# ---- block 1 ----
Block 1, routed clock nets over the placement:
Scale bar: 20 um.
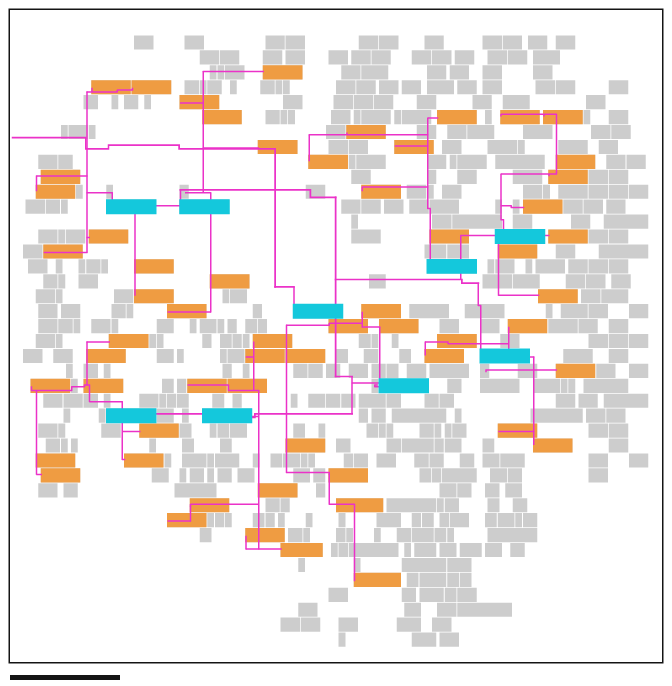
Block 1, cell placement:
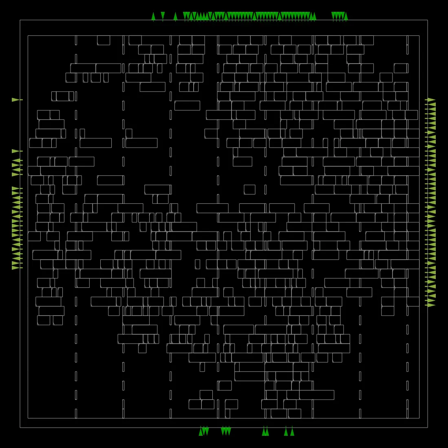
`src/rtl/spi_xfer_sched_pkg.sv`:
```
// -----------------------------------------------------------------------------
// spi_xfer_sched_pkg
// Shared definitions for the SPI transfer scheduler:
//   - SPI word width and default idle-gap / timeout constants
//   - scheduler state encoding (3-bit)
//   - id_onehot(): index to one-hot helper used to build the ack vector
// No ports (package).
// -----------------------------------------------------------------------------
package spi_xfer_sched_pkg;

  localparam int SPI_M   = 16;
  localparam int DEF_GAP = 2;
  localparam int DEF_TMO = 1024;

  typedef enum logic [2:0] {
    ST_IDLE  = 3'd0,
    ST_START = 3'd1,
    ST_WAIT  = 3'd2,
    ST_DONE  = 3'd3,
    ST_GAP   = 3'd4
  } state_e;

  // One-hot decode of a requester index (up to 8 requesters).
  function automatic logic [7:0] id_onehot(input logic [2:0] id);
    return 8'd1 << id;
  endfunction

endpackage

```
`src/rtl/spi_xfer_sched_rr_arbiter.sv`:
```
// -----------------------------------------------------------------------------
// spi_xfer_sched_rr_arbiter
// Purely combinational round-robin arbiter. Searches req starting at ptr+1
// upward with wrap-around and returns the first requester found.
// Ports:
//   req     in  N  request vector
//   ptr     in  3  index of the most recently served requester (must be < N)
//   gnt_id  out 3  granted requester index (0 when nothing requested)
//   gnt_vld out 1  at least one request is pending
// -----------------------------------------------------------------------------
module spi_xfer_sched_rr_arbiter #(
  parameter int N = 4
) (
  input  logic [N-1:0] req,
  input  logic [2:0]   ptr,
  output logic [2:0]   gnt_id,
  output logic         gnt_vld
);

  logic [2*N-1:0] dbl;
  logic [2*N-1:0] sh;
  logic [N-1:0]   rot;
  int             s;

  // Rotate req so that bit 0 is requester ptr+1, then pick the lowest set bit.
  always_comb begin
    dbl     = {req, req};
    sh      = dbl >> (32'(ptr) + 1);
    rot     = sh[N-1:0];
    gnt_vld = |rot;
    gnt_id  = 3'd0;
    s       = 0;
    // Walk from the far end down so the nearest candidate is assigned last.
    for (int j = N - 1; j >= 0; j--) begin
      s      = 32'(ptr) + 1 + j;
      s      = (s >= N) ? (s - N) : s;
      gnt_id = rot[j] ? 3'(s) : gnt_id;
    end
  end

endmodule

```
`src/rtl/spi_xfer_sched.sv`:
```
// -----------------------------------------------------------------------------
// spi_xfer_sched
// Round-robin scheduler sharing one SPI master among N requesters. For each
// frame it grants a requester, issues a one-cycle start with the TX word, waits
// for the master's end-of-frame load strobe, returns the RX word with a
// one-cycle one-hot ack, then idles GAP cycles before the next grant.
//
// Optional feature macro: SPI_XFER_SCHED_TMO_EN
//   defined   : frames not finished within TMO cycles of WAIT complete with
//               rx_dat=0 and err=1 alongside the ack.
//   undefined : WAIT is unbounded, err is constant 0.
//
// Ports:
//   clk      in  1    system clock (rising edge)
//   RESET    in  1    synchronous active-low reset
//   req      in  N    per-requester request level
//   tx_dat   in  N*M  TX words, requester i at [i*M +: M]
//   ack      out N    one-hot completion pulse
//   rx_dat   out M    received word, held until the next ack
//   err      out 1    timeout flag, pulses with ack
//   busy     out 1    high from grant until the end of the idle gap
//   cur_id   out 3    current / last granted requester
//   st       out 1    start pulse to the SPI master
//   mtx_dat  out M    TX word to the SPI master
//   load     in  1    end-of-frame strobe from the SPI master
//   mrx_dat  in  M    RX word from the SPI master, valid with load
// -----------------------------------------------------------------------------
module spi_xfer_sched
  import spi_xfer_sched_pkg::*;
#(
  parameter int N   = 4,
  parameter int M   = SPI_M,
  parameter int GAP = DEF_GAP,
  parameter int TMO = DEF_TMO
) (
  input  logic           clk,
  input  logic           RESET,
  input  logic [N-1:0]   req,
  input  logic [N*M-1:0] tx_dat,
  output logic [N-1:0]   ack,
  output logic [M-1:0]   rx_dat,
  output logic           err,
  output logic           busy,
  output logic [2:0]     cur_id,
  output logic           st,
  output logic [M-1:0]   mtx_dat,
  input  logic           load,
  input  logic [M-1:0]   mrx_dat
);

  // One counter serves both the idle gap and the frame timeout.
  localparam int             CW       = $clog2(TMO + 256) + 1;
  localparam logic [CW-1:0]  GAP_LAST = CW'(GAP - 1);
`ifdef SPI_XFER_SCHED_TMO_EN
  localparam logic [CW-1:0]  TMO_LAST = CW'(TMO - 1);
`endif

  state_e         state, nxt_state;
  logic [2:0]     ptr, nxt_ptr;
  logic [CW-1:0]  cnt, nxt_cnt;
  logic [N-1:0]   nxt_ack;
  logic [M-1:0]   nxt_rx, nxt_mtx, tx_sel;
  logic           nxt_err, nxt_busy, nxt_st;
  logic [2:0]     nxt_cur_id;
  logic [2:0]     gnt_id;
  logic           gnt_vld;

  spi_xfer_sched_rr_arbiter #(.N(N)) u_arb (
    .req     (req),
    .ptr     (ptr),
    .gnt_id  (gnt_id),
    .gnt_vld (gnt_vld)
  );

  // Select the TX word of the requester the arbiter is about to grant.
  always_comb begin
    tx_sel = '0;
    for (int i = 0; i < N; i++) begin
      tx_sel = (gnt_id == 3'(i)) ? tx_dat[i*M +: M] : tx_sel;
    end
  end

  // Next-state and next-output logic; all outputs are registered below.
  always_comb begin
    nxt_state  = state;
    nxt_ptr    = ptr;
    nxt_cnt    = cnt;
    nxt_ack    = '0;
    nxt_err    = 1'b0;
    nxt_st     = 1'b0;
    nxt_busy   = busy;
    nxt_cur_id = cur_id;
    nxt_mtx    = mtx_dat;
    nxt_rx     = rx_dat;
    case (state)
      ST_IDLE: begin
        if (gnt_vld) begin
          nxt_state  = ST_START;
          nxt_cur_id = gnt_id;
          nxt_mtx    = tx_sel;
          nxt_busy   = 1'b1;
          nxt_st     = 1'b1;
        end else begin
          nxt_state  = ST_IDLE;
        end
      end
      ST_START: begin
        // load is ignored here: the master cannot finish in zero cycles.
        nxt_state = ST_WAIT;
        nxt_cnt   = '0;
      end
      ST_WAIT: begin
        if (load) begin
          nxt_rx    = mrx_dat;
          nxt_ack   = N'(id_onehot(cur_id));
          nxt_state = ST_DONE;
        end else begin
`ifdef SPI_XFER_SCHED_TMO_EN
          if (cnt == TMO_LAST) begin
            nxt_rx    = '0;
            nxt_err   = 1'b1;
            nxt_ack   = N'(id_onehot(cur_id));
            nxt_state = ST_DONE;
          end else begin
            nxt_cnt   = cnt + CW'(1);
          end
`else
          nxt_state = ST_WAIT;
`endif
        end
      end
      ST_DONE: begin
        // ack is high during this state; the winner becomes lowest priority.
        nxt_ptr = cur_id;
        nxt_cnt = '0;
        if (GAP == 0) begin
          nxt_state = ST_IDLE;
          nxt_busy  = 1'b0;
        end else begin
          nxt_state = ST_GAP;
        end
      end
      ST_GAP: begin
        if (cnt == GAP_LAST) begin
          nxt_state = ST_IDLE;
          nxt_busy  = 1'b0;
        end else begin
          nxt_cnt   = cnt + CW'(1);
        end
      end
      default: begin
        nxt_state = ST_IDLE;
        nxt_busy  = 1'b0;
      end
    endcase
  end

  // State and output registers with synchronous active-low reset.
  always_ff @(posedge clk) begin
    if (!RESET) begin
      state   <= ST_IDLE;
      ptr     <= 3'(N - 1);
      cnt     <= '0;
      ack     <= '0;
      err     <= 1'b0;
      st      <= 1'b0;
      busy    <= 1'b0;
      cur_id  <= 3'd0;
      mtx_dat <= '0;
      rx_dat  <= '0;
    end else begin
      state   <= nxt_state;
      ptr     <= nxt_ptr;
      cnt     <= nxt_cnt;
      ack     <= nxt_ack;
      err     <= nxt_err;
      st      <= nxt_st;
      busy    <= nxt_busy;
      cur_id  <= nxt_cur_id;
      mtx_dat <= nxt_mtx;
      rx_dat  <= nxt_rx;
    end
  end

endmodule

```
`config.mk`:
```
export PLATFORM = sky130hd
export DESIGN_NAME = spi_xfer_sched
export DESIGN_NICKNAME = d
export VERILOG_FILES = /design/src/rtl/spi_xfer_sched_pkg.sv /design/src/rtl/spi_xfer_sched_rr_arbiter.sv /design/src/rtl/spi_xfer_sched.sv
export SDC_FILE = /design/constraint.sdc
export NUM_CORES = 1
export LEC_CHECK = 0
export CAP_MARGIN = 20
export CORE_MARGIN = 2
export CORE_UTILIZATION = 25
export DETAILED_ROUTE_END_ITERATION = 12
export PLACE_DENSITY = 0.58
export RECOVER_POWER = 50
export SYNTH_ARGS = -nofsm -noshare
export SYNTH_HDL_FRONTEND = slang
export SYNTH_SLANG_ARGS = --single-unit
export TNS_END_PERCENT = 100
```
`constraint.sdc`:
```
create_clock -name clk -period 2.5 [get_ports clk]
set_clock_uncertainty 0.1 [all_clocks]
set_input_delay 0.375 -clock clk [delete_from_list [all_inputs] [get_ports clk]]
set_output_delay 0.375 -clock clk [all_outputs]
set_load 0.01 [all_outputs]
```
==> impl_metrics.json <==
{
  "status": "finished clean",
  "seqAreaFraction_pct": 22.21,
  "power.ir.vdd_worst_mv": 0.3758,
  "r2r_cells": 9,
  "met1_length_mm": 4.070,
  "flop_cell": "sky130_fd_sc_hd__dfxtp_1",
  "drc_errors": 0,
  "setup.worst_path.class": "register to register",
  "cp-start-kind": "register",
  "detailroute.wirelength.met2_mm": 5.037,
  "dp.final_hpwl_mm": 7.140,
  "endpoint_with_the_worst_hold_slack": "rx_dat[14]",
  "syn_avg_cell_area_um2": 9.605,
  "nNetsFinal": 588,
  "synthSimpleGateAreaFrac_pct": 20.24,
  "power.share.combinational_pct": 52.9,
  "synth-edff-count": 0,
  "yosysUniqueCellTypes": 54,
  "dpl_worst_slack_ns": -0.2585,
  "yosys.area.top_type": "sky130_fd_sc_hd__dfxtp_1",
  "cp_max_fo": 14,
  "num-nonclk-inverters": 11,
  "setup.worst_path.start": "ptr[0]",
  "net-switching-power_uw": 1688,
  "grt_pass1_wl_mm": 15.24,
  "slew_headroom_pct": 46.97,
  "postRouteAntennaNets": 0,
  "floorplan.core_area_um2": 12720,
  "power-top-group": "combinational logic",
  "number_of_global_route_vias_before_repair": 3038,
  "routed_wl_mm": 9.712,
  "synthMostInstantiatedCell": "sky130_fd_sc_hd__nand2_1",
  "totalNegativeSetupSlack_ns": 0,
  "power_combinational_uw": 2600,
  "power.total_uw": 4914,
  "port_buffers": 127,
  "top_layer": "met4",
  "synth_top_area_share_pct": 35.85,
  "clock_power_share_pct": 21.7,
  "vias": 3016,
  "buffer_area_share_pct": 30.31,
  "timing.final.ws_setup_ns": 0.07421,
  "fp.dieW_um": 118.8,
  "grt-busiest-layer": "met2",
  "final_common_cell": "sky130_fd_sc_hd__clkdlybuf4s50_1",
  "synth_stat.cells": 343,
  "drtIter0Drc": 70,
  "met1_usage_pct": 15.47,
  "pwr.group.clock_uw": 1070,
  "ys_area_um2": 3294,
  "maximum_number_of_pins_on_one_net_before_global_route_repair": 32,
  "fp_util_pct": 25.89,
  "min_path_type": "register to register",
  "source_to_sink_clock_delay_at_the_later_pin_of_the_worst_skew_pair_ns": 0.32,
  "global_route.usage.met2_pct": 23.74,
  "clock-sinks": 59
}
About 'routed clock nets over the placement' of block 1:
flip-flops -> orange  # count 59
cells driving clock nets -> cyan  # count 9
clock wires -> magenta  # length 919 um
routed clock nets = 10

About 'cell placement' of block 1:
total number of tap cells: 172
Core Util, Final: 42.11%
sequential cells: 59
fill cell instance count of the final layout: 1272

-- worst max-delay path: stages, from the launching register on --
cell and delay, ns:
sky130_fd_sc_hd__dfxtp_4 0.37, sky130_fd_sc_hd__buf_6 0.16, sky130_fd_sc_hd__mux4_2 0.55, sky130_fd_sc_hd__buf_4 0.17, sky130_fd_sc_hd__o41ai_4 0.39, sky130_fd_sc_hd__nor2_2 0.09, sky130_fd_sc_hd__nor2b_2 0.18, sky130_fd_sc_hd__buf_6 0.16
sky130_fd_sc_hd__nand2_1 0.09, sky130_fd_sc_hd__o221ai_4 0.07

# ---- block 2 ----
Block 2, hierarchy map of the flops:
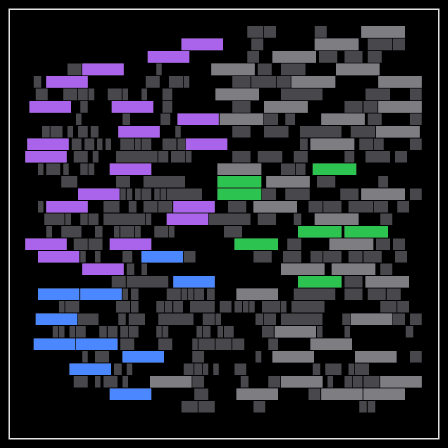
Block 2, routed metal, one color a layer:
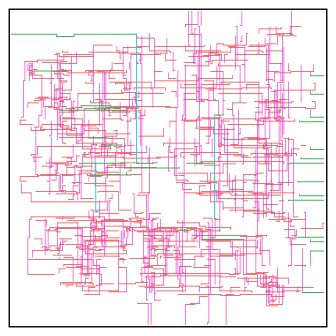
Block 2, cell placement:
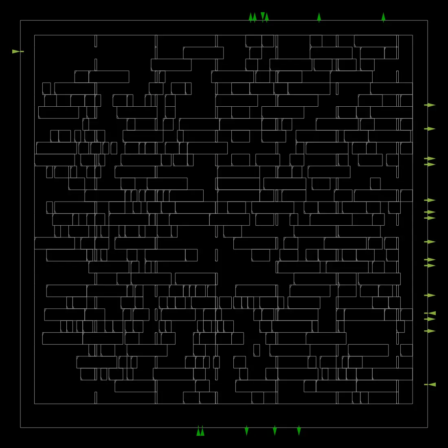
<file path="src/rtl/controller_pkg.sv">
// Shared state type and default timing for the controller scan scheduler.
package controller_pkg;

    typedef enum logic [2:0] {
        IDLE,
        LATCH,
        PULSE_HI,
        PULSE_LO,
        DONE
    } state_t;

    localparam int unsigned DEF_LATCH_CYCLES = 600;
    localparam int unsigned DEF_PHASE_CYCLES = 300;
    localparam int unsigned DEF_FRAME_CYCLES = 833334;
    localparam int unsigned PULSE_PERIODS    = 7;
    localparam int unsigned BTN_BITS         = 8;

endpackage

</file>
<file path="src/rtl/flex_counter.sv">
// Up-counter 0..rollover_val that wraps to 0; synchronous clear has priority over counting.
module flex_counter #(
    parameter int unsigned NUM_CNT_BITS = 4
) (
    input  logic                    clk,
    input  logic                    n_rst,
    input  logic                    clear,
    input  logic                    count_enable,
    input  logic [NUM_CNT_BITS-1:0] rollover_val,
    output logic [NUM_CNT_BITS-1:0] count_out
);

    always_ff @(posedge clk, negedge n_rst) begin
        if (!n_rst) begin
            count_out <= '0;
        end else if (clear) begin
            count_out <= '0;
        end else if (count_enable) begin
            count_out <= (count_out == rollover_val) ? '0 : count_out + 1'b1;
        end
    end

endmodule

</file>
<file path="src/rtl/flex_stp_sr.sv">
// Serial-to-parallel shift register; resets to all ones (no buttons pressed).
module flex_stp_sr #(
    parameter int unsigned NUM_BITS  = 4,
    parameter bit          SHIFT_MSB = 1'b1
) (
    input  logic                clk,
    input  logic                n_rst,
    input  logic                shift_enable,
    input  logic                serial_in,
    output logic [NUM_BITS-1:0] parallel_out
);

    always_ff @(posedge clk, negedge n_rst) begin
        if (!n_rst) begin
            parallel_out <= '1;
        end else if (shift_enable) begin
            parallel_out <= SHIFT_MSB ? {parallel_out[NUM_BITS-2:0], serial_in}
                                      : {serial_in, parallel_out[NUM_BITS-1:1]};
        end
    end

endmodule

</file>
<file path="src/rtl/controller_scan_scheduler.sv">
// Periodic/on-demand scanner for two serial game controllers sharing latch and pulse lines.
module controller_scan_scheduler
    import controller_pkg::*;
#(
    parameter int unsigned LATCH_CYCLES = DEF_LATCH_CYCLES,
    parameter int unsigned PHASE_CYCLES = DEF_PHASE_CYCLES,
    parameter int unsigned FRAME_CYCLES = DEF_FRAME_CYCLES
) (
    input  logic                clk,
    input  logic                n_rst,
    input  logic                enable,
    input  logic                scan_req,
    input  logic                data_p0,
    input  logic                data_p1,
    output logic                latch,
    output logic                pulse,
    output logic [BTN_BITS-1:0] buttons_p0,
    output logic [BTN_BITS-1:0] buttons_p1,
    output logic                scan_done,
    output logic                changed,
    output logic                busy
);

    localparam int unsigned PHASE_MAX = (LATCH_CYCLES > PHASE_CYCLES) ? LATCH_CYCLES : PHASE_CYCLES;
    localparam int unsigned PW = $clog2(PHASE_MAX + 1);
    localparam int unsigned FW = $clog2(FRAME_CYCLES + 1);
    localparam int unsigned NW = $clog2(PULSE_PERIODS + 1);

    localparam logic [PW-1:0] LATCH_LAST = PW'(LATCH_CYCLES - 1);
    localparam logic [PW-1:0] PHASE_LAST = PW'(PHASE_CYCLES - 1);
    localparam logic [FW-1:0] FRAME_LAST = FW'(FRAME_CYCLES - 1);
    localparam logic [NW-1:0] PULSE_LAST = NW'(PULSE_PERIODS - 1);

    state_t              state, next_state;
    logic                pending;
    logic [FW-1:0]       frame_count;
    logic [PW-1:0]       phase_count, phase_last;
    logic [NW-1:0]       pulse_count;
    logic                frame_tick, trigger, scanning, phase_done, lo_done, sample;
    logic [BTN_BITS-1:0] sr_p0, sr_p1, capture_p0, capture_p1;
    logic                unused_msb;

    assign frame_tick = (frame_count == FRAME_LAST);
    assign trigger    = enable & (frame_tick | scan_req);
    assign scanning   = (state == LATCH) || (state == PULSE_HI) || (state == PULSE_LO);
    assign phase_last = (state == LATCH) ? LATCH_LAST : PHASE_LAST;
    assign phase_done = scanning && (phase_count == phase_last);
    assign lo_done    = (state == PULSE_LO) && phase_done;
    assign sample     = phase_done && ((state == LATCH) || (state == PULSE_LO));

    // Buttons load the post-shift value so the eighth sample lands on the DONE edge itself.
    assign capture_p0 = {sr_p0[BTN_BITS-2:0], data_p0};
    assign capture_p1 = {sr_p1[BTN_BITS-2:0], data_p1};
    assign unused_msb = sr_p0[BTN_BITS-1] ^ sr_p1[BTN_BITS-1];

    flex_counter #(.NUM_CNT_BITS(FW)) u_frame_cnt (
        .clk          (clk),
        .n_rst        (n_rst),
        .clear        (1'b0),
        .count_enable (1'b1),
        .rollover_val (FRAME_LAST),
        .count_out    (frame_count)
    );

    flex_counter #(.NUM_CNT_BITS(PW)) u_phase_cnt (
        .clk          (clk),
        .n_rst        (n_rst),
        .clear        (!scanning),
        .count_enable (scanning),
        .rollover_val (phase_last),
        .count_out    (phase_count)
    );

    flex_counter #(.NUM_CNT_BITS(NW)) u_pulse_cnt (
        .clk          (clk),
        .n_rst        (n_rst),
        .clear        (state == IDLE),
        .count_enable (lo_done),
        .rollover_val (PULSE_LAST),
        .count_out    (pulse_count)
    );

    flex_stp_sr #(.NUM_BITS(BTN_BITS), .SHIFT_MSB(1'b1)) u_sr_p0 (
        .clk          (clk),
        .n_rst        (n_rst),
        .shift_enable (sample),
        .serial_in    (data_p0),
        .parallel_out (sr_p0)
    );

    flex_stp_sr #(.NUM_BITS(BTN_BITS), .SHIFT_MSB(1'b1)) u_sr_p1 (
        .clk          (clk),
        .n_rst        (n_rst),
        .shift_enable (sample),
        .serial_in    (data_p1),
        .parallel_out (sr_p1)
    );

    always_ff @(posedge clk, negedge n_rst) begin
        if (!n_rst) begin
            state <= IDLE;
        end else begin
            state <= next_state;
        end
    end

    always_comb begin
        next_state = state;
        unique case (state)
            IDLE:     if (trigger) next_state = LATCH;
            LATCH:    if (phase_done) next_state = PULSE_HI;
            PULSE_HI: if (phase_done) next_state = PULSE_LO;
            PULSE_LO: if (phase_done) next_state = (pulse_count == PULSE_LAST) ? DONE : PULSE_HI;
            DONE:     next_state = ((pending & enable) | trigger) ? LATCH : IDLE;
            default:  next_state = IDLE;
        endcase
    end

    // Line and status outputs are decoded from next_state and registered, so they never glitch.
    always_ff @(posedge clk, negedge n_rst) begin
        if (!n_rst) begin
            latch      <= 1'b0;
            pulse      <= 1'b0;
            busy       <= 1'b0;
            scan_done  <= 1'b0;
            changed    <= 1'b0;
            pending    <= 1'b0;
            buttons_p0 <= '1;
            buttons_p1 <= '1;
        end else begin
            latch     <= (next_state == LATCH);
            pulse     <= (next_state == PULSE_HI);
            busy      <= (next_state != IDLE);
            scan_done <= (next_state == DONE);
            changed   <= (next_state == DONE) &&
                         ((capture_p0 != buttons_p0) || (capture_p1 != buttons_p1));
            if (next_state == DONE) begin
                buttons_p0 <= capture_p0;
                buttons_p1 <= capture_p1;
            end
            if (!enable || (state == DONE)) begin
                pending <= 1'b0;
            end else if (scanning && trigger) begin
                pending <= 1'b1;
            end
        end
    end

endmodule

</file>
<file path="config.mk">
export PLATFORM = sky130hd
export DESIGN_NAME = controller_scan_scheduler
export DESIGN_NICKNAME = d
export VERILOG_FILES = /design/src/rtl/controller_pkg.sv /design/src/rtl/flex_counter.sv /design/src/rtl/flex_stp_sr.sv /design/src/rtl/controller_scan_scheduler.sv
export SDC_FILE = /design/constraint.sdc
export NUM_CORES = 1
export LEC_CHECK = 0
export CAP_MARGIN = 20
export CORE_MARGIN = 3
export CORE_UTILIZATION = 45
export CTS_BUF_LIST = sky130_fd_sc_hd__clkbuf_16
export CTS_CLUSTER_DIAMETER = 50
export CTS_CLUSTER_SIZE = 25
export DETAILED_ROUTE_END_ITERATION = 10
export MAX_ROUTING_LAYER = met4
export PLACE_DENSITY_LB_ADDON = 0.05
export SKIP_LAST_GASP = 1
export SLEW_MARGIN = 20
export SYNTH_ARGS = -nofsm -noshare
export SYNTH_HDL_FRONTEND = slang
export SYNTH_SLANG_ARGS = --single-unit
</file>
<file path="constraint.sdc">
create_clock -name clk -period 3 [get_ports clk]
set_input_delay 0.6 -clock clk [delete_from_list [all_inputs] [get_ports clk]]
set_output_delay 0.6 -clock clk [all_outputs]
set_load 0.1 [all_outputs]
</file>
==> impl_metrics.json <==
{
  "port_buffers": 26,
  "logic_gates": 200,
  "worst_clock_skew_ns": 0.006817,
  "drc_errors": 0,
  "status": "finished clean",
  "fin_worst_hold_slack_ns": 0.2369,
  "finalSetupViolations": 0,
  "cp_max_fo": 16,
  "cts.hold.buffers_added": 0,
  "net-switching-power_uw": 410.6,
  "tightest_slew_ns": 0.6681,
  "met3_wirelength_um": 254,
  "layout_worst_path_cycle_share_pct": 77.91,
  "totalNegativeSetupSlack_ns": 0,
  "path_delay_family": "simple AND/OR/NAND/NOR gates",
  "max_flop_register": "u_frame_cnt.count_out",
  "floorplan.core_area_um2": 7292,
  "source_to_sink_clock_delay_at_the_later_pin_of_the_worst_skew_pair_ns": 0.32,
  "cp-start-kind": "register",
  "synthesis.yosys.warnings": 0,
  "synthMostInstantiatedCell": "sky130_fd_sc_hd__dfrtp_1",
  "power.internal_uw": 1540,
  "synth.cellmix.xorXnorShare_pct": 10.25,
  "syn_avg_cell_area_um2": 11.95,
  "power-top-group": "sequential cells",
  "setup.worst_path.start": "u_phase_cnt.count_out[0]",
  "nNonClkBuffers": 29,
  "htree_levels": 3,
  "setup.worst_path.class": "register to register",
  "yosysUniqueCellTypes": 46,
  "sequential_cell_area_um2": 1839,
  "comb_share_pct": 37.73,
  "timing.critical_path.buf_inv": 0,
  "grt_setup_unrepaired": "false",
  "timing.critical_path.to": "buttons_p1[2]",
  "worst_r2r_endpoint": "buttons_p1[2]",
  "largest_cell_class": "registers",
  "synth.yosys.seq_area_share_pct": 53.83,
  "pwr.group.clock_uw": 937,
  "grt_pass1_wl_mm": 10.22,
  "launch_instance_of_the_worst_register_to_register_path": "u_phase_cnt.count_out[0]",
  "worstPathArrival_ns": 2.58,
  "layout.clock_buffers": 9,
  "drtIter0Drc": 67,
  "final.fill_count": 657,
  "final_period_minus_worst_setup_slack_ns": 2.337,
  "fp_util_pct": 46.86,
  "cts_inserted_buffers": 9,
  "root_buffer": "sky130_fd_sc_hd__clkbuf_16",
  "drive_gt1_share_pct": 33.23,
  "worst-endpoint-required_ns": 3.24,
  "clk_transition_reported_paths_ns": 0.06,
  "largest_registers": "u_frame_cnt.count_out (20), u_phase_cnt.count_out (10)",
  "r2r_cells": 6,
  "dp.final_hpwl_mm": 4.149,
  "dp.cells": 408,
  "nNetsFinal": 329,
  "synthSimpleGateAreaFrac_pct": 17.21,
  "power_combinational_uw": 34.1,
  "slew_headroom_pct": 55.12,
  "sw_frac_of_total_pct": 21.06,
  "drt-vias-per-instance": 5.163,
  "grt.overflow.total": 0,
  "critical_path.max_stage_delay_ns": 0.59
}
Notes on 'hierarchy map of the flops' of block 2 above:
u_frame_cnt -> purple  # flops 20
u_phase_cnt -> blue  # flops 10, where south-west
u_sr_p1 -> green  # flops 7, where east
not colored = 35

Notes on 'routed metal, one color a layer' of block 2 above:
met1 -> red  # wire length 2910 um
met2 -> magenta  # wire length 2650 um
met4 -> cyan  # wire length 83.0 um
met3 -> green  # wire length 254 um
via count: 2189
final wirelength: 5.894 mm
Routed WL per cell: 13.90 um
overall global routing resource usage: 15.31%

Notes on 'cell placement' of block 2 above:
fin cells: 424
sequential cells: 72
total number of tap cells: 99

## through the flow
stage | utilization [%] | instance area (um2)
4_1_cts | 54.67 | 3986
3_5_place_dp | 51.05 | 3722
2_1_floorplan | - | 3417
5_1_grt | 54.67 | 3986
6_report | 54.67 | 3986
3_3_place_gp | 51.05 | 3722
## routing by layer
layer,vias to the layer above,GRT usage [%]
met5,-,-
met4,0,6.227
met3,7,3.540
met2,42,22.74
met1,1066,20.37
li1,1074,-

# ---- block 3 ----
File: config.mk
export PLATFORM = sky130hd
export DESIGN_NAME = mult_share_arbiter
export DESIGN_NICKNAME = d
export VERILOG_FILES = /design/src/rtl/mult_share_arbiter_pkg.sv /design/src/rtl/mult_share_arbiter_rr_grant2.sv /design/src/rtl/mult_share_arbiter.sv
export SDC_FILE = /design/constraint.sdc
export NUM_CORES = 1
export LEC_CHECK = 0
export ABC_AREA = 1
export CORE_MARGIN = 1
export CORE_UTILIZATION = 55
export CTS_BUF_LIST = sky130_fd_sc_hd__clkbuf_16
export DETAILED_ROUTE_END_ITERATION = 16
export DONT_BUFFER_PORTS = 1
export PLACE_DENSITY = 0.79
export SKIP_CTS_REPAIR_TIMING = 1
export SYNTH_ARGS = -nofsm -noshare
export SYNTH_HDL_FRONTEND = slang
export SYNTH_HIERARCHICAL = 1
export SYNTH_SLANG_ARGS = --single-unit
File: constraint.sdc
create_clock -name clk -period 4.1 [get_ports clk]
set_input_delay 1.025 -clock clk [delete_from_list [all_inputs] [get_ports clk]]
set_output_delay 1.025 -clock clk [all_outputs]
set_load 0.05 [all_outputs]
File: src/rtl/mult_share_arbiter_pkg.sv
// mult_share_arbiter_pkg: shared FSM state type and default sizing for the multiplier-sharing arbiter
package mult_share_arbiter_pkg;
   typedef enum logic [1:0] {IDLE, ISSUE, WAIT, RESP} state_t;
   localparam int DEF_WIDTH          = 8;
   localparam int DEF_TIMEOUT_CYCLES = 15;
endpackage

File: src/rtl/mult_share_arbiter_rr_grant2.sv
// rr_grant2: two-way round-robin grant, one-hot output
//   valid : request valid bits, bit i = requester i
//   last  : index of the requester served most recently
//   grant : one-hot grant (all zero when nothing is valid)
module rr_grant2 (
   input  logic [1:0] valid,
   input  logic       last,
   output logic [1:0] grant
);
   // On contention the requester that was not served last wins.
   assign grant = (valid == 2'b11) ? (last ? 2'b01 : 2'b10) : valid;
endmodule

File: src/rtl/mult_share_arbiter.sv
// mult_share_arbiter: shares one external Booth multiplier between two requesters
//   Optional watchdog: define MULT_ARB_TIMEOUT_EN to abort a WAIT that exceeds
//   TIMEOUT_CYCLES cycles (response with rsp_err=1, rsp_result=0).
//   clk, rst_n                 : clock, asynchronous active-low reset
//   req_valid / req_ready      : per-requester handshake (ready is one-hot, IDLE only)
//   req{0,1}_a / req{0,1}_b    : signed operands of each requester
//   rsp_valid / rsp_ready      : shared response handshake
//   rsp_id, rsp_result, rsp_err: response owner, product, watchdog abort flag
//   mul_start                  : one-cycle start strobe to the multiplier
//   mul_multiplier/multiplicand: operands held stable while the multiplier runs
//   mul_done, mul_result       : multiplier completion and product
module mult_share_arbiter
   import mult_share_arbiter_pkg::*;
#(
   parameter int WIDTH          = DEF_WIDTH,
   parameter int TIMEOUT_CYCLES = DEF_TIMEOUT_CYCLES
) (
   input  logic               clk,
   input  logic               rst_n,
   input  logic [1:0]         req_valid,
   output logic [1:0]         req_ready,
   input  logic [WIDTH-1:0]   req0_a,
   input  logic [WIDTH-1:0]   req0_b,
   input  logic [WIDTH-1:0]   req1_a,
   input  logic [WIDTH-1:0]   req1_b,
   output logic               rsp_valid,
   input  logic               rsp_ready,
   output logic               rsp_id,
   output logic [2*WIDTH-1:0] rsp_result,
   output logic               rsp_err,
   output logic               mul_start,
   output logic [WIDTH-1:0]   mul_multiplier,
   output logic [WIDTH-1:0]   mul_multiplicand,
   input  logic               mul_done,
   input  logic [2*WIDTH-1:0] mul_result
);
   state_t     state;
   logic       last;
   logic [1:0] grant;
   logic       gid;

   rr_grant2 u_rr_grant2 (.valid(req_valid), .last(last), .grant(grant));

   // Ready is combinational so a requester sees its grant in the same cycle;
   // gating with rst_n keeps it low while reset is asserted.
   assign req_ready = (rst_n && state == IDLE) ? grant : 2'b00;
   assign gid       = grant[1];

`ifdef MULT_ARB_TIMEOUT_EN
   localparam int CW = $clog2(TIMEOUT_CYCLES + 1);
   logic [CW-1:0] wd_cnt;
   logic          err_q;
   assign rsp_err = err_q;
`else
   assign rsp_err = 1'b0;
`endif

   always_ff @(posedge clk or negedge rst_n) begin
      if (!rst_n) begin
         state            <= IDLE;
         last             <= 1'b1;
         rsp_valid        <= 1'b0;
         rsp_id           <= 1'b0;
         rsp_result       <= '0;
         mul_start        <= 1'b0;
         mul_multiplier   <= '0;
         mul_multiplicand <= '0;
`ifdef MULT_ARB_TIMEOUT_EN
         wd_cnt           <= '0;
         err_q            <= 1'b0;
`endif
      end else begin
         mul_start <= 1'b0;
         case (state)
            IDLE: if (|grant) begin
               mul_multiplier   <= gid ? req1_a : req0_a;
               mul_multiplicand <= gid ? req1_b : req0_b;
               rsp_id           <= gid;
               last             <= gid;
               mul_start        <= 1'b1;
               state            <= ISSUE;
            end
            // mul_done may still be high from the previous product here.
            ISSUE: begin
               state <= WAIT;
`ifdef MULT_ARB_TIMEOUT_EN
               wd_cnt <= '0;
`endif
            end
            WAIT: if (mul_done) begin
               rsp_result <= mul_result;
               rsp_valid  <= 1'b1;
               state      <= RESP;
`ifdef MULT_ARB_TIMEOUT_EN
               err_q      <= 1'b0;
            end else if (wd_cnt == CW'(TIMEOUT_CYCLES - 1)) begin
               rsp_result <= '0;
               rsp_valid  <= 1'b1;
               err_q      <= 1'b1;
               state      <= RESP;
            end else begin
               wd_cnt <= wd_cnt + 1'b1;
`endif
            end
            // Returning to IDLE (not accepting here) leaves one idle cycle after a transfer.
            RESP: if (rsp_ready) begin
               rsp_valid <= 1'b0;
               state     <= IDLE;
            end
            default: state <= IDLE;
         endcase
      end
   end
endmodule

Block 3, cell placement:
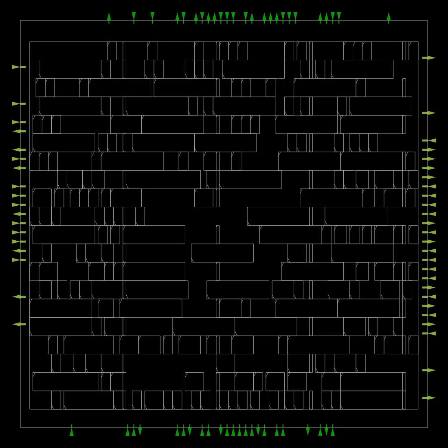
fraction of area in registers: 47.06%
fin cells: 262
fill cell instance count of the final layout: 266
Core Util, Final: 64.68%
cell row count: 20

Block 3, I/O pins on the die edge:
Pins as bars across the die edge, other pins in gray.
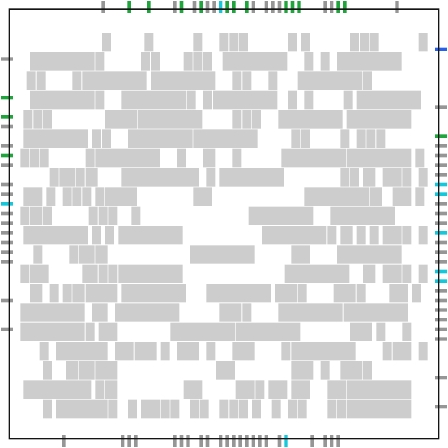
mul_result -> green  # pins 16, direction input, edge 12 north, 3 west, 1 east
rsp_err -> blue  # pins 1, direction output, edge east
req0_a -> cyan  # pins 8, direction input, edge 5 east, 1 west, 1 north, 1 south

==> impl_metrics.json <==
{
  "status": "finished clean",
  "synth.area.mux_share_pct": 0,
  "synthCells": 219,
  "gp_congestion": 0.6856,
  "worst_clock_skew_ns": 0.002857,
  "clk_share_pct": 8.411,
  "timing.final.ws_setup_ns": 1.250,
  "die_h_um": 60.28,
  "drive_gt1_share_pct": 11.01,
  "logic_area_um2": 744.5,
  "synth.top_cells.by_count": "sky130_fd_sc_hd__nand2_1 (81), sky130_fd_sc_hd__dfrtp_1 (37), sky130_fd_sc_hd__inv_1 (23), sky130_fd_sc_hd__nor2_1 (16), sky130_fd_sc_hd__o21a_1 (16)",
  "dp.final_hpwl_mm": 2.310,
  "maximum_number_of_pins_on_one_net_before_global_route_repair": 41,
  "sequential_cell_area_um2": 952.2,
  "clock-sinks": 38,
  "fp_util_pct": 59.72,
  "synth-async-reset-ratio_pct": 100.0,
  "area_added_between_synthesis_and_finish_pct": 8.305,
  "cpMostUsedCell": "sky130_fd_sc_hd__nand2_1",
  "fp_nets": 276,
  "synthMostInstantiatedCell": "sky130_fd_sc_hd__nand2_1",
  "drt-vias-per-instance": 4.908,
  "tapcell.inserted": 44,
  "ctsLongestPathBuffers": 2,
  "critPathSlowestCell": "sky130_fd_sc_hd__and3_1",
  "worstPathArrival_ns": 1.83,
  "final-hold-violation-count": 0,
  "source_to_sink_clock_delay_at_the_later_pin_of_the_worst_skew_pair_ns": 0.27,
  "drc_errors": 0,
  "grt_antenna_before_repair": 0,
  "layout_worst_path_cycle_share_pct": 69.52,
  "area_of_the_die_um2": 3634,
  "antenna_cells": 0,
  "fp.dieW_um": 60.28,
  "synth-compound-area-share_pct": 13.33,
  "flop-count": 38,
  "cp-start-kind": "primary input",
  "tritoncts": "done",
  "totalNegativeSetupSlack_ns": 0,
  "root_buffer": "sky130_fd_sc_hd__clkbuf_16",
  "net-switching-power_uw": 1133,
  "tightest_slew_ns": 0.5110,
  "register_to_register_setup_slack_ns": 2.31,
  "maxCapViolCount": 0,
  "timing.critical_path.to": "req_ready[0]",
  "cts_inserted_buffers": 5,
  "grt.overflow.total": 0,
  "fin_area_um2": 2023,
  "post_place_instance_area_um2": 1853,
  "floorplan.core_area_um2": 3128,
  "topCombFamilyByArea": "simple AND/OR/NAND/NOR gates",
  "nNonClkBuffers": 1,
  "flop_cell": "sky130_fd_sc_hd__dfrtp_1",
  "timing.final.max_slew_violations": 0,
  "power.internal_uw": 1018,
  "r2r_cells": 6,
  "comb_share_pct": 36.80,
  "finalSetupViolations": 0,
  "buffer_area_share_pct": 0.3711,
  "synth-edff-count": 0,
  "critical_path.max_stage_delay_ns": 0.51,
  "synthSimpleGateAreaFrac_pct": 24.11,
  "fin_worst_hold_slack_ns": 0.4455,
  "dpl_worst_slack_ns": 1.250
}
Block 3, routed metal, one color a layer:
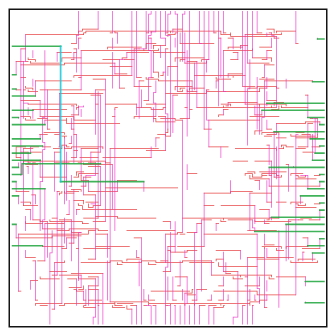
met2 -> magenta  # wire length 1590 um
met1 -> red  # wire length 1330 um
met4 -> cyan  # wire length 25.8 um
met3 -> green  # wire length 207 um
overall global routing resource usage: 19.14%
Routed WL per cell: 12.02 um
via count: 1286
final wirelength: 3.150 mm

## stage by stage
step                      total power, uW  instances
after CTS                            2174        262
after floorplan                      1681        219
after global placement               1729        254
after detailed placement             1747        254
final                                2151        262
after global routing                 2288        262
## routing by layer
layer / track usage, % / share of wire [%]
met1: 22.22 / 42
met2: 32.18 / 50
met3: 6.277 / 6.6
met4: 7.973 / 0.79
met5: 0 / 0
## state kept, by name, summed over array words and instances (netlist names)
signal	count
state	2
mul_multiplicand	8
rsp_result	16
mul_multiplier	8
rsp_id	1
mul_start	1
last	1
rsp_valid	1

# ---- block 4 ----
Block 4, routed clock nets over the placement:
Scale bar: 50 um.
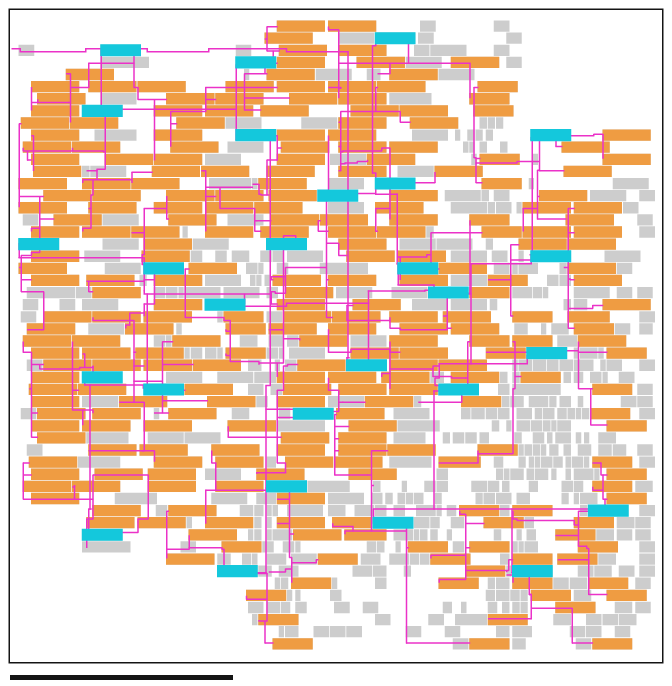
## config.mk

```make
export PLATFORM = sky130hd
export DESIGN_NAME = mvm_seq_ctrl
export DESIGN_NICKNAME = d
export VERILOG_FILES = /design/src/rtl/mvm_seq_ctrl.sv
export SDC_FILE = /design/constraint.sdc
export NUM_CORES = 1
export LEC_CHECK = 0
export CAP_MARGIN = 20
export CORE_MARGIN = 1.5
export CORE_UTILIZATION = 53
export DETAILED_ROUTE_END_ITERATION = 8
export GPL_ROUTABILITY_DRIVEN = 0
export PLACE_DENSITY = 0.75
export SLEW_MARGIN = 20
export SYNTH_ARGS = -nofsm -noshare
export SYNTH_HDL_FRONTEND = slang
export SYNTH_SLANG_ARGS = --single-unit
export TNS_END_PERCENT = 20
```

## constraint.sdc

```tcl
create_clock -name clk -period 2.9 [get_ports clk]
set_clock_uncertainty 0.15 [all_clocks]
set_input_delay 0.58 -clock clk [delete_from_list [all_inputs] [get_ports clk]]
set_output_delay 0.58 -clock clk [all_outputs]
set_load 0.02 [all_outputs]
```

## src/rtl/mvm_seq_ctrl.sv

```systemverilog
// rtl/mvm_seq_ctrl.sv - host-side sequencer for the sparse 4x4 spike-MVM engine
// Optional feature macro: MVM_SEQ_SKIP_ZERO_EN (all-zero trains bypass the engine).
module mvm_seq_ctrl #(
   parameter int MAX_NNZ     = 16,
   parameter int TRAIN_DEPTH = 4,
   parameter int TIMEOUT     = 255
) (
   input  logic                     clk,
   input  logic                     rst_n,
   input  logic                     csr_wr,
   input  logic [1:0]               csr_row,
   input  logic [1:0]               csr_col,
   input  logic [7:0]               csr_val,
   input  logic                     csr_clear,
   output logic [$clog2(MAX_NNZ):0] nnz_count,
   input  logic                     train_wr,
   input  logic [3:0]               train_in,
   output logic                     train_full,
   input  logic                     run,
   output logic                     busy,
   output logic                     res_valid,
   output logic [1:0]               res_row,
   output logic [7:0]               res_data,
   output logic                     done,
   output logic                     err_timeout,
   output logic                     eng_start,
   input  logic                     eng_fetch_ready,
   output logic                     eng_sending,
   output logic                     eng_done_list,
   output logic [1:0]               eng_row,
   output logic [1:0]               eng_col,
   output logic [7:0]               eng_value,
   input  logic [7:0]               eng_out_val,
   input  logic                     eng_out_toggle
);

   localparam int CW = $clog2(MAX_NNZ) + 1;
   localparam int IW = (MAX_NNZ > 1) ? $clog2(MAX_NNZ) : 1;
   localparam int FW = (TRAIN_DEPTH > 1) ? $clog2(TRAIN_DEPTH) : 1;
   localparam int WW = $clog2(TIMEOUT + 1);

   localparam logic [CW-1:0] NNZ_MAX = CW'(MAX_NNZ);
   localparam logic [WW-1:0] WD_MAX  = WW'(TIMEOUT);

`ifdef MVM_SEQ_SKIP_ZERO_EN
   localparam bit SKIP_ZERO = 1'b1;
`else
   localparam bit SKIP_ZERO = 1'b0;
`endif

   localparam logic [2:0] S_IDLE      = 3'd0;
   localparam logic [2:0] S_START     = 3'd1;
   localparam logic [2:0] S_LOAD      = 3'd2;
   localparam logic [2:0] S_LIST_END  = 3'd3;
   localparam logic [2:0] S_TRAIN     = 3'd4;
   localparam logic [2:0] S_WAIT_DONE = 3'd5;
   localparam logic [2:0] S_COLLECT   = 3'd6;
   localparam logic [2:0] S_FINISH    = 3'd7;

   logic [2:0]    state_q, state_d;
   logic [CW-1:0] k_q, k_d;
   logic [CW-1:0] nnz_q, nnz_d;
   logic [1:0]    r_q, r_d;
   logic [WW-1:0] wd_q, wd_d;
   logic          tog_ref_q, tog_ref_d;
   logic          skip_q, skip_d;
   logic [FW:0]   wr_ptr_q, wr_ptr_d;
   logic [FW:0]   rd_ptr_q, rd_ptr_d;

   logic          busy_q, busy_d;
   logic          done_q, done_d;
   logic          err_timeout_q, err_timeout_d;
   logic          res_valid_q, res_valid_d;
   logic [1:0]    res_row_q, res_row_d;
   logic [7:0]    res_data_q, res_data_d;
   logic          eng_start_q, eng_start_d;
   logic          eng_sending_q, eng_sending_d;
   logic          eng_done_list_q, eng_done_list_d;
   logic [1:0]    eng_row_q, eng_row_d;
   logic [1:0]    eng_col_q, eng_col_d;
   logic [7:0]    eng_value_q, eng_value_d;

   logic [11:0]   csr_mem_q [MAX_NNZ];
   logic [3:0]    fifo_mem_q [TRAIN_DEPTH];

   logic          csr_we;
   logic          push;
   logic          pop;
   logic          flush;
   logic          fifo_empty;
   logic          fifo_full;
   logic [3:0]    fifo_head;
   logic          wd_watched;

   assign fifo_empty = (wr_ptr_q == rd_ptr_q);
   assign fifo_full  = (wr_ptr_q[FW] != rd_ptr_q[FW]) &&
                       (wr_ptr_q[FW-1:0] == rd_ptr_q[FW-1:0]);
   assign fifo_head  = fifo_mem_q[rd_ptr_q[FW-1:0]];
   assign wd_watched = (state_q == S_LOAD) || (state_q == S_LIST_END) ||
                       (state_q == S_WAIT_DONE) || (state_q == S_COLLECT);

   always_comb begin
      state_d         = state_q;
      k_d             = k_q;
      r_d             = r_q;
      tog_ref_d       = tog_ref_q;
      skip_d          = skip_q;
      done_d          = 1'b0;
      err_timeout_d   = err_timeout_q;
      res_valid_d     = 1'b0;
      res_row_d       = res_row_q;
      res_data_d      = res_data_q;
      eng_start_d     = 1'b0;
      eng_sending_d   = 1'b0;
      eng_done_list_d = 1'b0;
      eng_row_d       = eng_row_q;
      eng_col_d       = eng_col_q;
      eng_value_d     = eng_value_q;
      pop             = 1'b0;
      flush           = 1'b0;

      case (state_q)
         S_IDLE: begin
            if (run) begin
               err_timeout_d = 1'b0;
               if (fifo_empty) done_d = 1'b1;
               else            state_d = S_START;
            end
         end
         S_START: begin
            k_d = '0;
            if (SKIP_ZERO && (fifo_head == 4'b0000)) begin
               pop     = 1'b1;
               skip_d  = 1'b1;
               r_d     = 2'd0;
               state_d = S_COLLECT;
            end else begin
               eng_start_d = 1'b1;
               state_d     = S_LOAD;
            end
         end
         S_LOAD: begin
            // >= rather than == keeps a mid-load csr_clear from stranding the walk
            if (k_q >= nnz_q) begin
               state_d = S_LIST_END;
            end else if (eng_fetch_ready && !eng_sending_q) begin
               eng_sending_d                       = 1'b1;
               {eng_row_d, eng_col_d, eng_value_d} = csr_mem_q[k_q[IW-1:0]];
               k_d                                 = k_q + CW'(1);
            end
         end
         S_LIST_END: begin
            if (eng_fetch_ready && !eng_sending_q) begin
               eng_done_list_d = 1'b1;
               state_d         = S_TRAIN;
            end
         end
         S_TRAIN: begin
            eng_sending_d = 1'b1;
            eng_value_d   = {4'b0000, fifo_head};
            pop           = 1'b1;
            tog_ref_d     = eng_out_toggle;
            state_d       = S_WAIT_DONE;
         end
         S_WAIT_DONE: begin
            // first edge only marks compute completion; it carries no data
            if (eng_out_toggle != tog_ref_q) begin
               tog_ref_d = eng_out_toggle;
               r_d       = 2'd0;
               state_d   = S_COLLECT;
            end
         end
         S_COLLECT: begin
            if (skip_q || (eng_out_toggle != tog_ref_q)) begin
               tog_ref_d   = eng_out_toggle;
               res_valid_d = 1'b1;
               res_row_d   = r_q;
               res_data_d  = skip_q ? 8'h00 : eng_out_val;
               r_d         = r_q + 2'd1;
               if (r_q == 2'd3) begin
                  skip_d  = 1'b0;
                  state_d = fifo_empty ? S_FINISH : S_START;
               end
            end
         end
         S_FINISH: begin
            done_d  = 1'b1;
            state_d = S_IDLE;
         end
         default: state_d = S_IDLE;
      endcase

      if (wd_watched && (wd_q == WD_MAX)) begin
         err_timeout_d   = 1'b1;
         flush           = 1'b1;
         done_d          = 1'b1;
         res_valid_d     = 1'b0;
         eng_sending_d   = 1'b0;
         eng_done_list_d = 1'b0;
         skip_d          = 1'b0;
         state_d         = S_IDLE;
      end

      wd_d   = (state_d != state_q) ? '0 : wd_q + WW'(1);
      busy_d = (state_d != S_IDLE) && (state_d != S_FINISH);

      push     = train_wr && !fifo_full && !flush;
      wr_ptr_d = wr_ptr_q + {{FW{1'b0}}, push};
      rd_ptr_d = flush ? wr_ptr_q : rd_ptr_q + {{FW{1'b0}}, pop};

      csr_we = 1'b0;
      nnz_d  = nnz_q;
      if (csr_clear) begin
         nnz_d = '0;
      end else if (csr_wr && !busy_q && (nnz_q != NNZ_MAX)) begin
         csr_we = 1'b1;
         nnz_d  = nnz_q + CW'(1);
      end
   end

   always_ff @(posedge clk or posedge rst_n) begin
      if (rst_n) begin
         state_q         <= S_IDLE;
         k_q             <= '0;
         nnz_q           <= '0;
         r_q             <= '0;
         wd_q            <= '0;
         tog_ref_q       <= 1'b0;
         skip_q          <= 1'b0;
         wr_ptr_q        <= '0;
         rd_ptr_q        <= '0;
         busy_q          <= 1'b0;
         done_q          <= 1'b0;
         err_timeout_q   <= 1'b0;
         res_valid_q     <= 1'b0;
         res_row_q       <= '0;
         res_data_q      <= '0;
         eng_start_q     <= 1'b0;
         eng_sending_q   <= 1'b0;
         eng_done_list_q <= 1'b0;
         eng_row_q       <= '0;
         eng_col_q       <= '0;
         eng_value_q     <= '0;
      end else begin
         state_q         <= state_d;
         k_q             <= k_d;
         nnz_q           <= nnz_d;
         r_q             <= r_d;
         wd_q            <= wd_d;
         tog_ref_q       <= tog_ref_d;
         skip_q          <= skip_d;
         wr_ptr_q        <= wr_ptr_d;
         rd_ptr_q        <= rd_ptr_d;
         busy_q          <= busy_d;
         done_q          <= done_d;
         err_timeout_q   <= err_timeout_d;
         res_valid_q     <= res_valid_d;
         res_row_q       <= res_row_d;
         res_data_q      <= res_data_d;
         eng_start_q     <= eng_start_d;
         eng_sending_q   <= eng_sending_d;
         eng_done_list_q <= eng_done_list_d;
         eng_row_q       <= eng_row_d;
         eng_col_q       <= eng_col_d;
         eng_value_q     <= eng_value_d;
      end
   end

   always_ff @(posedge clk) begin
      if (csr_we) csr_mem_q[nnz_q[IW-1:0]] <= {csr_row, csr_col, csr_val};
      if (push)   fifo_mem_q[wr_ptr_q[FW-1:0]] <= train_in;
   end

   assign nnz_count     = nnz_q;
   assign train_full    = fifo_full;
   assign busy          = busy_q;
   assign done          = done_q;
   assign err_timeout   = err_timeout_q;
   assign res_valid     = res_valid_q;
   assign res_row       = res_row_q;
   assign res_data      = res_data_q;
   assign eng_start     = eng_start_q;
   assign eng_sending   = eng_sending_q;
   assign eng_done_list = eng_done_list_q;
   assign eng_row       = eng_row_q;
   assign eng_col       = eng_col_q;
   assign eng_value     = eng_value_q;

endmodule

```

==> impl_metrics.json <==
{
  "status": "finished clean",
  "fin_area_um2": 13030,
  "fp.dieW_um": 146.4,
  "path_delay_family": "flip-flops",
  "worstSetupEndpointType": "output port",
  "postCtsSetupRepairBufs": 0,
  "fin_worst_hold_slack_ns": 0.1929,
  "netlist_top_cells_area": "sky130_fd_sc_hd__edfxtp_1 (57%), sky130_fd_sc_hd__dfrtp_1 (14%), sky130_fd_sc_hd__mux4_2 (11%), sky130_fd_sc_hd__mux4_1 (2.2%), sky130_fd_sc_hd__mux2_2 (1.9%)",
  "fp_util_pct": 53.87,
  "clock_power_share_pct": 34.3,
  "layout_worst_path_cycle_share_pct": 92.55,
  "synth-async-reset-ratio_pct": 22.10,
  "yosys.area.top_type": "sky130_fd_sc_hd__edfxtp_1",
  "port_buffers": 66,
  "power.internal_uw": 7819,
  "power.ir.vdd_worst_mv": 0.6160,
  "fp_nets": 642,
  "layout.clock_buffers": 27,
  "stage_log_warnings": 30,
  "synth-edff-count": 208,
  "nNonClkBuffers": 103,
  "drc_errors": 0,
  "dp.final_hpwl_mm": 15.54,
  "power-top-group": "sequential cells",
  "grt.overflow.total": 0,
  "detail_route.wl_per_cell_um": 23.35,
  "seqAreaFraction_pct": 59.28,
  "timing.critical_path.buf_inv": 2,
  "grt_pass1_wl_mm": 36.23,
  "register_to_register_setup_slack_ns": 0.32,
  "flop-count": 267,
  "pwr.group.clock_uw": 3680,
  "synthSimpleGateAreaFrac_pct": 5.096,
  "comb_share_pct": 22.97,
  "critPathSlowestCell": "sky130_fd_sc_hd__dfrtp_1",
  "syn_avg_cell_area_um2": 18.35,
  "global_route.usage.met2_pct": 39.31,
  "drive_gt1_share_pct": 23.44,
  "largest_reg_flops": 192,
  "maximum_number_of_pins_on_one_net_before_global_route_repair": 46,
  "die_h_um": 146.4,
  "detailroute.wirelength.met2_mm": 11.99,
  "drtIter0Drc": 411,
  "synth.area.mux_share_pct": 15.94,
  "net-switching-power_uw": 2913,
  "power.share.combinational_pct": 21.1,
  "sequential_cell_area_um2": 7726,
  "grt_setup_unrepaired": "false",
  "met1_usage_pct": 29.80,
  "cp-start-kind": "register",
  "worstPathArrival_ns": 1.95,
  "tightest_slew_ns": 0.7709,
  "synthesis.yosys.warnings": 0,
  "worst_r2r_endpoint": "wd_q[1]",
  "number_of_stages_on_the_worst_setup_path": 5,
  "ctsLongestPathBuffers": 3,
  "cts-resized-gates": 2,
  "nNetsFinal": 748,
  "detail_route.first_pass.iterations": 5,
  "clk_transition_reported_paths_ns": 0.06,
  "final_period_minus_worst_setup_slack_ns": 2.684,
  "maxCapViolCount": 0,
  "area_of_the_die_um2": 21440,
  "grt-busiest-layer": "met2",
  "gr-usage-all-layers_pct": 22.51,
  "clk_share_pct": 7.315,
  "setup.worst_path.class": "register to output port",
  "clock-sinks": 267,
  "maximum_operating_frequency_ghz": 0.3726
}
## Picture notes: 'routed clock nets over the placement' of block 4
flip-flops -> orange  # count 267
cells driving clock nets -> cyan  # count 27
clock wires -> magenta  # length 2880 um
flops lie = all over the die

==> per-stage QoR <==
step / setup WS (ns) / std cells / TNS, ns / total power, uW / utilization [%]
after CTS: 0.2223 / 991 / 0 / 10810 / 64.41
final: 0.2160 / 991 / 0 / 10730 / 64.41
after detailed placement: 0.1664 / 941 / 0 / 7134 / 59.70
after floorplan: -0.02488 / 594 / -0.8739 / 6292 / -
after global placement: 0.1920 / 941 / 0 / 7053 / 59.70
after global routing: 0.1177 / 991 / 0 / 11190 / 64.41

# ---- block 5 ----
File: config.mk
export PLATFORM = sky130hd
export DESIGN_NAME = xex_sector_scheduler
export DESIGN_NICKNAME = d
export VERILOG_FILES = /design/src/rtl/xex_sched_pkg.sv /design/src/rtl/xex_rr_arbiter.sv /design/src/rtl/xex_sector_scheduler.sv
export SDC_FILE = /design/constraint.sdc
export NUM_CORES = 1
export LEC_CHECK = 0
export CAP_MARGIN = 10
export CELL_PAD_IN_SITES_DETAIL_PLACEMENT = 0
export CELL_PAD_IN_SITES_GLOBAL_PLACEMENT = 1
export CORE_AREA = 2 2 406 408
export DETAILED_ROUTE_END_ITERATION = 8
export DIE_AREA = 0 0 408 410
export PLACE_DENSITY = 0.39
export SYNTH_ARGS = -nofsm -noshare
export SYNTH_HDL_FRONTEND = slang
export SYNTH_HIERARCHICAL = 1
export SYNTH_SLANG_ARGS = --single-unit
File: constraint.sdc
create_clock -name clk -period 5.64 [get_ports clk]
set_input_delay 0.846 -clock clk [delete_from_list [all_inputs] [get_ports clk]]
set_output_delay 0.846 -clock clk [all_outputs]
set_load 0.1 [all_outputs]
File: src/rtl/xex_sched_pkg.sv
// Shared types for the XEX sector scheduler: engine mode codes, FSM states, block width.
package xex_sched_pkg;
  localparam int BLOCK_W = 128;

  typedef enum logic [1:0] {
    MODE_IDLE = 2'b00,
    MODE_ENC  = 2'b10,
    MODE_DEC  = 2'b11
  } mode_e;

  typedef enum logic [2:0] {
    S_IDLE,
    S_LOAD,
    S_STREAM,
    S_DRAIN,
    S_FINISH
  } state_e;
endpackage

File: src/rtl/xex_rr_arbiter.sv
// 2-way round-robin picker; the pointer moves to the non-owner whenever advance pulses.
module xex_rr_arbiter (
  input  logic       clk,
  input  logic       rst,
  input  logic [1:0] req,
  input  logic       advance,
  input  logic       owner,
  output logic [1:0] pick
);
  logic ptr;

  always_ff @(posedge clk or posedge rst) begin
    if (rst)          ptr <= 1'b0;
    else if (advance) ptr <= ~owner;
  end

  always_comb begin
    pick = req;
    if (req == 2'b11) begin
      pick = 2'b00;
      pick[ptr] = 1'b1;
    end
  end
endmodule

File: src/rtl/xex_sector_scheduler.sv
// Shares one XEX engine between two requesters a whole sector at a time.
// Optional watchdog abort is enabled with `define XEX_SCHED_WDOG_EN.
module xex_sector_scheduler
  import xex_sched_pkg::*;
#(
  parameter int BLOCKS_PER_SECTOR = 256,
  parameter int TIMEOUT_CYCLES    = 1024
) (
  input  logic                    clk,
  input  logic                    rst,
  input  logic [1:0]              req,
  input  logic [1:0][1:0]         req_mode,
  input  logic [1:0][BLOCK_W-1:0] req_sector,
  input  logic [1:0]              req_valid,
  input  logic [1:0][BLOCK_W-1:0] req_data,
  output logic [1:0]              req_ready,
  output logic [1:0]              gnt,
  output logic [1:0]              resp_valid,
  output logic [BLOCK_W-1:0]      resp_data,
  output logic [1:0]              done,
  output logic [1:0]              err,
  output logic                    eng_in_rdy,
  output logic [1:0]              eng_mode,
  output logic [BLOCK_W-1:0]      eng_sector,
  output logic [BLOCK_W-1:0]      eng_data_in,
  input  logic                    eng_busy,
  input  logic                    eng_out_rdy,
  input  logic [BLOCK_W-1:0]      eng_data_out
);
  localparam int CW = $clog2(BLOCKS_PER_SECTOR) + 1;
  localparam logic [CW-1:0] N = CW'(BLOCKS_PER_SECTOR);

  state_e              state, state_n;
  logic                own;
  mode_e               mode_r;
  logic [BLOCK_W-1:0]  sector_r;
  logic                err_flag;
  logic [CW-1:0]       iss_cnt, ret_cnt;
  logic [1:0]          pick;
  logic                pick_idx, bad_mode, busy_st, accept, resp, last_resp, timeout;

  xex_rr_arbiter u_arb (
    .clk    (clk),
    .rst    (rst),
    .req    (req),
    .advance(state == S_FINISH),
    .owner  (own),
    .pick   (pick)
  );

  assign pick_idx  = pick[1];
  assign bad_mode  = !req_mode[pick_idx][1];
  assign busy_st   = (state == S_STREAM) || (state == S_DRAIN);

  assign eng_in_rdy  = (state == S_STREAM) && req_valid[own] && (iss_cnt < N);
  assign eng_data_in = (state == S_STREAM) ? req_data[own] : '0;
  assign accept      = eng_in_rdy && !eng_busy;
  // Results arriving before the engine is streaming belong to nobody and are dropped.
  assign resp        = busy_st && eng_out_rdy;
  assign last_resp   = resp && (ret_cnt == N - 1'b1);

  assign req_ready  = accept ? (2'b01 << own) : 2'b00;
  assign resp_valid = resp   ? (2'b01 << own) : 2'b00;
  assign resp_data  = resp   ? eng_data_out   : '0;
  assign done       = (state == S_FINISH && !err_flag) ? gnt : 2'b00;
  assign err        = (state == S_FINISH &&  err_flag) ? gnt : 2'b00;
  assign eng_mode   = (state == S_LOAD || busy_st) ? mode_r : MODE_IDLE;
  assign eng_sector = sector_r;

`ifdef XEX_SCHED_WDOG_EN
  localparam int WW = $clog2(TIMEOUT_CYCLES) + 1;
  logic [WW-1:0] wdog;

  always_ff @(posedge clk or posedge rst) begin
    if (rst)                             wdog <= '0;
    else if (!busy_st || accept || resp) wdog <= '0;
    else                                 wdog <= wdog + 1'b1;
  end

  assign timeout = busy_st && !accept && !resp && (wdog == WW'(TIMEOUT_CYCLES - 1));
`else
  assign timeout = 1'b0 && (TIMEOUT_CYCLES > 0);
`endif

  always_comb begin
    state_n = state;
    case (state)
      S_IDLE:   if (|req) state_n = bad_mode ? S_FINISH : S_LOAD;
      S_LOAD:   state_n = S_STREAM;
      S_STREAM,
      S_DRAIN: begin
        if (last_resp || timeout)                       state_n = S_FINISH;
        else if (state == S_STREAM && iss_cnt == N)     state_n = S_DRAIN;
      end
      S_FINISH: state_n = S_IDLE;
      default:  state_n = S_IDLE;
    endcase
  end

  always_ff @(posedge clk or posedge rst) begin
    if (rst) begin
      state    <= S_IDLE;
      gnt      <= '0;
      own      <= 1'b0;
      mode_r   <= MODE_IDLE;
      sector_r <= '0;
      err_flag <= 1'b0;
      iss_cnt  <= '0;
      ret_cnt  <= '0;
    end else begin
      state <= state_n;
      case (state)
        S_IDLE: if (|req) begin
          gnt      <= pick;
          own      <= pick_idx;
          mode_r   <= mode_e'(req_mode[pick_idx]);
          sector_r <= req_sector[pick_idx];
          err_flag <= bad_mode;
        end
        S_LOAD: begin
          iss_cnt <= '0;
          ret_cnt <= '0;
        end
        S_STREAM,
        S_DRAIN: begin
          if (accept)  iss_cnt  <= iss_cnt + 1'b1;
          if (resp)    ret_cnt  <= ret_cnt + 1'b1;
          if (timeout) err_flag <= 1'b1;
        end
        S_FINISH: begin
          gnt      <= '0;
          err_flag <= 1'b0;
        end
        default: ;
      endcase
    end
  end
endmodule
Block 5, placement by cell class:
Fill, decap, tap and diode cells in gray.
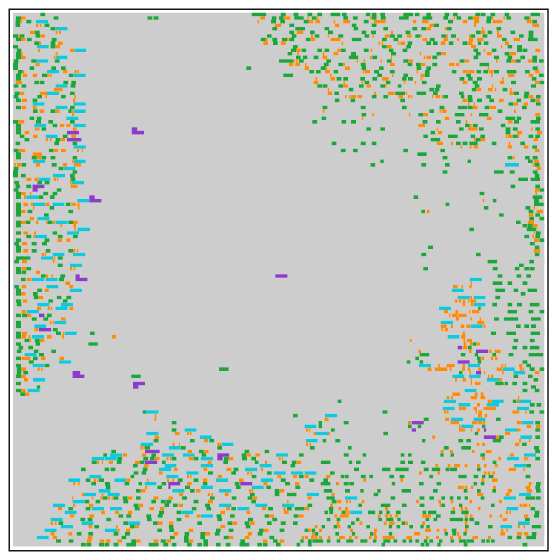
flops -> cyan  # cells 156, share of their area 19%
other buffers and delay cells -> green  # cells 1076, share of their area 50%
clock drivers and dummy loads -> purple  # cells 32, share of their area 3.0%
all other logic -> orange  # cells 902, share of their area 28%

==> impl_metrics.json <==
{
  "status": "finished clean",
  "detail_route.first_pass.iterations": 4,
  "drc_errors": 0,
  "fin_worst_hold_slack_ns": 0.4753,
  "gr-usage-all-layers_pct": 13.08,
  "worst_clock_skew_ns": 0.04256,
  "timing.critical_path.buf_inv": 2,
  "synth.yosys.seq_area_share_pct": 39.04,
  "synth.area.mux_share_pct": 26.35,
  "postRouteAntennaNets": 0,
  "yosys.area.top_type": "sky130_fd_sc_hd__dfrtp_1",
  "worstPathArrival_ns": 3.68,
  "cts-resized-gates": 0,
  "synth.cellmix.xorXnorShare_pct": 0.08760,
  "io_pins": 1049,
  "layout_worst_path_cycle_share_pct": 80.19,
  "worst_r2r_endpoint": "iss_cnt[7]",
  "number_of_stages_on_the_worst_setup_path": 4,
  "root_buffer": "sky130_fd_sc_hd__clkbuf_16",
  "sequential_cell_area_um2": 3908
}
[power groups by stage]
stage	Sequential, uW	Combinational, uW	Clock (uW)
after global routing	2140	12900	1500
after CTS	2070	12600	1470
after floorplan	5190	5720	0
after global placement	2070	12600	0
final	2060	12400	1380
after detailed placement	2070	12600	0
[cells by family after synthesis]
logic type | after synthesis
fa+ha+maj | 4
mux | 263
buf+inv | 100
xor+xnor | 1
simple gates | 462
compound gates | 164
flops | 156

# ---- block 6 ----
Block 6, routed metal, one color a layer:
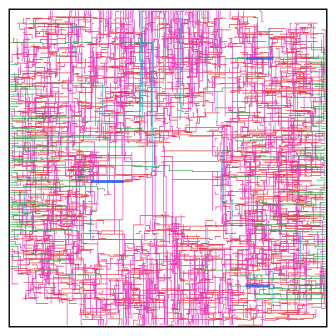
Block 6, cell placement:
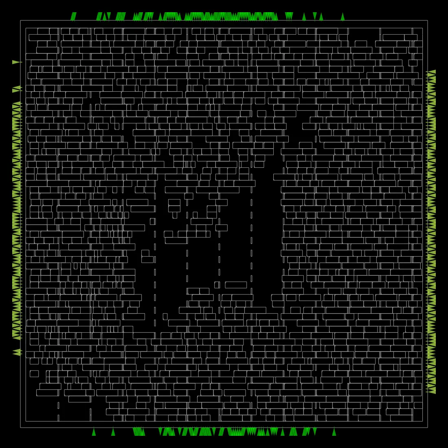
Block 6, routed clock nets over the placement:
Scale bar: 50 um.
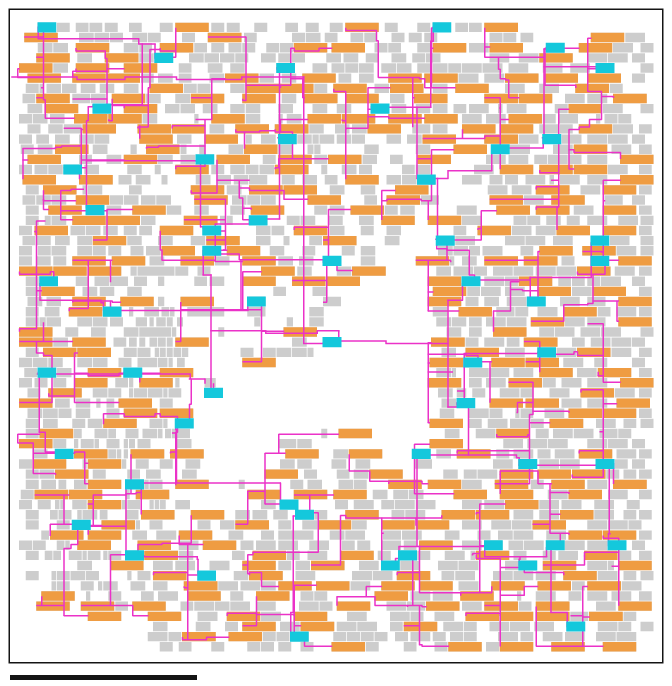
`config.mk`:
```
export PLATFORM = sky130hd
export DESIGN_NAME = pipe_stage_buf
export DESIGN_NICKNAME = d
export VERILOG_FILES = /design/src/rtl/pipe_pkg.sv /design/src/rtl/pipe_stage_entry.sv /design/src/rtl/pipe_stage_buf.sv
export SDC_FILE = /design/constraint.sdc
export NUM_CORES = 1
export LEC_CHECK = 0
export CORE_MARGIN = 2
export CORE_UTILIZATION = 50
export CTS_BUF_LIST = sky130_fd_sc_hd__clkbuf_8
export DETAILED_ROUTE_END_ITERATION = 8
export GPL_TIMING_DRIVEN = 0
export PLACE_DENSITY = 0.79
export SLEW_MARGIN = 20
export SYNTH_ARGS = -nofsm -noshare
export SYNTH_HDL_FRONTEND = slang
export SYNTH_HIERARCHICAL = 1
export SYNTH_SLANG_ARGS = --single-unit
```
`constraint.sdc`:
```
create_clock -name clk -period 6.2 [get_ports clk]
set_clock_uncertainty 0.1 [all_clocks]
set_input_delay 1.24 -clock clk [delete_from_list [all_inputs] [get_ports clk]]
set_output_delay 1.24 -clock clk [all_outputs]
set_load 0.005 [all_outputs]
```
`src/rtl/pipe_pkg.sv`:
```
// Shared pipeline-stage types: FSM state, default widths per MIPS stage register, control field layout.
// No logic; latency and backpressure belong to the modules that import it.
// Field offsets let a consumer unpack the CTRL_W-bit control bundle.
package pipe_pkg;

    typedef enum logic [1:0] {
        EMPTY = 2'd0,
        ONE   = 2'd1,
        TWO   = 2'd2
    } stage_state_t;

    localparam int CTRL_W_DEFAULT = 11;

    localparam int DATA_W_IF_ID  = 64;   // instr, pc+4
    localparam int DATA_W_ID_EX  = 143;  // rs/rt values, imm, pc+4, rs/rt/rd
    localparam int DATA_W_EX_MEM = 69;   // alu result, rt value, rd
    localparam int DATA_W_MEM_WB = 69;   // mem data, alu result, rd

    localparam int CTRL_ALU_FUNC_LSB = 0;
    localparam int CTRL_ALU_FUNC_W   = 5;
    localparam int CTRL_ALU_SRC      = 5;
    localparam int CTRL_REG_WRITE    = 6;
    localparam int CTRL_REG_DST      = 7;
    localparam int CTRL_MEM_READ     = 8;
    localparam int CTRL_MEM_WRITE    = 9;
    localparam int CTRL_MEM_TO_REG   = 10;

    typedef struct packed {
        logic                       mem_to_reg;
        logic                       mem_write;
        logic                       mem_read;
        logic                       reg_dst;
        logic                       reg_write;
        logic                       alu_src;
        logic [CTRL_ALU_FUNC_W-1:0] alu_func;
    } ctrl_t;

    function automatic ctrl_t unpack_ctrl(input logic [CTRL_W_DEFAULT-1:0] v);
        ctrl_t c;
        c.mem_to_reg = v[CTRL_MEM_TO_REG];
        c.mem_write  = v[CTRL_MEM_WRITE];
        c.mem_read   = v[CTRL_MEM_READ];
        c.reg_dst    = v[CTRL_REG_DST];
        c.reg_write  = v[CTRL_REG_WRITE];
        c.alu_src    = v[CTRL_ALU_SRC];
        c.alu_func   = v[CTRL_ALU_FUNC_LSB +: CTRL_ALU_FUNC_W];
        return c;
    endfunction

endpackage

```
`src/rtl/pipe_stage_entry.sv`:
```
// One valid-tagged control+data register with load and clear; clear zeroes valid and control.
// Latency: 1 cycle from load to output.
// Backpressure: none; the owner decides when to load or clear (clear wins).
module pipe_stage_entry #(
    parameter int CTRL_W = pipe_pkg::CTRL_W_DEFAULT,
    parameter int DATA_W = pipe_pkg::DATA_W_ID_EX
) (
    input  logic              clk,
    input  logic              rst,
    input  logic              clr,
    input  logic              load,
    input  logic [CTRL_W-1:0] ld_ctrl,
    input  logic [DATA_W-1:0] ld_data,
    output logic              vld,
    output logic [CTRL_W-1:0] ctrl,
    output logic [DATA_W-1:0] data
);

    always_ff @(posedge clk or posedge rst) begin
        if (rst) begin
            vld  <= 1'b0;
            ctrl <= '0;
            data <= '0;
        end else if (clr) begin
            vld  <= 1'b0;
            ctrl <= '0;
        end else if (load) begin
            vld  <= 1'b1;
            ctrl <= ld_ctrl;
            data <= ld_data;
        end
    end

endmodule

```
`src/rtl/pipe_stage_buf.sv`:
```
// Generic pipeline stage register with valid/ready, optional 2-entry skid, flush and stall.
// Latency: 1 cycle, 1 transfer/cycle with out_ready high. Optional counters: PIPE_STAGE_BUF_STATS_EN.
// Backpressure: SKID=1 registered in_ready (low only when both entries full); SKID=0 combinational.
module pipe_stage_buf
    import pipe_pkg::*;
#(
    parameter int CTRL_W = CTRL_W_DEFAULT,
    parameter int DATA_W = DATA_W_ID_EX,
    parameter bit SKID   = 1'b1
) (
    input  logic              clk,
    input  logic              rst,
    input  logic              flush,
    input  logic              in_valid,
    output logic              in_ready,
    input  logic [CTRL_W-1:0] in_ctrl,
    input  logic [DATA_W-1:0] in_data,
    output logic              out_valid,
    input  logic              out_ready,
    output logic [CTRL_W-1:0] out_ctrl,
`ifdef PIPE_STAGE_BUF_STATS_EN
    output logic [31:0]       stall_cnt,
    output logic [31:0]       bubble_cnt,
`endif
    output logic [DATA_W-1:0] out_data
);

    logic              in_xfer;
    logic              out_xfer;
    logic              main_vld;
    logic [CTRL_W-1:0] main_ctrl;
    logic [DATA_W-1:0] main_data;

    assign in_xfer   = in_valid & in_ready;
    assign out_xfer  = main_vld & out_ready;
    assign out_valid = main_vld;
    // Bubbles must never present a register write or memory access downstream.
    assign out_ctrl  = main_vld ? main_ctrl : '0;
    assign out_data  = main_data;

    generate
        if (SKID) begin : g_skid
            stage_state_t      state;
            logic              full;
            logic              main_load, main_clr, skid_load, skid_clr;
            logic              skid_vld;
            logic [CTRL_W-1:0] skid_ctrl, main_src_ctrl;
            logic [DATA_W-1:0] skid_data, main_src_data;

            always_ff @(posedge clk or posedge rst) begin
                if (rst) begin
                    state <= EMPTY;
                    full  <= 1'b0;
                end else if (flush) begin
                    state <= EMPTY;
                    full  <= 1'b0;
                end else begin
                    case (state)
                        EMPTY: if (in_xfer) state <= ONE;
                        ONE: begin
                            if (in_xfer && !out_xfer) begin
                                state <= TWO;
                                full  <= 1'b1;
                            end else if (!in_xfer && out_xfer) begin
                                state <= EMPTY;
                            end
                        end
                        TWO: begin
                            if (out_xfer) begin
                                state <= ONE;
                                full  <= 1'b0;
                            end
                        end
                        default: begin
                            state <= EMPTY;
                            full  <= 1'b0;
                        end
                    endcase
                end
            end

            assign in_ready = !full & !rst;

            always_comb begin
                main_clr  = flush | (out_xfer & !in_xfer & (state != TWO));
                main_load = (in_xfer & ((state == EMPTY) | ((state == ONE) & out_xfer)))
                          | ((state == TWO) & out_xfer);
                skid_load = in_xfer & (state == ONE) & !out_xfer;
                skid_clr  = flush | ((state == TWO) & out_xfer);
            end

            // When the skid holds an entry it is older than anything on the input.
            assign main_src_ctrl = skid_vld ? skid_ctrl : in_ctrl;
            assign main_src_data = skid_vld ? skid_data : in_data;

            pipe_stage_entry #(.CTRL_W(CTRL_W), .DATA_W(DATA_W)) u_main (
                .clk(clk), .rst(rst), .clr(main_clr), .load(main_load),
                .ld_ctrl(main_src_ctrl), .ld_data(main_src_data),
                .vld(main_vld), .ctrl(main_ctrl), .data(main_data)
            );

            pipe_stage_entry #(.CTRL_W(CTRL_W), .DATA_W(DATA_W)) u_skid (
                .clk(clk), .rst(rst), .clr(skid_clr), .load(skid_load),
                .ld_ctrl(in_ctrl), .ld_data(in_data),
                .vld(skid_vld), .ctrl(skid_ctrl), .data(skid_data)
            );
        end else begin : g_single
            logic main_clr;

            assign in_ready = !rst & (!main_vld | out_ready);
            assign main_clr = flush | (out_xfer & !in_xfer);

            pipe_stage_entry #(.CTRL_W(CTRL_W), .DATA_W(DATA_W)) u_main (
                .clk(clk), .rst(rst), .clr(main_clr), .load(in_xfer),
                .ld_ctrl(in_ctrl), .ld_data(in_data),
                .vld(main_vld), .ctrl(main_ctrl), .data(main_data)
            );
        end
    endgenerate

`ifdef PIPE_STAGE_BUF_STATS_EN
    logic kill;
    // in_ready low with a valid main entry means the skid is occupied too (SKID=1 only).
    assign kill = in_xfer | (main_vld & (!out_ready | !in_ready));

    always_ff @(posedge clk or posedge rst) begin
        if (rst) begin
            stall_cnt  <= '0;
            bubble_cnt <= '0;
        end else begin
            if (main_vld && !out_ready && stall_cnt != 32'hFFFF_FFFF)
                stall_cnt <= stall_cnt + 32'd1;
            if (flush && kill && bubble_cnt != 32'hFFFF_FFFF)
                bubble_cnt <= bubble_cnt + 32'd1;
        end
    end
`endif

endmodule

```
==> impl_metrics.json <==
{
  "top_layer": "met5",
  "power_density_nw_per_um2": 337.1,
  "drive_gt1_share_pct": 44.26,
  "timing.critical_path.buf_inv": 2,
  "met3_usage_pct": 7.071,
  "area_added_between_synthesis_and_finish_pct": 32.81,
  "tritoncts": "done",
  "setup.worst_path.start": "rst",
  "global_route.usage.met2_pct": 35.33,
  "slew_headroom_pct": 60.08,
  "worstPathArrival_ns": 2.73,
  "timing.final.max_slew_violations": 0,
  "maximum_number_of_pins_on_one_net_before_global_route_repair": 92,
  "min_path_cells": 1,
  "register_to_register_setup_slack_ns": 3.64,
  "clock-sinks": 313,
  "power_sequential_uw": 2920,
  "final_common_cell": "sky130_fd_sc_hd__clkdlybuf4s50_1",
  "status": "finished clean",
  "detailroute.wirelength.met2_mm": 15.83,
  "routed_wl_mm": 33.85,
  "die_h_um": 174.7,
  "grt.overflow.total": 0
}
About 'routed metal, one color a layer' of block 6:
met5 -> blue  # wire length 42.3 um
met1 -> red  # wire length 14400 um
met4 -> cyan  # wire length 766 um
met2 -> magenta  # wire length 15800 um
met3 -> green  # wire length 2850 um

About 'cell placement' of block 6:
core footprint: 28700 um2
fraction of area in registers: 40.50%
fill cell instance count of the final layout: 2080

About 'routed clock nets over the placement' of block 6:
flip-flops -> orange  # count 313
cells driving clock nets -> cyan  # count 53
clock wires -> magenta  # length 4380 um
routed clock nets = 54

[through the flow]
step | hold WS, ns | total power, uW | std cells | instance area, um2
floorplan | 0.3749 | 3760 | 892 | 14560
global placement | 0.3829 | 4630 | 1590 | 18190
detailed placement | 0.3876 | 4696 | 1592 | 18260
CTS | 0.4048 | 6599 | 1683 | 19340
global route | 0.4131 | 6856 | 1685 | 19340
finish | 0.4009 | 6520 | 1685 | 19340

# ---- block 7 ----
`src/rtl/pc_unit_pkg.sv`:
```
// rtl/pc_unit_pkg.sv - shared constants, state encoding and target check for the PC stage
package pc_unit_pkg;

    localparam logic [31:0] RESET_PC_DEFAULT = 32'h0000_3000;
    localparam int          IMM_W            = 16;
    localparam int          JIDX_W           = 26;

    localparam logic [1:0]  ST_RUN   = 2'd0;
    localparam logic [1:0]  ST_PEND  = 2'd1;
    localparam logic [1:0]  ST_FAULT = 2'd2;

    // Word-aligned and inside [base, last]; compares are unsigned.
    function automatic logic target_ok(
        input logic [31:0] target,
        input logic [31:0] base,
        input logic [31:0] last
    );
        return (target[1:0] == 2'b00) && (target >= base) && (target <= last);
    endfunction

endpackage

```
`src/rtl/pc_unit_npc_calc.sv`:
```
// rtl/pc_unit_npc_calc.sv - combinational next-PC selection and validity check
module npc_calc
    import pc_unit_pkg::*;
#(
    parameter logic [31:0] RESET_PC = RESET_PC_DEFAULT,
    parameter logic [31:0] LAST_PC  = RESET_PC_DEFAULT + 32'h0000_0FFC
) (
    input  logic [31:0]       i_pc,
    input  logic              i_br_taken,
    input  logic [IMM_W-1:0]  i_br_off,
    input  logic              i_j_en,
    input  logic [JIDX_W-1:0] i_j_index,
    input  logic              i_jr_en,
    input  logic [31:0]       i_jr_target,
    output logic [31:0]       o_pc_plus4,
    output logic [31:0]       o_target,
    output logic              o_redirect,
    output logic              o_valid
);

    logic [31:0] w_br_disp;

    assign o_pc_plus4 = i_pc + 32'd4;
    assign w_br_disp  = {{(32-IMM_W-2){i_br_off[IMM_W-1]}}, i_br_off, 2'b00};
    assign o_redirect = i_jr_en | i_j_en | i_br_taken;

    always_comb begin
        o_target = o_pc_plus4;
        if (i_jr_en) begin
            o_target = i_jr_target;
        end else if (i_j_en) begin
            o_target = {o_pc_plus4[31:28], i_j_index, 2'b00};
        end else if (i_br_taken) begin
            o_target = o_pc_plus4 + w_br_disp;
        end
    end

    // Sequential fall-through past the last word is caught here too.
    assign o_valid = target_ok(o_target, RESET_PC, LAST_PC);

endmodule

```
`src/rtl/pc_unit.sv`:
```
// rtl/pc_unit.sv - program counter register with stall-pending redirect and sticky fault
module pc_unit
    import pc_unit_pkg::*;
#(
    parameter logic [31:0] RESET_PC   = RESET_PC_DEFAULT,
    parameter int unsigned IMEM_WORDS = 1024
) (
    input  logic              i_clk,
    input  logic              i_rst_n,
    input  logic              i_stall,
    input  logic              i_br_taken,
    input  logic [IMM_W-1:0]  i_br_off,
    input  logic              i_j_en,
    input  logic [JIDX_W-1:0] i_j_index,
    input  logic              i_jr_en,
    input  logic [31:0]       i_jr_target,
    output logic [31:0]       o_pc,
    output logic [31:0]       o_pc_plus4,
    output logic              o_fault,
    output logic [31:0]       o_fault_addr
);

    localparam logic [31:0] LAST_PC = RESET_PC + 32'(IMEM_WORDS * 4) - 32'd4;

    logic [1:0]  r_state;
    logic [31:0] r_pc;
    logic [31:0] r_pend;
    logic [31:0] r_fault_addr;

    logic [31:0] w_target;
    logic        w_redirect;
    logic        w_valid;
    logic        w_pend_ok;

    npc_calc #(
        .RESET_PC (RESET_PC),
        .LAST_PC  (LAST_PC)
    ) u_npc_calc (
        .i_pc        (r_pc),
        .i_br_taken  (i_br_taken),
        .i_br_off    (i_br_off),
        .i_j_en      (i_j_en),
        .i_j_index   (i_j_index),
        .i_jr_en     (i_jr_en),
        .i_jr_target (i_jr_target),
        .o_pc_plus4  (o_pc_plus4),
        .o_target    (w_target),
        .o_redirect  (w_redirect),
        .o_valid     (w_valid)
    );

    assign w_pend_ok = target_ok(r_pend, RESET_PC, LAST_PC);

    always_ff @(posedge i_clk) begin
        if (!i_rst_n) begin
            r_state      <= ST_RUN;
            r_pc         <= RESET_PC;
            r_pend       <= 32'd0;
            r_fault_addr <= 32'd0;
        end else begin
            case (r_state)
                ST_RUN: begin
                    if (!i_stall) begin
                        if (w_valid) begin
                            r_pc <= w_target;
                        end else begin
                            r_fault_addr <= w_target;
                            r_state      <= ST_FAULT;
                        end
                    end else if (w_redirect) begin
                        r_pend  <= w_target;
                        r_state <= ST_PEND;
                    end
                end
                // First captured redirect wins; live redirect inputs are ignored here.
                ST_PEND: begin
                    if (!i_stall) begin
                        if (w_pend_ok) begin
                            r_pc    <= r_pend;
                            r_state <= ST_RUN;
                        end else begin
                            r_fault_addr <= r_pend;
                            r_state      <= ST_FAULT;
                        end
                    end
                end
                default: begin
                    r_state <= ST_FAULT;
                end
            endcase
        end
    end

    assign o_pc         = r_pc;
    assign o_fault      = (r_state == ST_FAULT);
    assign o_fault_addr = r_fault_addr;

endmodule

```
`config.mk`:
```
export PLATFORM = sky130hd
export DESIGN_NAME = pc_unit
export DESIGN_NICKNAME = d
export VERILOG_FILES = /design/src/rtl/pc_unit_pkg.sv /design/src/rtl/pc_unit_npc_calc.sv /design/src/rtl/pc_unit.sv
export SDC_FILE = /design/constraint.sdc
export NUM_CORES = 1
export LEC_CHECK = 0
export CAP_MARGIN = 15
export CORE_ASPECT_RATIO = 0.8
export CORE_UTILIZATION = 51
export CTS_BUF_LIST = sky130_fd_sc_hd__clkbuf_16
export CTS_CLUSTER_DIAMETER = 120
export DETAILED_ROUTE_END_ITERATION = 10
export PLACE_DENSITY = 0.82
export SYNTH_ARGS = -nofsm -noshare
export SYNTH_HDL_FRONTEND = slang
export SYNTH_SLANG_ARGS = --single-unit
```
`constraint.sdc`:
```
create_clock -name i_clk -period 5.7 [get_ports i_clk]
set_input_delay 0.855 -clock i_clk [delete_from_list [all_inputs] [get_ports i_clk]]
set_output_delay 0.855 -clock i_clk [all_outputs]
set_load 0.01 [all_outputs]
```
==> impl_metrics.json <==
{
  "ys.flops": 98,
  "maxCapViolCount": 0,
  "num-nonclk-inverters": 18,
  "synth.cellmix.xorXnorShare_pct": 5.399,
  "layout_worst_path_cycle_share_pct": 95.90,
  "drtIter0Drc": 736,
  "min_path_type": "register to register",
  "status": "finished clean",
  "postCtsSetupRepairBufs": 0,
  "maximum_operating_frequency_ghz": 0.1829,
  "detail_route.first_pass.iterations": 5,
  "cpMostUsedCell": "sky130_fd_sc_hd__a211oi_2",
  "fin_worst_hold_slack_ns": 0.4593,
  "largest_cell_class": "multi-input combinational cells",
  "post-route-util_pct": 69.06,
  "root_buffer": "sky130_fd_sc_hd__clkbuf_16",
  "crit_path_cell_trace": "nand4_4 > or4_4 > nor4_1 > xor2_1 > ha_1 > a21oi_1 > a32oi_1 > or4_1 > and4_1 > a211oi_2 > nor4_4 > a21oi_4 > buf_4 > nor2_1 > a211oi_2",
  "cts_inserted_buffers": 9
}
[routing by layer]
layer  GRT usage [%]  share of wire [%]  vias up  wire, um
met4           14.21                3.1        0       842
met2           59.10                 44      472     11750
met5               0                  0        -         0
li1                -                  -     3736         -
met3           5.438                8.8       63      2354
met1           50.50                 44     3648     11860
[tightest hold or removal path, stage by stage (launching register included)]
cell,delay [ns]
sky130_fd_sc_hd__dfxtp_1,0.31
sky130_fd_sc_hd__nand2_1,0.05
sky130_fd_sc_hd__o21ai_0,0.06
[registers in the layout, summed over array words and instances (netlist names)]
name and flops:
r_pend 32, o_pc 32, r_state 2, o_fault_addr 32
Block 7, routed clock nets over the placement:
Scale bar: 50 um.
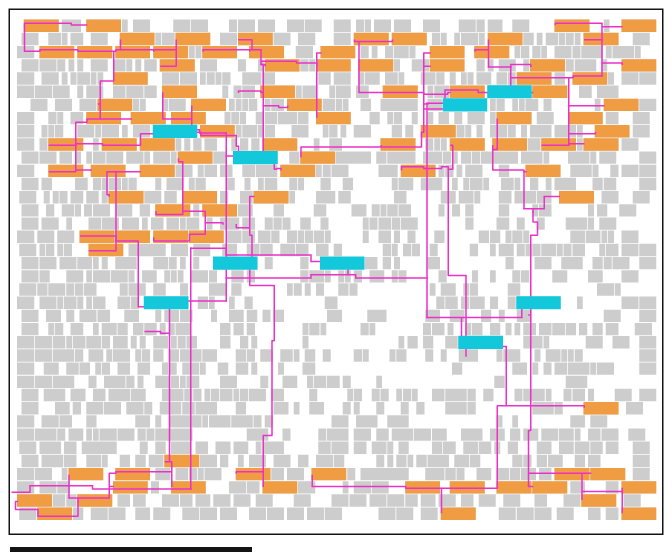
cells driving clock nets -> cyan  # count 9
clock wires -> magenta  # length 1390 um
flip-flops -> orange  # count 98
flops lie = all over the die
routed clock nets = 10
clock skew after layout: 0.01072 ns
clock distribution power: 612 uW
source-to-sink clock delay at the later pin of the worst-skew pair: 0.36 ns
Clock Power Share: 34.5%

Block 7, routed metal, one color a layer:
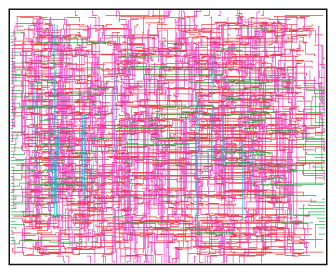
met3 -> green  # wire length 2350 um
met2 -> magenta  # wire length 11700 um
met1 -> red  # wire length 11900 um
met4 -> cyan  # wire length 843 um
overall global routing resource usage: 37.02%
Routed WL per cell: 21.04 um
final wirelength: 26.80 mm
via count: 7919


# ---- block 8 ----
Block 8, routed clock nets over the placement:
Scale bar: 20 um.
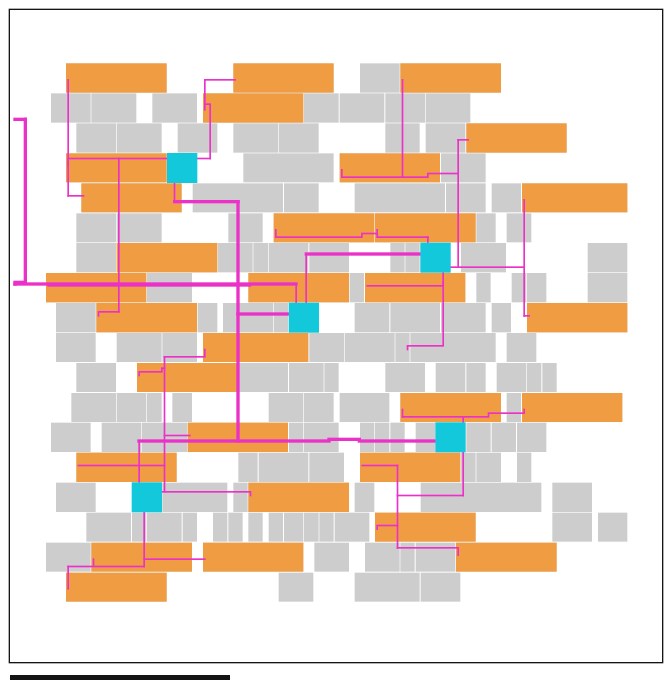
`src/rtl/uart_tx_if.sv`:
```
// rtl/uart_tx_if.sv - byte handshake into the UART transmitter
interface uart_tx_if #(
    parameter int DATA_WIDTH = 8
);
    logic [DATA_WIDTH-1:0] P_DATA;
    logic                  Data_Valid;
    logic                  ready;

    modport master (
        output P_DATA,
        output Data_Valid,
        input  ready
    );

    modport slave (
        input  P_DATA,
        input  Data_Valid,
        output ready
    );
endinterface

```
`src/rtl/uart_tx.sv`:
```
// rtl/uart_tx.sv - UART transmitter, start/8 data LSB first/optional parity/stop
// Optional one-entry holding register for back-to-back frames: UART_TX_BUF_EN
module uart_tx #(
    parameter int DATA_WIDTH     = 8,
    parameter int PRESCALE_WIDTH = 6
) (
    input  logic                      CLK,
    input  logic                      RST,
    uart_tx_if.slave                  s_if,
    input  logic                      PAR_EN,
    input  logic                      PAR_TYP,
    input  logic [PRESCALE_WIDTH-1:0] prescale,
    output logic                      TX_OUT,
    output logic                      busy
);
    localparam int IDX_W = $clog2(DATA_WIDTH);

    typedef enum logic [2:0] {
        S_IDLE,
        S_START,
        S_DATA,
        S_PARITY,
        S_STOP
    } state_t;

    state_t                    state_q, state_d;
    logic [PRESCALE_WIDTH-1:0] cnt_q, cnt_d;
    logic [PRESCALE_WIDTH-1:0] presc_q, presc_d;
    logic [IDX_W-1:0]          idx_q, idx_d;
    logic [DATA_WIDTH-1:0]     data_q, data_d;
    logic                      par_en_q, par_en_d;
    logic                      par_typ_q, par_typ_d;
    logic                      tx_q, tx_d;
    logic                      busy_q, busy_d;

    logic                      accept;
    logic                      bit_end;
    logic                      pending;
    logic                      load_frame;
    logic                      load_from_hold;
    logic [PRESCALE_WIDTH-1:0] presc_eff;

`ifdef UART_TX_BUF_EN
    logic                  hold_valid_q, hold_valid_d;
    logic [DATA_WIDTH-1:0] hold_data_q, hold_data_d;

    assign s_if.ready     = !hold_valid_q;
    assign pending        = hold_valid_q || accept;
    assign load_from_hold = hold_valid_q;
`else
    assign s_if.ready     = (state_q == S_IDLE);
    assign pending        = 1'b0;
    assign load_from_hold = 1'b0;
`endif

    assign accept     = s_if.Data_Valid && s_if.ready;
    assign presc_eff  = (prescale == '0) ? PRESCALE_WIDTH'(1) : prescale;
    assign bit_end    = (cnt_q == presc_q - PRESCALE_WIDTH'(1));
    assign load_frame = ((state_q == S_IDLE) && accept) ||
                        ((state_q == S_STOP) && bit_end && pending);

    assign TX_OUT = tx_q;
    assign busy   = busy_q;

    always_ff @(posedge CLK or negedge RST) begin
        if (!RST) begin
            state_q   <= S_IDLE;
            cnt_q     <= '0;
            presc_q   <= PRESCALE_WIDTH'(1);
            idx_q     <= '0;
            data_q    <= '0;
            par_en_q  <= 1'b0;
            par_typ_q <= 1'b0;
            tx_q      <= 1'b1;
            busy_q    <= 1'b0;
        end else begin
            state_q   <= state_d;
            cnt_q     <= cnt_d;
            presc_q   <= presc_d;
            idx_q     <= idx_d;
            data_q    <= data_d;
            par_en_q  <= par_en_d;
            par_typ_q <= par_typ_d;
            tx_q      <= tx_d;
            busy_q    <= busy_d;
        end
    end

`ifdef UART_TX_BUF_EN
    always_ff @(posedge CLK or negedge RST) begin
        if (!RST) begin
            hold_valid_q <= 1'b0;
            hold_data_q  <= '0;
        end else begin
            hold_valid_q <= hold_valid_d;
            hold_data_q  <= hold_data_d;
        end
    end

    // Bytes only park here when they cannot start a frame on the accepting edge.
    always_comb begin
        hold_valid_d = hold_valid_q;
        hold_data_d  = hold_data_q;
        if (load_frame && hold_valid_q) begin
            hold_valid_d = 1'b0;
        end
        if (accept && !load_frame) begin
            hold_valid_d = 1'b1;
            hold_data_d  = s_if.P_DATA;
        end
    end
`endif

    always_comb begin
        state_d = state_q;
        case (state_q)
            S_IDLE:   if (accept) state_d = S_START;
            S_START:  if (bit_end) state_d = S_DATA;
            S_DATA: begin
                if (bit_end && (idx_q == IDX_W'(DATA_WIDTH - 1))) begin
                    state_d = par_en_q ? S_PARITY : S_STOP;
                end
            end
            S_PARITY: if (bit_end) state_d = S_STOP;
            S_STOP: begin
                if (bit_end) state_d = pending ? S_START : S_IDLE;
            end
            default:  state_d = S_IDLE;
        endcase
    end

    // Frame parameters are captured only on load_frame so mid-frame input changes are ignored.
    always_comb begin
        cnt_d     = (state_q == S_IDLE || bit_end) ? '0 : cnt_q + PRESCALE_WIDTH'(1);
        idx_d     = idx_q;
        presc_d   = presc_q;
        data_d    = data_q;
        par_en_d  = par_en_q;
        par_typ_d = par_typ_q;
        if ((state_q == S_DATA) && bit_end) begin
            idx_d = idx_q + IDX_W'(1);
        end
        if (load_frame) begin
            cnt_d     = '0;
            idx_d     = '0;
            presc_d   = presc_eff;
            par_en_d  = PAR_EN;
            par_typ_d = PAR_TYP;
`ifdef UART_TX_BUF_EN
            data_d    = load_from_hold ? hold_data_q : s_if.P_DATA;
`else
            data_d    = s_if.P_DATA;
`endif
        end
    end

    always_comb begin
        tx_d   = 1'b1;
        busy_d = (state_q != S_IDLE);
        case (state_q)
            S_IDLE:   tx_d = 1'b1;
            S_START:  tx_d = 1'b0;
            S_DATA:   tx_d = data_q[idx_q];
            S_PARITY: tx_d = par_typ_q ? ~^data_q : ^data_q;
            S_STOP:   tx_d = 1'b1;
            default:  tx_d = 1'b1;
        endcase
    end

endmodule

```
`src/flat_wrapper.sv`:
```
// flat-port wrapper written by rule: the top's interface ports become plain ports
module uart_tx_flat 
#(
    parameter int DATA_WIDTH     = 8,
    parameter int PRESCALE_WIDTH = 6
)
  (CLK, RST, PAR_EN, PAR_TYP, prescale, TX_OUT, busy, s_if_P_DATA, s_if_Data_Valid, s_if_ready);
  uart_tx_if #(.DATA_WIDTH(DATA_WIDTH)) s_if_i ();
  input  logic CLK;
  input  logic RST;
  input  logic PAR_EN;
  input  logic PAR_TYP;
  input  logic [PRESCALE_WIDTH-1:0] prescale;
  output logic TX_OUT;
  output logic busy;
  input wire logic [$bits(s_if_i.P_DATA)-1:0] s_if_P_DATA;
  input wire logic [$bits(s_if_i.Data_Valid)-1:0] s_if_Data_Valid;
  output wire logic [$bits(s_if_i.ready)-1:0] s_if_ready;
  assign s_if_i.P_DATA = s_if_P_DATA;
  assign s_if_i.Data_Valid = s_if_Data_Valid;
  assign s_if_ready = s_if_i.ready;
  uart_tx #(.DATA_WIDTH(DATA_WIDTH), .PRESCALE_WIDTH(PRESCALE_WIDTH)) u_core (.CLK(CLK), .RST(RST), .s_if(s_if_i), .PAR_EN(PAR_EN), .PAR_TYP(PAR_TYP), .prescale(prescale), .TX_OUT(TX_OUT), .busy(busy));
endmodule
```
`config.mk`:
```
export PLATFORM = sky130hd
export DESIGN_NAME = uart_tx_flat
export DESIGN_NICKNAME = d
export VERILOG_FILES = /design/src/rtl/uart_tx_if.sv /design/src/rtl/uart_tx.sv /design/src/flat_wrapper.sv
export SDC_FILE = /design/constraint.sdc
export NUM_CORES = 1
export LEC_CHECK = 0
export ABC_AREA = 0
export CAP_MARGIN = 0
export CORE_MARGIN = 3
export CORE_UTILIZATION = 55
export DETAILED_ROUTE_END_ITERATION = 6
export PLACE_DENSITY_LB_ADDON = 0.3
export SYNTH_ARGS = -nofsm -noshare
export SYNTH_HDL_FRONTEND = slang
export SYNTH_SLANG_ARGS = --single-unit
```
`constraint.sdc`:
```
create_clock -name CLK -period 3.1 [get_ports CLK]
set_clock_uncertainty 0.15 [all_clocks]
set_input_delay 0.62 -clock CLK [delete_from_list [all_inputs] [get_ports CLK]]
set_output_delay 0.62 -clock CLK [all_outputs]
set_load 0.01 [all_outputs]
```
==> impl_metrics.json <==
{
  "synth-edff-count": 0,
  "power.share.combinational_pct": 44.4,
  "nNonClkBuffers": 22,
  "synthMostInstantiatedCell": "sky130_fd_sc_hd__dfrtp_1",
  "r2r_cells": 7,
  "fp_nets": 153,
  "seq_power_share_pct": 39.1,
  "floorplan.core_area_um2": 2590,
  "power.total_uw": 1858,
  "timing.final.max_slew_violations": 0,
  "met3_wirelength_um": 162,
  "synthesis.yosys.warnings": 0,
  "final.fill_count": 170,
  "grt_antenna_before_repair": 0,
  "vias": 1055,
  "die_h_um": 59.22,
  "power_density_nw_per_um2": 989.4,
  "finalSetupViolations": 0,
  "ys.flops": 30,
  "status": "finished clean",
  "dp.cells": 180
}
About 'routed clock nets over the placement' of block 8:
clock wires -> magenta  # length 399 um
cells driving clock nets -> cyan  # count 5
flip-flops -> orange  # count 30
flops lie = all over the die

## cell families (layout without fill, tap and decap cells)
family,count (synthesis),in the layout,share of synthesized area (%)
xor+xnor,21,21,13.66
buf+inv,10,38,2.570
fa+ha+maj,4,4,3.213
mux,22,22,17.03
flops,30,30,48.35
compound gates,10,10,3.854
simple gates,33,33,11.33
## power groups by stage
stage	registers (uW)	logic (uW)	clock network, uW
floorplan	695	661	0
global placement	720	795	0
detailed placement	732	832	0
CTS	725	839	312
global route	750	919	330
finish	726	824	308

# ---- block 9 ----
Block 9, cell placement:
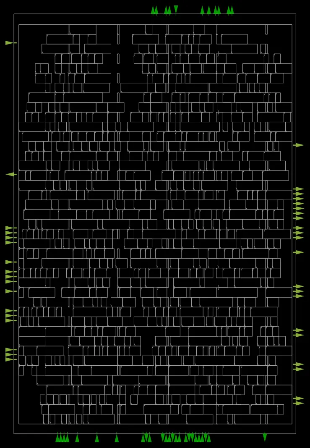
**src/rtl/text_console_writer_if.sv**
```systemverilog
`default_nettype none
// ============================================================================
// Module   : text_console_writer_if
// Purpose  : Bundle of the text console writer's byte-input handshake, the
//            foreground colour, the VRAM write port and the cursor/status
//            outputs.
// Modports : master - byte source / VRAM observer
//                     (drives in_valid, in_data, fg_*)
//            slave  - the console writer
//                     (drives in_ready, vram_*, cursor_*, busy)
// Signals  : in_valid/in_ready/in_data  byte stream handshake
//            fg_r/fg_g/fg_b             foreground colour, sampled on accept
//            vram_we/vram_addr/vram_wdata  VRAM CPU-side write port
//            cursor_col/cursor_row      current cursor position
//            busy                       multi-cycle operation in progress
// Revision : 1.0 - initial release
// ============================================================================
interface text_console_writer_if #(
  parameter int COLS       = 80,
  parameter int ROWS       = 60,
  parameter int ADDR_WIDTH = $clog2(COLS * ROWS * 4)
);
  logic                  in_valid;
  logic                  in_ready;
  logic [7:0]            in_data;
  logic [7:0]            fg_r;
  logic [7:0]            fg_g;
  logic [7:0]            fg_b;
  logic                  vram_we;
  logic [ADDR_WIDTH-1:0] vram_addr;
  logic [7:0]            vram_wdata;
  logic [6:0]            cursor_col;
  logic [5:0]            cursor_row;
  logic                  busy;

  modport master (
    output in_valid, in_data, fg_r, fg_g, fg_b,
    input  in_ready, vram_we, vram_addr, vram_wdata, cursor_col, cursor_row, busy
  );

  modport slave (
    input  in_valid, in_data, fg_r, fg_g, fg_b,
    output in_ready, vram_we, vram_addr, vram_wdata, cursor_col, cursor_row, busy
  );
endinterface
`default_nettype wire

```
**src/rtl/text_console_writer.sv**
```systemverilog
`default_nettype none
// ============================================================================
// Module   : text_console_writer
// Purpose  : Byte-stream terminal front end. Accepts ASCII bytes, keeps a
//            cursor and writes glyphs plus foreground colour into the text
//            VRAM (planes char/R/G/B, addr = plane*CELLS + row*COLS + col).
//            Handles CR, LF, BS and FF (clear screen). Single clock domain.
// Ports    : cpu_clk - sole clock
//            rst     - synchronous, active-high reset
//            bus     - text_console_writer_if.slave (byte input, colour,
//                      VRAM write port, cursor and busy outputs)
// Options  : CONSOLE_CLEAR_LINE_EN - when defined, every row change (LF or
//            wrap at the last column) blanks the new row in all four planes
//            (CLR_LINE state, 4*COLS writes) before accepting more input.
// Revision : 1.0 - initial release
// ============================================================================
module text_console_writer #(
  parameter int COLS       = 80,
  parameter int ROWS       = 60,
  parameter int CELLS      = COLS * ROWS,
  parameter int ADDR_WIDTH = $clog2(CELLS * 4)
) (
  input  wire logic            cpu_clk,
  input  wire logic            rst,
  text_console_writer_if.slave bus
);

  localparam logic [7:0] CH_BS    = 8'h08;
  localparam logic [7:0] CH_LF    = 8'h0A;
  localparam logic [7:0] CH_FF    = 8'h0C;
  localparam logic [7:0] CH_CR    = 8'h0D;
  localparam logic [7:0] CH_SPACE = 8'h20;
  localparam logic [7:0] CH_TILDE = 8'h7E;

  localparam logic [6:0]            LAST_COL     = 7'(COLS - 1);
  localparam logic [5:0]            LAST_ROW     = 6'(ROWS - 1);
  localparam logic [ADDR_WIDTH-1:0] PLANE_STRIDE = ADDR_WIDTH'(CELLS);
  localparam logic [ADDR_WIDTH-1:0] CLEAR_LAST   = ADDR_WIDTH'(CELLS - 1);
`ifdef CONSOLE_CLEAR_LINE_EN
  localparam logic [ADDR_WIDTH-1:0] LINE_LAST    = ADDR_WIDTH'(COLS - 1);
`endif

  typedef enum logic [2:0] {
    S_IDLE  = 3'd0,
    S_WR_CH = 3'd1,
    S_WR_R  = 3'd2,
    S_WR_G  = 3'd3,
    S_WR_B  = 3'd4,
    S_CLEAR = 3'd5
`ifdef CONSOLE_CLEAR_LINE_EN
    , S_CLR_LINE = 3'd6
`endif
  } state_t;

  state_t                state;
  logic                  in_ready;
  logic                  busy;
  logic                  vram_we;
  logic [ADDR_WIDTH-1:0] vram_addr;
  logic [7:0]            vram_wdata;
  logic [6:0]            cur_col;
  logic [5:0]            cur_row;
  logic [7:0]            fg_r_cap;
  logic [7:0]            fg_g_cap;
  logic [7:0]            fg_b_cap;

  // Fill engine shared by screen clear and line clear: walks fill_idx over
  // 0..fill_last inside each plane, starting each plane at
  // plane*CELLS + fill_base.
  logic [1:0]            plane;
  logic [ADDR_WIDTH-1:0] fill_idx;
  logic [ADDR_WIDTH-1:0] fill_last;
  logic [ADDR_WIDTH-1:0] fill_base;

  logic                  accept;
  logic                  printable;
  logic [5:0]            row_after;
  logic [ADDR_WIDTH-1:0] cell_addr;
  logic [1:0]            plane_next;
  logic [ADDR_WIDTH-1:0] next_plane_start;
  logic [7:0]            fill_data_cur;
  logic [7:0]            fill_data_next;

  function automatic logic [ADDR_WIDTH-1:0] row_base(input logic [5:0] r);
    return ADDR_WIDTH'(r) * ADDR_WIDTH'(COLS);
  endfunction

  // Blank-cell content per plane: space glyph, then the captured colour.
  function automatic logic [7:0] plane_fill(input logic [1:0] p,
                                            input logic [7:0] r,
                                            input logic [7:0] g,
                                            input logic [7:0] b);
    case (p)
      2'd0:    return CH_SPACE;
      2'd1:    return r;
      2'd2:    return g;
      default: return b;
    endcase
  endfunction

  always_comb begin
    accept           = bus.in_valid && in_ready;
    printable        = (bus.in_data >= CH_SPACE) && (bus.in_data <= CH_TILDE);
    row_after        = (cur_row == LAST_ROW) ? 6'd0 : cur_row + 6'd1;
    cell_addr        = row_base(cur_row) + ADDR_WIDTH'(cur_col);
    plane_next       = plane + 2'd1;
    next_plane_start = ADDR_WIDTH'(plane_next) * PLANE_STRIDE + fill_base;
    fill_data_cur    = plane_fill(plane, fg_r_cap, fg_g_cap, fg_b_cap);
    fill_data_next   = plane_fill(plane_next, fg_r_cap, fg_g_cap, fg_b_cap);
  end

  always_ff @(posedge cpu_clk) begin
    if (rst) begin
      state      <= S_IDLE;
      in_ready   <= 1'b0;
      busy       <= 1'b0;
      vram_we    <= 1'b0;
      vram_addr  <= '0;
      vram_wdata <= '0;
      cur_col    <= '0;
      cur_row    <= '0;
      fg_r_cap   <= '0;
      fg_g_cap   <= '0;
      fg_b_cap   <= '0;
      plane      <= '0;
      fill_idx   <= '0;
      fill_last  <= '0;
      fill_base  <= '0;
    end else begin
      case (state)
        S_IDLE: begin
          in_ready <= 1'b1;
          busy     <= 1'b0;
          vram_we  <= 1'b0;
          if (accept) begin
            fg_r_cap <= bus.fg_r;
            fg_g_cap <= bus.fg_g;
            fg_b_cap <= bus.fg_b;
            if (printable) begin
              // Glyph goes out on the first write cycle straight from the
              // accepted byte; the colour planes follow from the captures.
              state      <= S_WR_CH;
              in_ready   <= 1'b0;
              busy       <= 1'b1;
              vram_we    <= 1'b1;
              vram_addr  <= cell_addr;
              vram_wdata <= bus.in_data;
            end else begin
              case (bus.in_data)
                CH_CR: cur_col <= '0;
                CH_LF: begin
                  cur_row <= row_after;
`ifdef CONSOLE_CLEAR_LINE_EN
                  state      <= S_CLR_LINE;
                  in_ready   <= 1'b0;
                  busy       <= 1'b1;
                  vram_we    <= 1'b1;
                  vram_addr  <= row_base(row_after);
                  vram_wdata <= CH_SPACE;
                  plane      <= 2'd0;
                  fill_idx   <= '0;
                  fill_last  <= LINE_LAST;
                  fill_base  <= row_base(row_after);
`endif
                end
                CH_BS: begin
                  if (cur_col != 7'd0) cur_col <= cur_col - 7'd1;
                end
                CH_FF: begin
                  cur_col    <= '0;
                  cur_row    <= '0;
                  state      <= S_CLEAR;
                  in_ready   <= 1'b0;
                  busy       <= 1'b1;
                  vram_we    <= 1'b1;
                  vram_addr  <= '0;
                  vram_wdata <= CH_SPACE;
                  plane      <= 2'd0;
                  fill_idx   <= '0;
                  fill_last  <= CLEAR_LAST;
                  fill_base  <= '0;
                end
                default: ; // consumed and ignored
              endcase
            end
          end
        end

        S_WR_CH: begin
          state      <= S_WR_R;
          vram_addr  <= vram_addr + PLANE_STRIDE;
          vram_wdata <= fg_r_cap;
        end

        S_WR_R: begin
          state      <= S_WR_G;
          vram_addr  <= vram_addr + PLANE_STRIDE;
          vram_wdata <= fg_g_cap;
        end

        S_WR_G: begin
          state      <= S_WR_B;
          vram_addr  <= vram_addr + PLANE_STRIDE;
          vram_wdata <= fg_b_cap;
        end

        S_WR_B: begin
          if (cur_col == LAST_COL) begin
            cur_col <= '0;
            cur_row <= row_after;
`ifdef CONSOLE_CLEAR_LINE_EN
            state      <= S_CLR_LINE;
            vram_we    <= 1'b1;
            vram_addr  <= row_base(row_after);
            vram_wdata <= CH_SPACE;
            plane      <= 2'd0;
            fill_idx   <= '0;
            fill_last  <= LINE_LAST;
            fill_base  <= row_base(row_after);
`else
            state    <= S_IDLE;
            vram_we  <= 1'b0;
            in_ready <= 1'b1;
            busy     <= 1'b0;
`endif
          end else begin
            cur_col  <= cur_col + 7'd1;
            state    <= S_IDLE;
            vram_we  <= 1'b0;
            in_ready <= 1'b1;
            busy     <= 1'b0;
          end
        end

        S_CLEAR
`ifdef CONSOLE_CLEAR_LINE_EN
        , S_CLR_LINE
`endif
        : begin
          if (fill_idx == fill_last) begin
            if (plane == 2'd3) begin
              state    <= S_IDLE;
              vram_we  <= 1'b0;
              in_ready <= 1'b1;
              busy     <= 1'b0;
            end else begin
              // Jump to the same region in the next plane.
              plane      <= plane_next;
              fill_idx   <= '0;
              vram_addr  <= next_plane_start;
              vram_wdata <= fill_data_next;
            end
          end else begin
            fill_idx   <= fill_idx + ADDR_WIDTH'(1);
            vram_addr  <= vram_addr + ADDR_WIDTH'(1);
            vram_wdata <= fill_data_cur;
          end
        end

        default: begin
          state    <= S_IDLE;
          vram_we  <= 1'b0;
          in_ready <= 1'b0;
          busy     <= 1'b0;
        end
      endcase
    end
  end

  assign bus.in_ready   = in_ready;
  assign bus.busy       = busy;
  assign bus.vram_we    = vram_we;
  assign bus.vram_addr  = vram_addr;
  assign bus.vram_wdata = vram_wdata;
  assign bus.cursor_col = cur_col;
  assign bus.cursor_row = cur_row;

endmodule
`default_nettype wire

```
**src/flat_wrapper.sv**
```systemverilog
// flat-port wrapper written by rule: the top's interface ports become plain ports
module text_console_writer_flat 
#(
  parameter int COLS       = 80,
  parameter int ROWS       = 60,
  parameter int CELLS      = COLS * ROWS,
  parameter int ADDR_WIDTH = $clog2(CELLS * 4)
)
  (cpu_clk, rst, bus_in_valid, bus_in_data, bus_fg_r, bus_fg_g, bus_fg_b, bus_in_ready, bus_vram_we, bus_vram_addr, bus_vram_wdata, bus_cursor_col, bus_cursor_row, bus_busy);
  text_console_writer_if #(.COLS(COLS), .ROWS(ROWS), .ADDR_WIDTH(ADDR_WIDTH)) bus_i ();
  input  wire logic cpu_clk;
  input  wire logic rst;
  input wire logic [$bits(bus_i.in_valid)-1:0] bus_in_valid;
  input wire logic [$bits(bus_i.in_data)-1:0] bus_in_data;
  input wire logic [$bits(bus_i.fg_r)-1:0] bus_fg_r;
  input wire logic [$bits(bus_i.fg_g)-1:0] bus_fg_g;
  input wire logic [$bits(bus_i.fg_b)-1:0] bus_fg_b;
  output wire logic [$bits(bus_i.in_ready)-1:0] bus_in_ready;
  output wire logic [$bits(bus_i.vram_we)-1:0] bus_vram_we;
  output wire logic [$bits(bus_i.vram_addr)-1:0] bus_vram_addr;
  output wire logic [$bits(bus_i.vram_wdata)-1:0] bus_vram_wdata;
  output wire logic [$bits(bus_i.cursor_col)-1:0] bus_cursor_col;
  output wire logic [$bits(bus_i.cursor_row)-1:0] bus_cursor_row;
  output wire logic [$bits(bus_i.busy)-1:0] bus_busy;
  assign bus_i.in_valid = bus_in_valid;
  assign bus_i.in_data = bus_in_data;
  assign bus_i.fg_r = bus_fg_r;
  assign bus_i.fg_g = bus_fg_g;
  assign bus_i.fg_b = bus_fg_b;
  assign bus_in_ready = bus_i.in_ready;
  assign bus_vram_we = bus_i.vram_we;
  assign bus_vram_addr = bus_i.vram_addr;
  assign bus_vram_wdata = bus_i.vram_wdata;
  assign bus_cursor_col = bus_i.cursor_col;
  assign bus_cursor_row = bus_i.cursor_row;
  assign bus_busy = bus_i.busy;
  text_console_writer #(.COLS(COLS), .ROWS(ROWS), .CELLS(CELLS), .ADDR_WIDTH(ADDR_WIDTH)) u_core (.cpu_clk(cpu_clk), .rst(rst), .bus(bus_i));
endmodule
```
**config.mk**
```make
export PLATFORM = sky130hd
export DESIGN_NAME = text_console_writer_flat
export DESIGN_NICKNAME = d
export VERILOG_FILES = /design/src/rtl/text_console_writer_if.sv /design/src/rtl/text_console_writer.sv /design/src/flat_wrapper.sv
export SDC_FILE = /design/constraint.sdc
export NUM_CORES = 1
export LEC_CHECK = 0
export ABC_CLOCK_PERIOD_IN_PS = 6400
export CORE_ASPECT_RATIO = 1.5
export CORE_UTILIZATION = 65
export DETAILED_ROUTE_END_ITERATION = 10
export DONT_BUFFER_PORTS = 1
export GPL_TIMING_DRIVEN = 1
export PLACE_DENSITY = 0.81
export SETUP_SLACK_MARGIN = 0.15
export SLEW_MARGIN = 10
export SYNTH_ARGS = -nofsm -noshare
export SYNTH_HDL_FRONTEND = slang
export SYNTH_SLANG_ARGS = --single-unit
```
**constraint.sdc**
```tcl
create_clock -name cpu_clk -period 6.4 [get_ports cpu_clk]
set_clock_uncertainty 0.15 [all_clocks]
set_input_delay 0.96 -clock cpu_clk [delete_from_list [all_inputs] [get_ports cpu_clk]]
set_output_delay 0.96 -clock cpu_clk [all_outputs]
set_load 0.05 [all_outputs]
```
==> impl_metrics.json <==
{
  "post_place_instance_area_um2": 5675,
  "power.ir.vdd_worst_mv": 0.1690,
  "grt_setup_unrepaired": "false",
  "synth.top_cells.by_count": "sky130_fd_sc_hd__nand2_1 (97), sky130_fd_sc_hd__dfxtp_1 (83), sky130_fd_sc_hd__a21oi_1 (78), sky130_fd_sc_hd__nor2_1 (45), sky130_fd_sc_hd__o21ai_0 (39)",
  "root_buffer": "sky130_fd_sc_hd__clkbuf_16",
  "antenna_cells": 0,
  "netlist_top_cells_area": "sky130_fd_sc_hd__dfxtp_1 (29%), sky130_fd_sc_hd__a21oi_1 (6.8%), sky130_fd_sc_hd__nand2_1 (6.3%), sky130_fd_sc_hd__ha_1 (5.2%), sky130_fd_sc_hd__o21ai_0 (3.4%)",
  "clk_share_pct": 6.203,
  "nNonClkBuffers": 3,
  "fa_ha_area_share_pct": 5.914,
  "worst_hold_path_startpoint": "u_core.fg_g_cap[2]",
  "gr-usage-all-layers_pct": 35.68,
  "drive_gt1_share_pct": 6.329,
  "crit_path_cell_trace": "ha_1 > ha_1 > inv_1 > fa_1 > nor2b_1 > nor3b_1 > xnor2_1 > nor2_1 > a2111oi_0 > o32ai_1",
  "logic_gates": 578,
  "largest_cell_class": "multi-input combinational cells",
  "synth_top_area_share_pct": 28.88,
  "seqAreaFraction_pct": 27.46,
  "clk_transition_reported_paths_ns": 0.06,
  "critPathSlowestCell": "sky130_fd_sc_hd__dfxtp_1",
  "min_path_type": "register to register",
  "timing.final.max_slew_violations": 0,
  "detail_route.wl_per_cell_um": 19.69,
  "status": "finished clean"
}
## Picture notes: 'cell placement' of block 9
fill cell instance count of the final layout: 704
total number of tap cells: 107

[power by group]
group / internal (uW) / switching [uW]
combinational: 68.8 / 114
sequential: 539 / 76.5
clock: 432 / 221
[sequential cells by signal, indices dropped and copies added, names as in the netlist]
signal	flops
u_core.bus.cursor_col	7
u_core.bus.cursor_row	6
u_core.bus.in_ready	1
u_core.bus.vram_addr	15
u_core.bus.vram_wdata	8
u_core.bus.vram_we	1
u_core.fg_b_cap	8
u_core.fg_g_cap	8
u_core.fg_r_cap	8
u_core.fill_idx	15
u_core.fill_last	1
u_core.plane	2
u_core.state	3

# ---- block 10 ----
`src/rtl/wb_buffered_bridge.sv`:
```
// Same-clock Wishbone bridge: requests queue in a FIFO, posted writes ack on push,
// reads (and non-posted writes) ack once their own entry completes downstream.
module wb_buffered_bridge #(
  parameter int ADR_WIDTH     = 32,
  parameter int DAT_WIDTH     = 32,
  parameter int DEPTH         = 4,
  parameter bit POSTED_WRITES = 1'b1
) (
  input  logic                   clock,
  input  logic                   reset_n,
  input  logic [ADR_WIDTH-1:0]   i_adr,
  input  logic [DAT_WIDTH-1:0]   i_dat_w,
  input  logic [DAT_WIDTH/8-1:0] i_sel,
  input  logic                   i_we,
  input  logic                   i_cyc,
  input  logic                   i_stb,
  output logic [DAT_WIDTH-1:0]   i_dat_r,
  output logic                   i_ack,
  output logic                   i_err,
  output logic [ADR_WIDTH-1:0]   t_adr,
  output logic [DAT_WIDTH-1:0]   t_dat_w,
  output logic [DAT_WIDTH/8-1:0] t_sel,
  output logic                   t_we,
  output logic                   t_cyc,
  output logic                   t_stb,
  input  logic [DAT_WIDTH-1:0]   t_dat_r,
  input  logic                   t_ack,
  input  logic                   t_err,
  output logic                   post_err,
  input  logic                   post_err_clr,
  output logic                   busy
);
  localparam int SEL_W = DAT_WIDTH / 8;
  localparam int PTR_W = (DEPTH > 1) ? $clog2(DEPTH) : 1;
  localparam int CNT_W = PTR_W + 1;

  typedef struct packed {
    logic [ADR_WIDTH-1:0] adr;
    logic [DAT_WIDTH-1:0] dat;
    logic [SEL_W-1:0]     sel;
    logic                 we;
  } req_t;

  typedef enum logic [1:0] {I_IDLE, I_WACK, I_RWAIT, I_RACK} i_state_t;
  typedef enum logic       {T_IDLE, T_BUSY}                  t_state_t;

  req_t             fifo [DEPTH];
  req_t             head;
  logic [PTR_W-1:0] wr_ptr, rd_ptr;
  logic [CNT_W-1:0] count;
  i_state_t         i_state;
  t_state_t         t_state;
  logic             abandon;
  logic             full, push, pop, posted, last_done;

  assign full      = (count == CNT_W'(DEPTH));
  assign push      = (i_state == I_IDLE) && i_cyc && i_stb && !full;
  assign pop       = (t_state == T_BUSY) && (t_ack || t_err);
  assign posted    = POSTED_WRITES && i_we;
  // No pushes happen while waiting, so the waited-on entry pops exactly when it is the last one.
  assign last_done = pop && (count == CNT_W'(1));
  assign head      = fifo[rd_ptr];
  assign busy      = (count != '0) || (t_state == T_BUSY);

  always_ff @(posedge clock)
    if (push) fifo[wr_ptr] <= {i_adr, i_dat_w, i_sel, i_we};

  always_ff @(posedge clock or negedge reset_n) begin
    if (!reset_n) begin
      wr_ptr <= '0;
      rd_ptr <= '0;
      count  <= '0;
    end else begin
      if (push) wr_ptr <= wr_ptr + PTR_W'(1);
      if (pop)  rd_ptr <= rd_ptr + PTR_W'(1);
      count <= count + CNT_W'(push) - CNT_W'(pop);
    end
  end

  // Initiator side; abandon remembers an i_cyc drop so a late completion is never acked.
  always_ff @(posedge clock or negedge reset_n) begin
    if (!reset_n) begin
      i_state <= I_IDLE;
      i_ack   <= 1'b0;
      i_err   <= 1'b0;
      i_dat_r <= '0;
      abandon <= 1'b0;
    end else begin
      i_ack <= 1'b0;
      i_err <= 1'b0;
      case (i_state)
        I_IDLE:
          if (push) begin
            abandon <= 1'b0;
            if (posted) begin
              i_ack   <= 1'b1;
              i_state <= I_WACK;
            end else begin
              i_state <= I_RWAIT;
            end
          end
        I_WACK: i_state <= I_IDLE;
        I_RWAIT: begin
          if (!i_cyc) abandon <= 1'b1;
          if (last_done) begin
            i_dat_r <= t_dat_r;
            i_ack   <= !t_err && i_cyc && !abandon;
            i_err   <= t_err && i_cyc && !abandon;
            i_state <= I_RACK;
          end
        end
        I_RACK: i_state <= I_IDLE;
      endcase
    end
  end

  // Target side: one registered cycle per entry, t_cyc low for a cycle between entries.
  always_ff @(posedge clock or negedge reset_n) begin
    if (!reset_n) begin
      t_state  <= T_IDLE;
      t_adr    <= '0;
      t_dat_w  <= '0;
      t_sel    <= '0;
      t_we     <= 1'b0;
      t_cyc    <= 1'b0;
      t_stb    <= 1'b0;
      post_err <= 1'b0;
    end else begin
      post_err <= (pop && t_err && t_we && POSTED_WRITES) || (post_err && !post_err_clr);
      case (t_state)
        T_IDLE:
          if (count != '0) begin
            t_adr   <= head.adr;
            t_dat_w <= head.dat;
            t_sel   <= head.sel;
            t_we    <= head.we;
            t_cyc   <= 1'b1;
            t_stb   <= 1'b1;
            t_state <= T_BUSY;
          end
        T_BUSY:
          if (t_ack || t_err) begin
            t_cyc   <= 1'b0;
            t_stb   <= 1'b0;
            t_state <= T_IDLE;
          end
      endcase
    end
  end
endmodule

```
`config.mk`:
```
export PLATFORM = sky130hd
export DESIGN_NAME = wb_buffered_bridge
export DESIGN_NICKNAME = d
export VERILOG_FILES = /design/src/rtl/wb_buffered_bridge.sv
export SDC_FILE = /design/constraint.sdc
export NUM_CORES = 1
export LEC_CHECK = 0
export ABC_AREA = 1
export CAP_MARGIN = 20
export CORE_ASPECT_RATIO = 0.75
export CORE_MARGIN = 1.5
export CORE_UTILIZATION = 31
export DETAILED_ROUTE_END_ITERATION = 8
export PLACE_DENSITY = 0.59
export SLEW_MARGIN = 20
export SYNTH_ARGS = -nofsm -noshare
export SYNTH_HDL_FRONTEND = slang
export SYNTH_SLANG_ARGS = --single-unit
```
`constraint.sdc`:
```
create_clock -name clock -period 10.9 [get_ports clock]
set_input_delay 2.18 -clock clock [delete_from_list [all_inputs] [get_ports clock]]
set_output_delay 2.18 -clock clock [all_outputs]
set_load 0.005 [all_outputs]
```
Block 10, placement by cell class:
Fill, decap, tap and diode cells in gray.
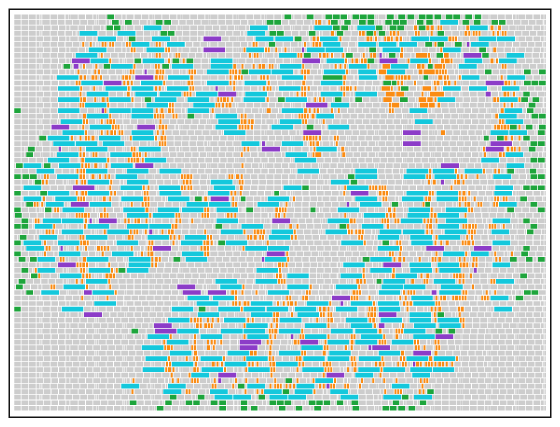
all other logic -> orange  # cells 1134, share of their area 24%
clock drivers and dummy loads -> purple  # cells 75, share of their area 7.1%
other buffers and delay cells -> green  # cells 227, share of their area 12%
flops -> cyan  # cells 392, share of their area 57%
core footprint: 51440 um2
fraction of area in registers: 54.88%
final design instance area without fill: 20400 um2

Block 10, I/O pins on the die edge:
Pins as bars across the die edge, other pins in gray.
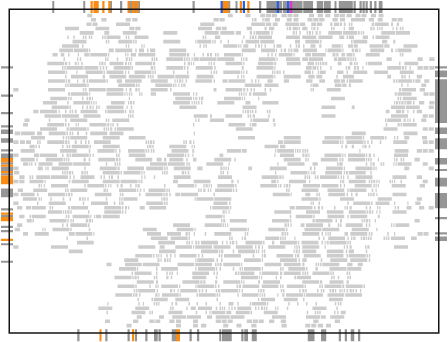
post_err_clr -> magenta  # pins 1, direction input, edge north
t_sel -> blue  # pins 4, direction output, edge north
t_adr -> orange  # pins 32, direction output, edge 16 north, 12 west, 4 south
all pins by edge = 85 north, 51 east, 42 south, 37 west
die width: 266.4 um
number of buffers inserted by port buffering: 214

Block 10, routed metal, one color a layer:
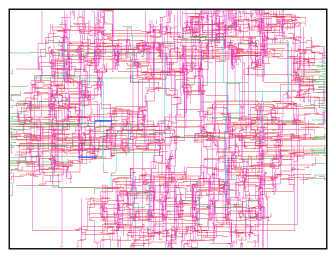
met2 -> magenta  # wire length 18000 um
met3 -> green  # wire length 2230 um
met4 -> cyan  # wire length 722 um
met5 -> blue  # wire length 26.7 um
met1 -> red  # wire length 18200 um
Routed WL per cell: 15.45 um
final wirelength: 39.14 mm

==> impl_metrics.json <==
{
  "status": "finished clean",
  "critPathSlowestCell": "sky130_fd_sc_hd__clkdlybuf4s50_1",
  "synth.cellmix.xorXnorShare_pct": 0.1628,
  "ctsLongestPathBuffers": 3,
  "num-nonclk-inverters": 293,
  "drtIter0Drc": 705,
  "drt-vias-per-instance": 4.249,
  "yosysUniqueCellTypes": 25,
  "slew_headroom_pct": 36.05,
  "dp.cells": 2456,
  "layout_worst_path_cycle_share_pct": 37.88,
  "path_delay_family": "adder cells",
  "postCtsSetupRepairBufs": 0,
  "met3_usage_pct": 3.631,
  "power.share.combinational_pct": 32.3,
  "number_of_global_route_vias_before_repair": 10920,
  "synth_stat.cells": 1597,
  "area_added_between_synthesis_and_finish_pct": 26.46,
  "timing.critical_path.buf_inv": 2,
  "final.fill_count": 4906,
  "post-route-util_pct": 39.67,
  "tapcell.inserted": 703,
  "grt_setup_unrepaired": "false",
  "fp_nets": 1712,
  "synthesis.yosys.warnings": 0,
  "stage_log_warnings": 29,
  "synth_top_area_share_pct": 51.36,
  "root_buffer": "sky130_fd_sc_hd__clkbuf_16",
  "p_leak_uw": 0.009231,
  "setup.worst_path.class": "primary input to register",
  "grt_antenna_before_repair": 4,
  "power_density_nw_per_um2": 256.5,
  "worst_clock_skew_ns": 0.02538,
  "setup.worst_path.start": "i_cyc",
  "drive_gt1_share_pct": 5.088,
  "power-top-group": "sequential cells",
  "layout.clock_buffers": 46,
  "met3_wirelength_mm": 2.226,
  "launch_instance_of_the_worst_register_to_register_path": "rd_ptr[0]"
}
how the worst min path moves through the flow:
| stage | startpoint | end | depth (start not counted) |
|---|---|---|---|
| 6_report | i_dat_r[25] | i_dat_r[25] | 2 |
| 5_1_grt | i_dat_r[21] | i_dat_r[21] | 2 |
| 4_1_cts | i_dat_r[25] | i_dat_r[25] | 2 |
| 3_5_place_dp | i_dat_r[25] | i_dat_r[25] | 2 |
| 3_3_place_gp | i_dat_r[20] | i_dat_r[20] | 2 |
| 2_1_floorplan | i_dat_r[0] | i_dat_r[0] | 2 |


==> layout pictures side by side <==
Placement by cell class.
Fill, decap, tap and diode cells in gray.
picture 1
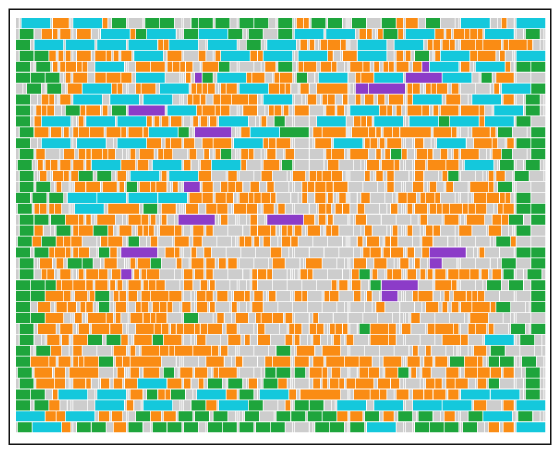
picture 2
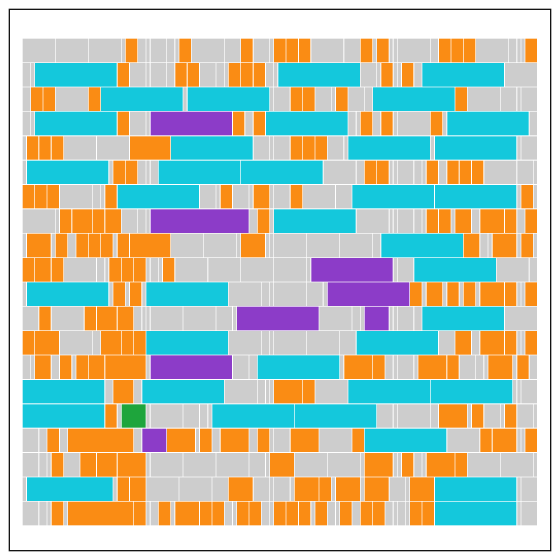
picture 3
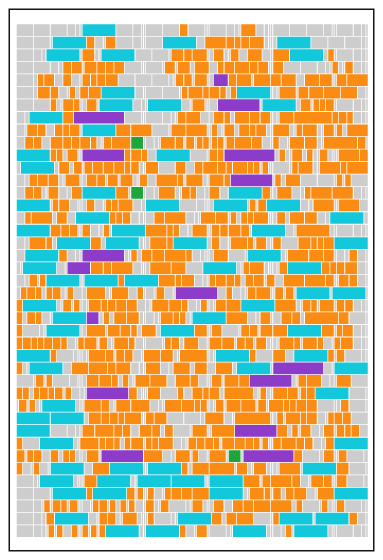
picture 4
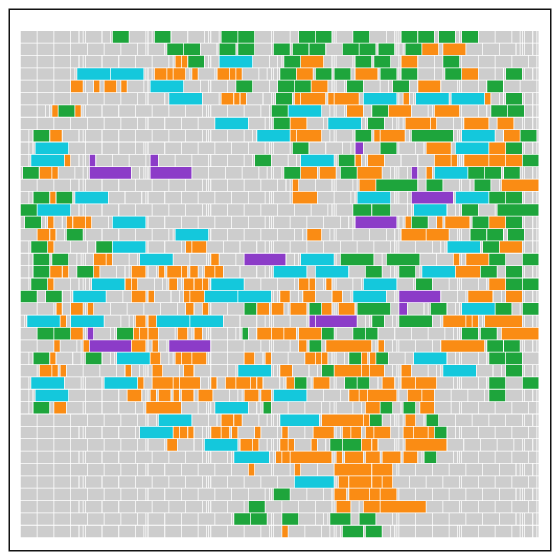
picture 5
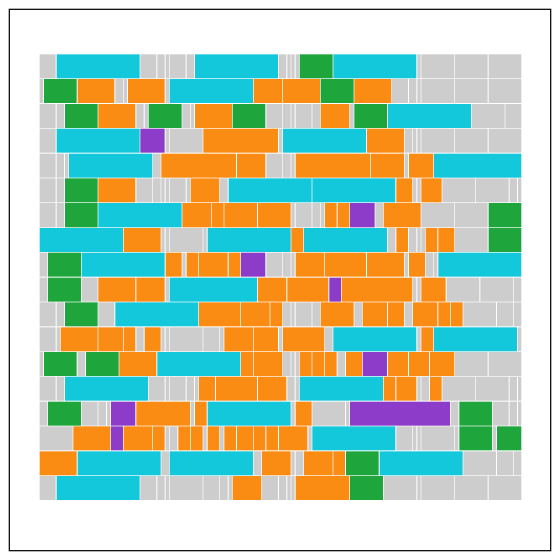
picture 6
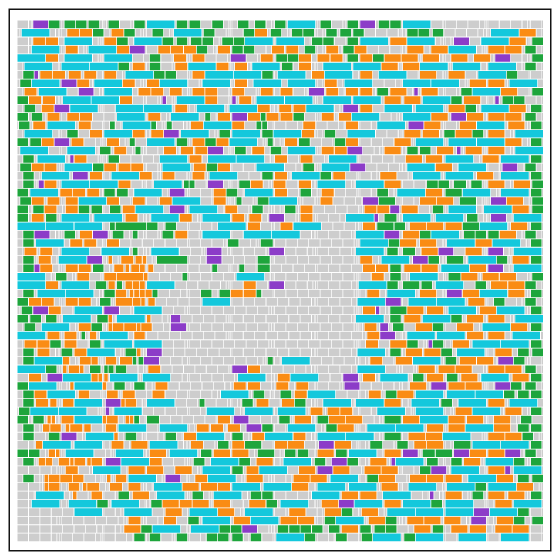
Picture 5 is block 8.
Picture 2 is block 3.
Picture 6 is block 6.
Picture 1 is block 7.
Picture 4 is block 1.
Picture 3 is block 9.
- fewest cells: picture 5
- most cells: picture 6


==> layout pictures side by side <==
Cell placement.
Plate I
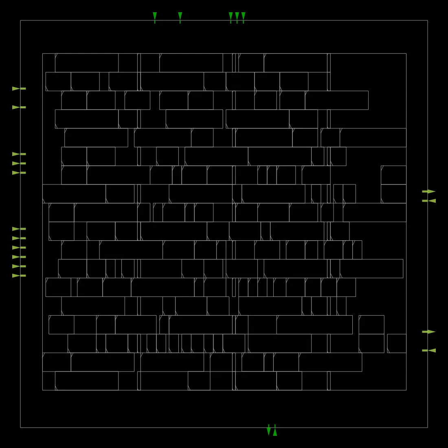
Plate II
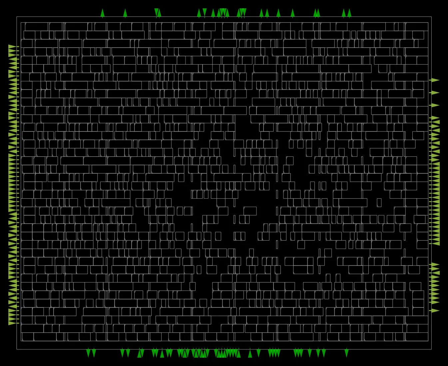
Plate III
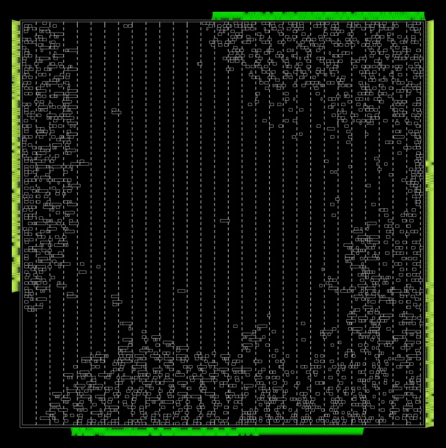
Plate IV
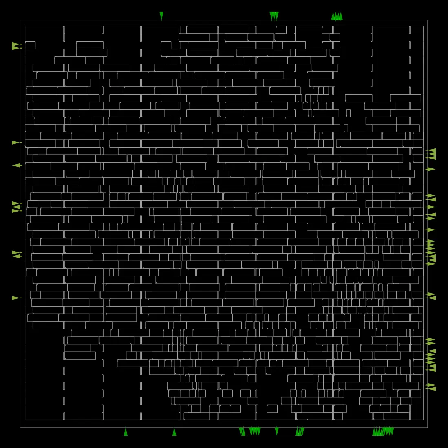
Plate V
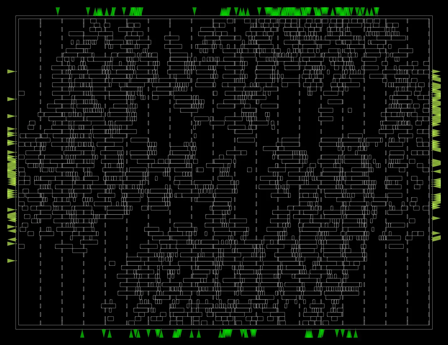
- most cells: Plate III
- Plate II = block 7
- Plate I = block 8
- Plate IV = block 4
- Plate V = block 10
- Plate III = block 5

Power figures rest on the tool's default switching activity, not on a simulated workload.
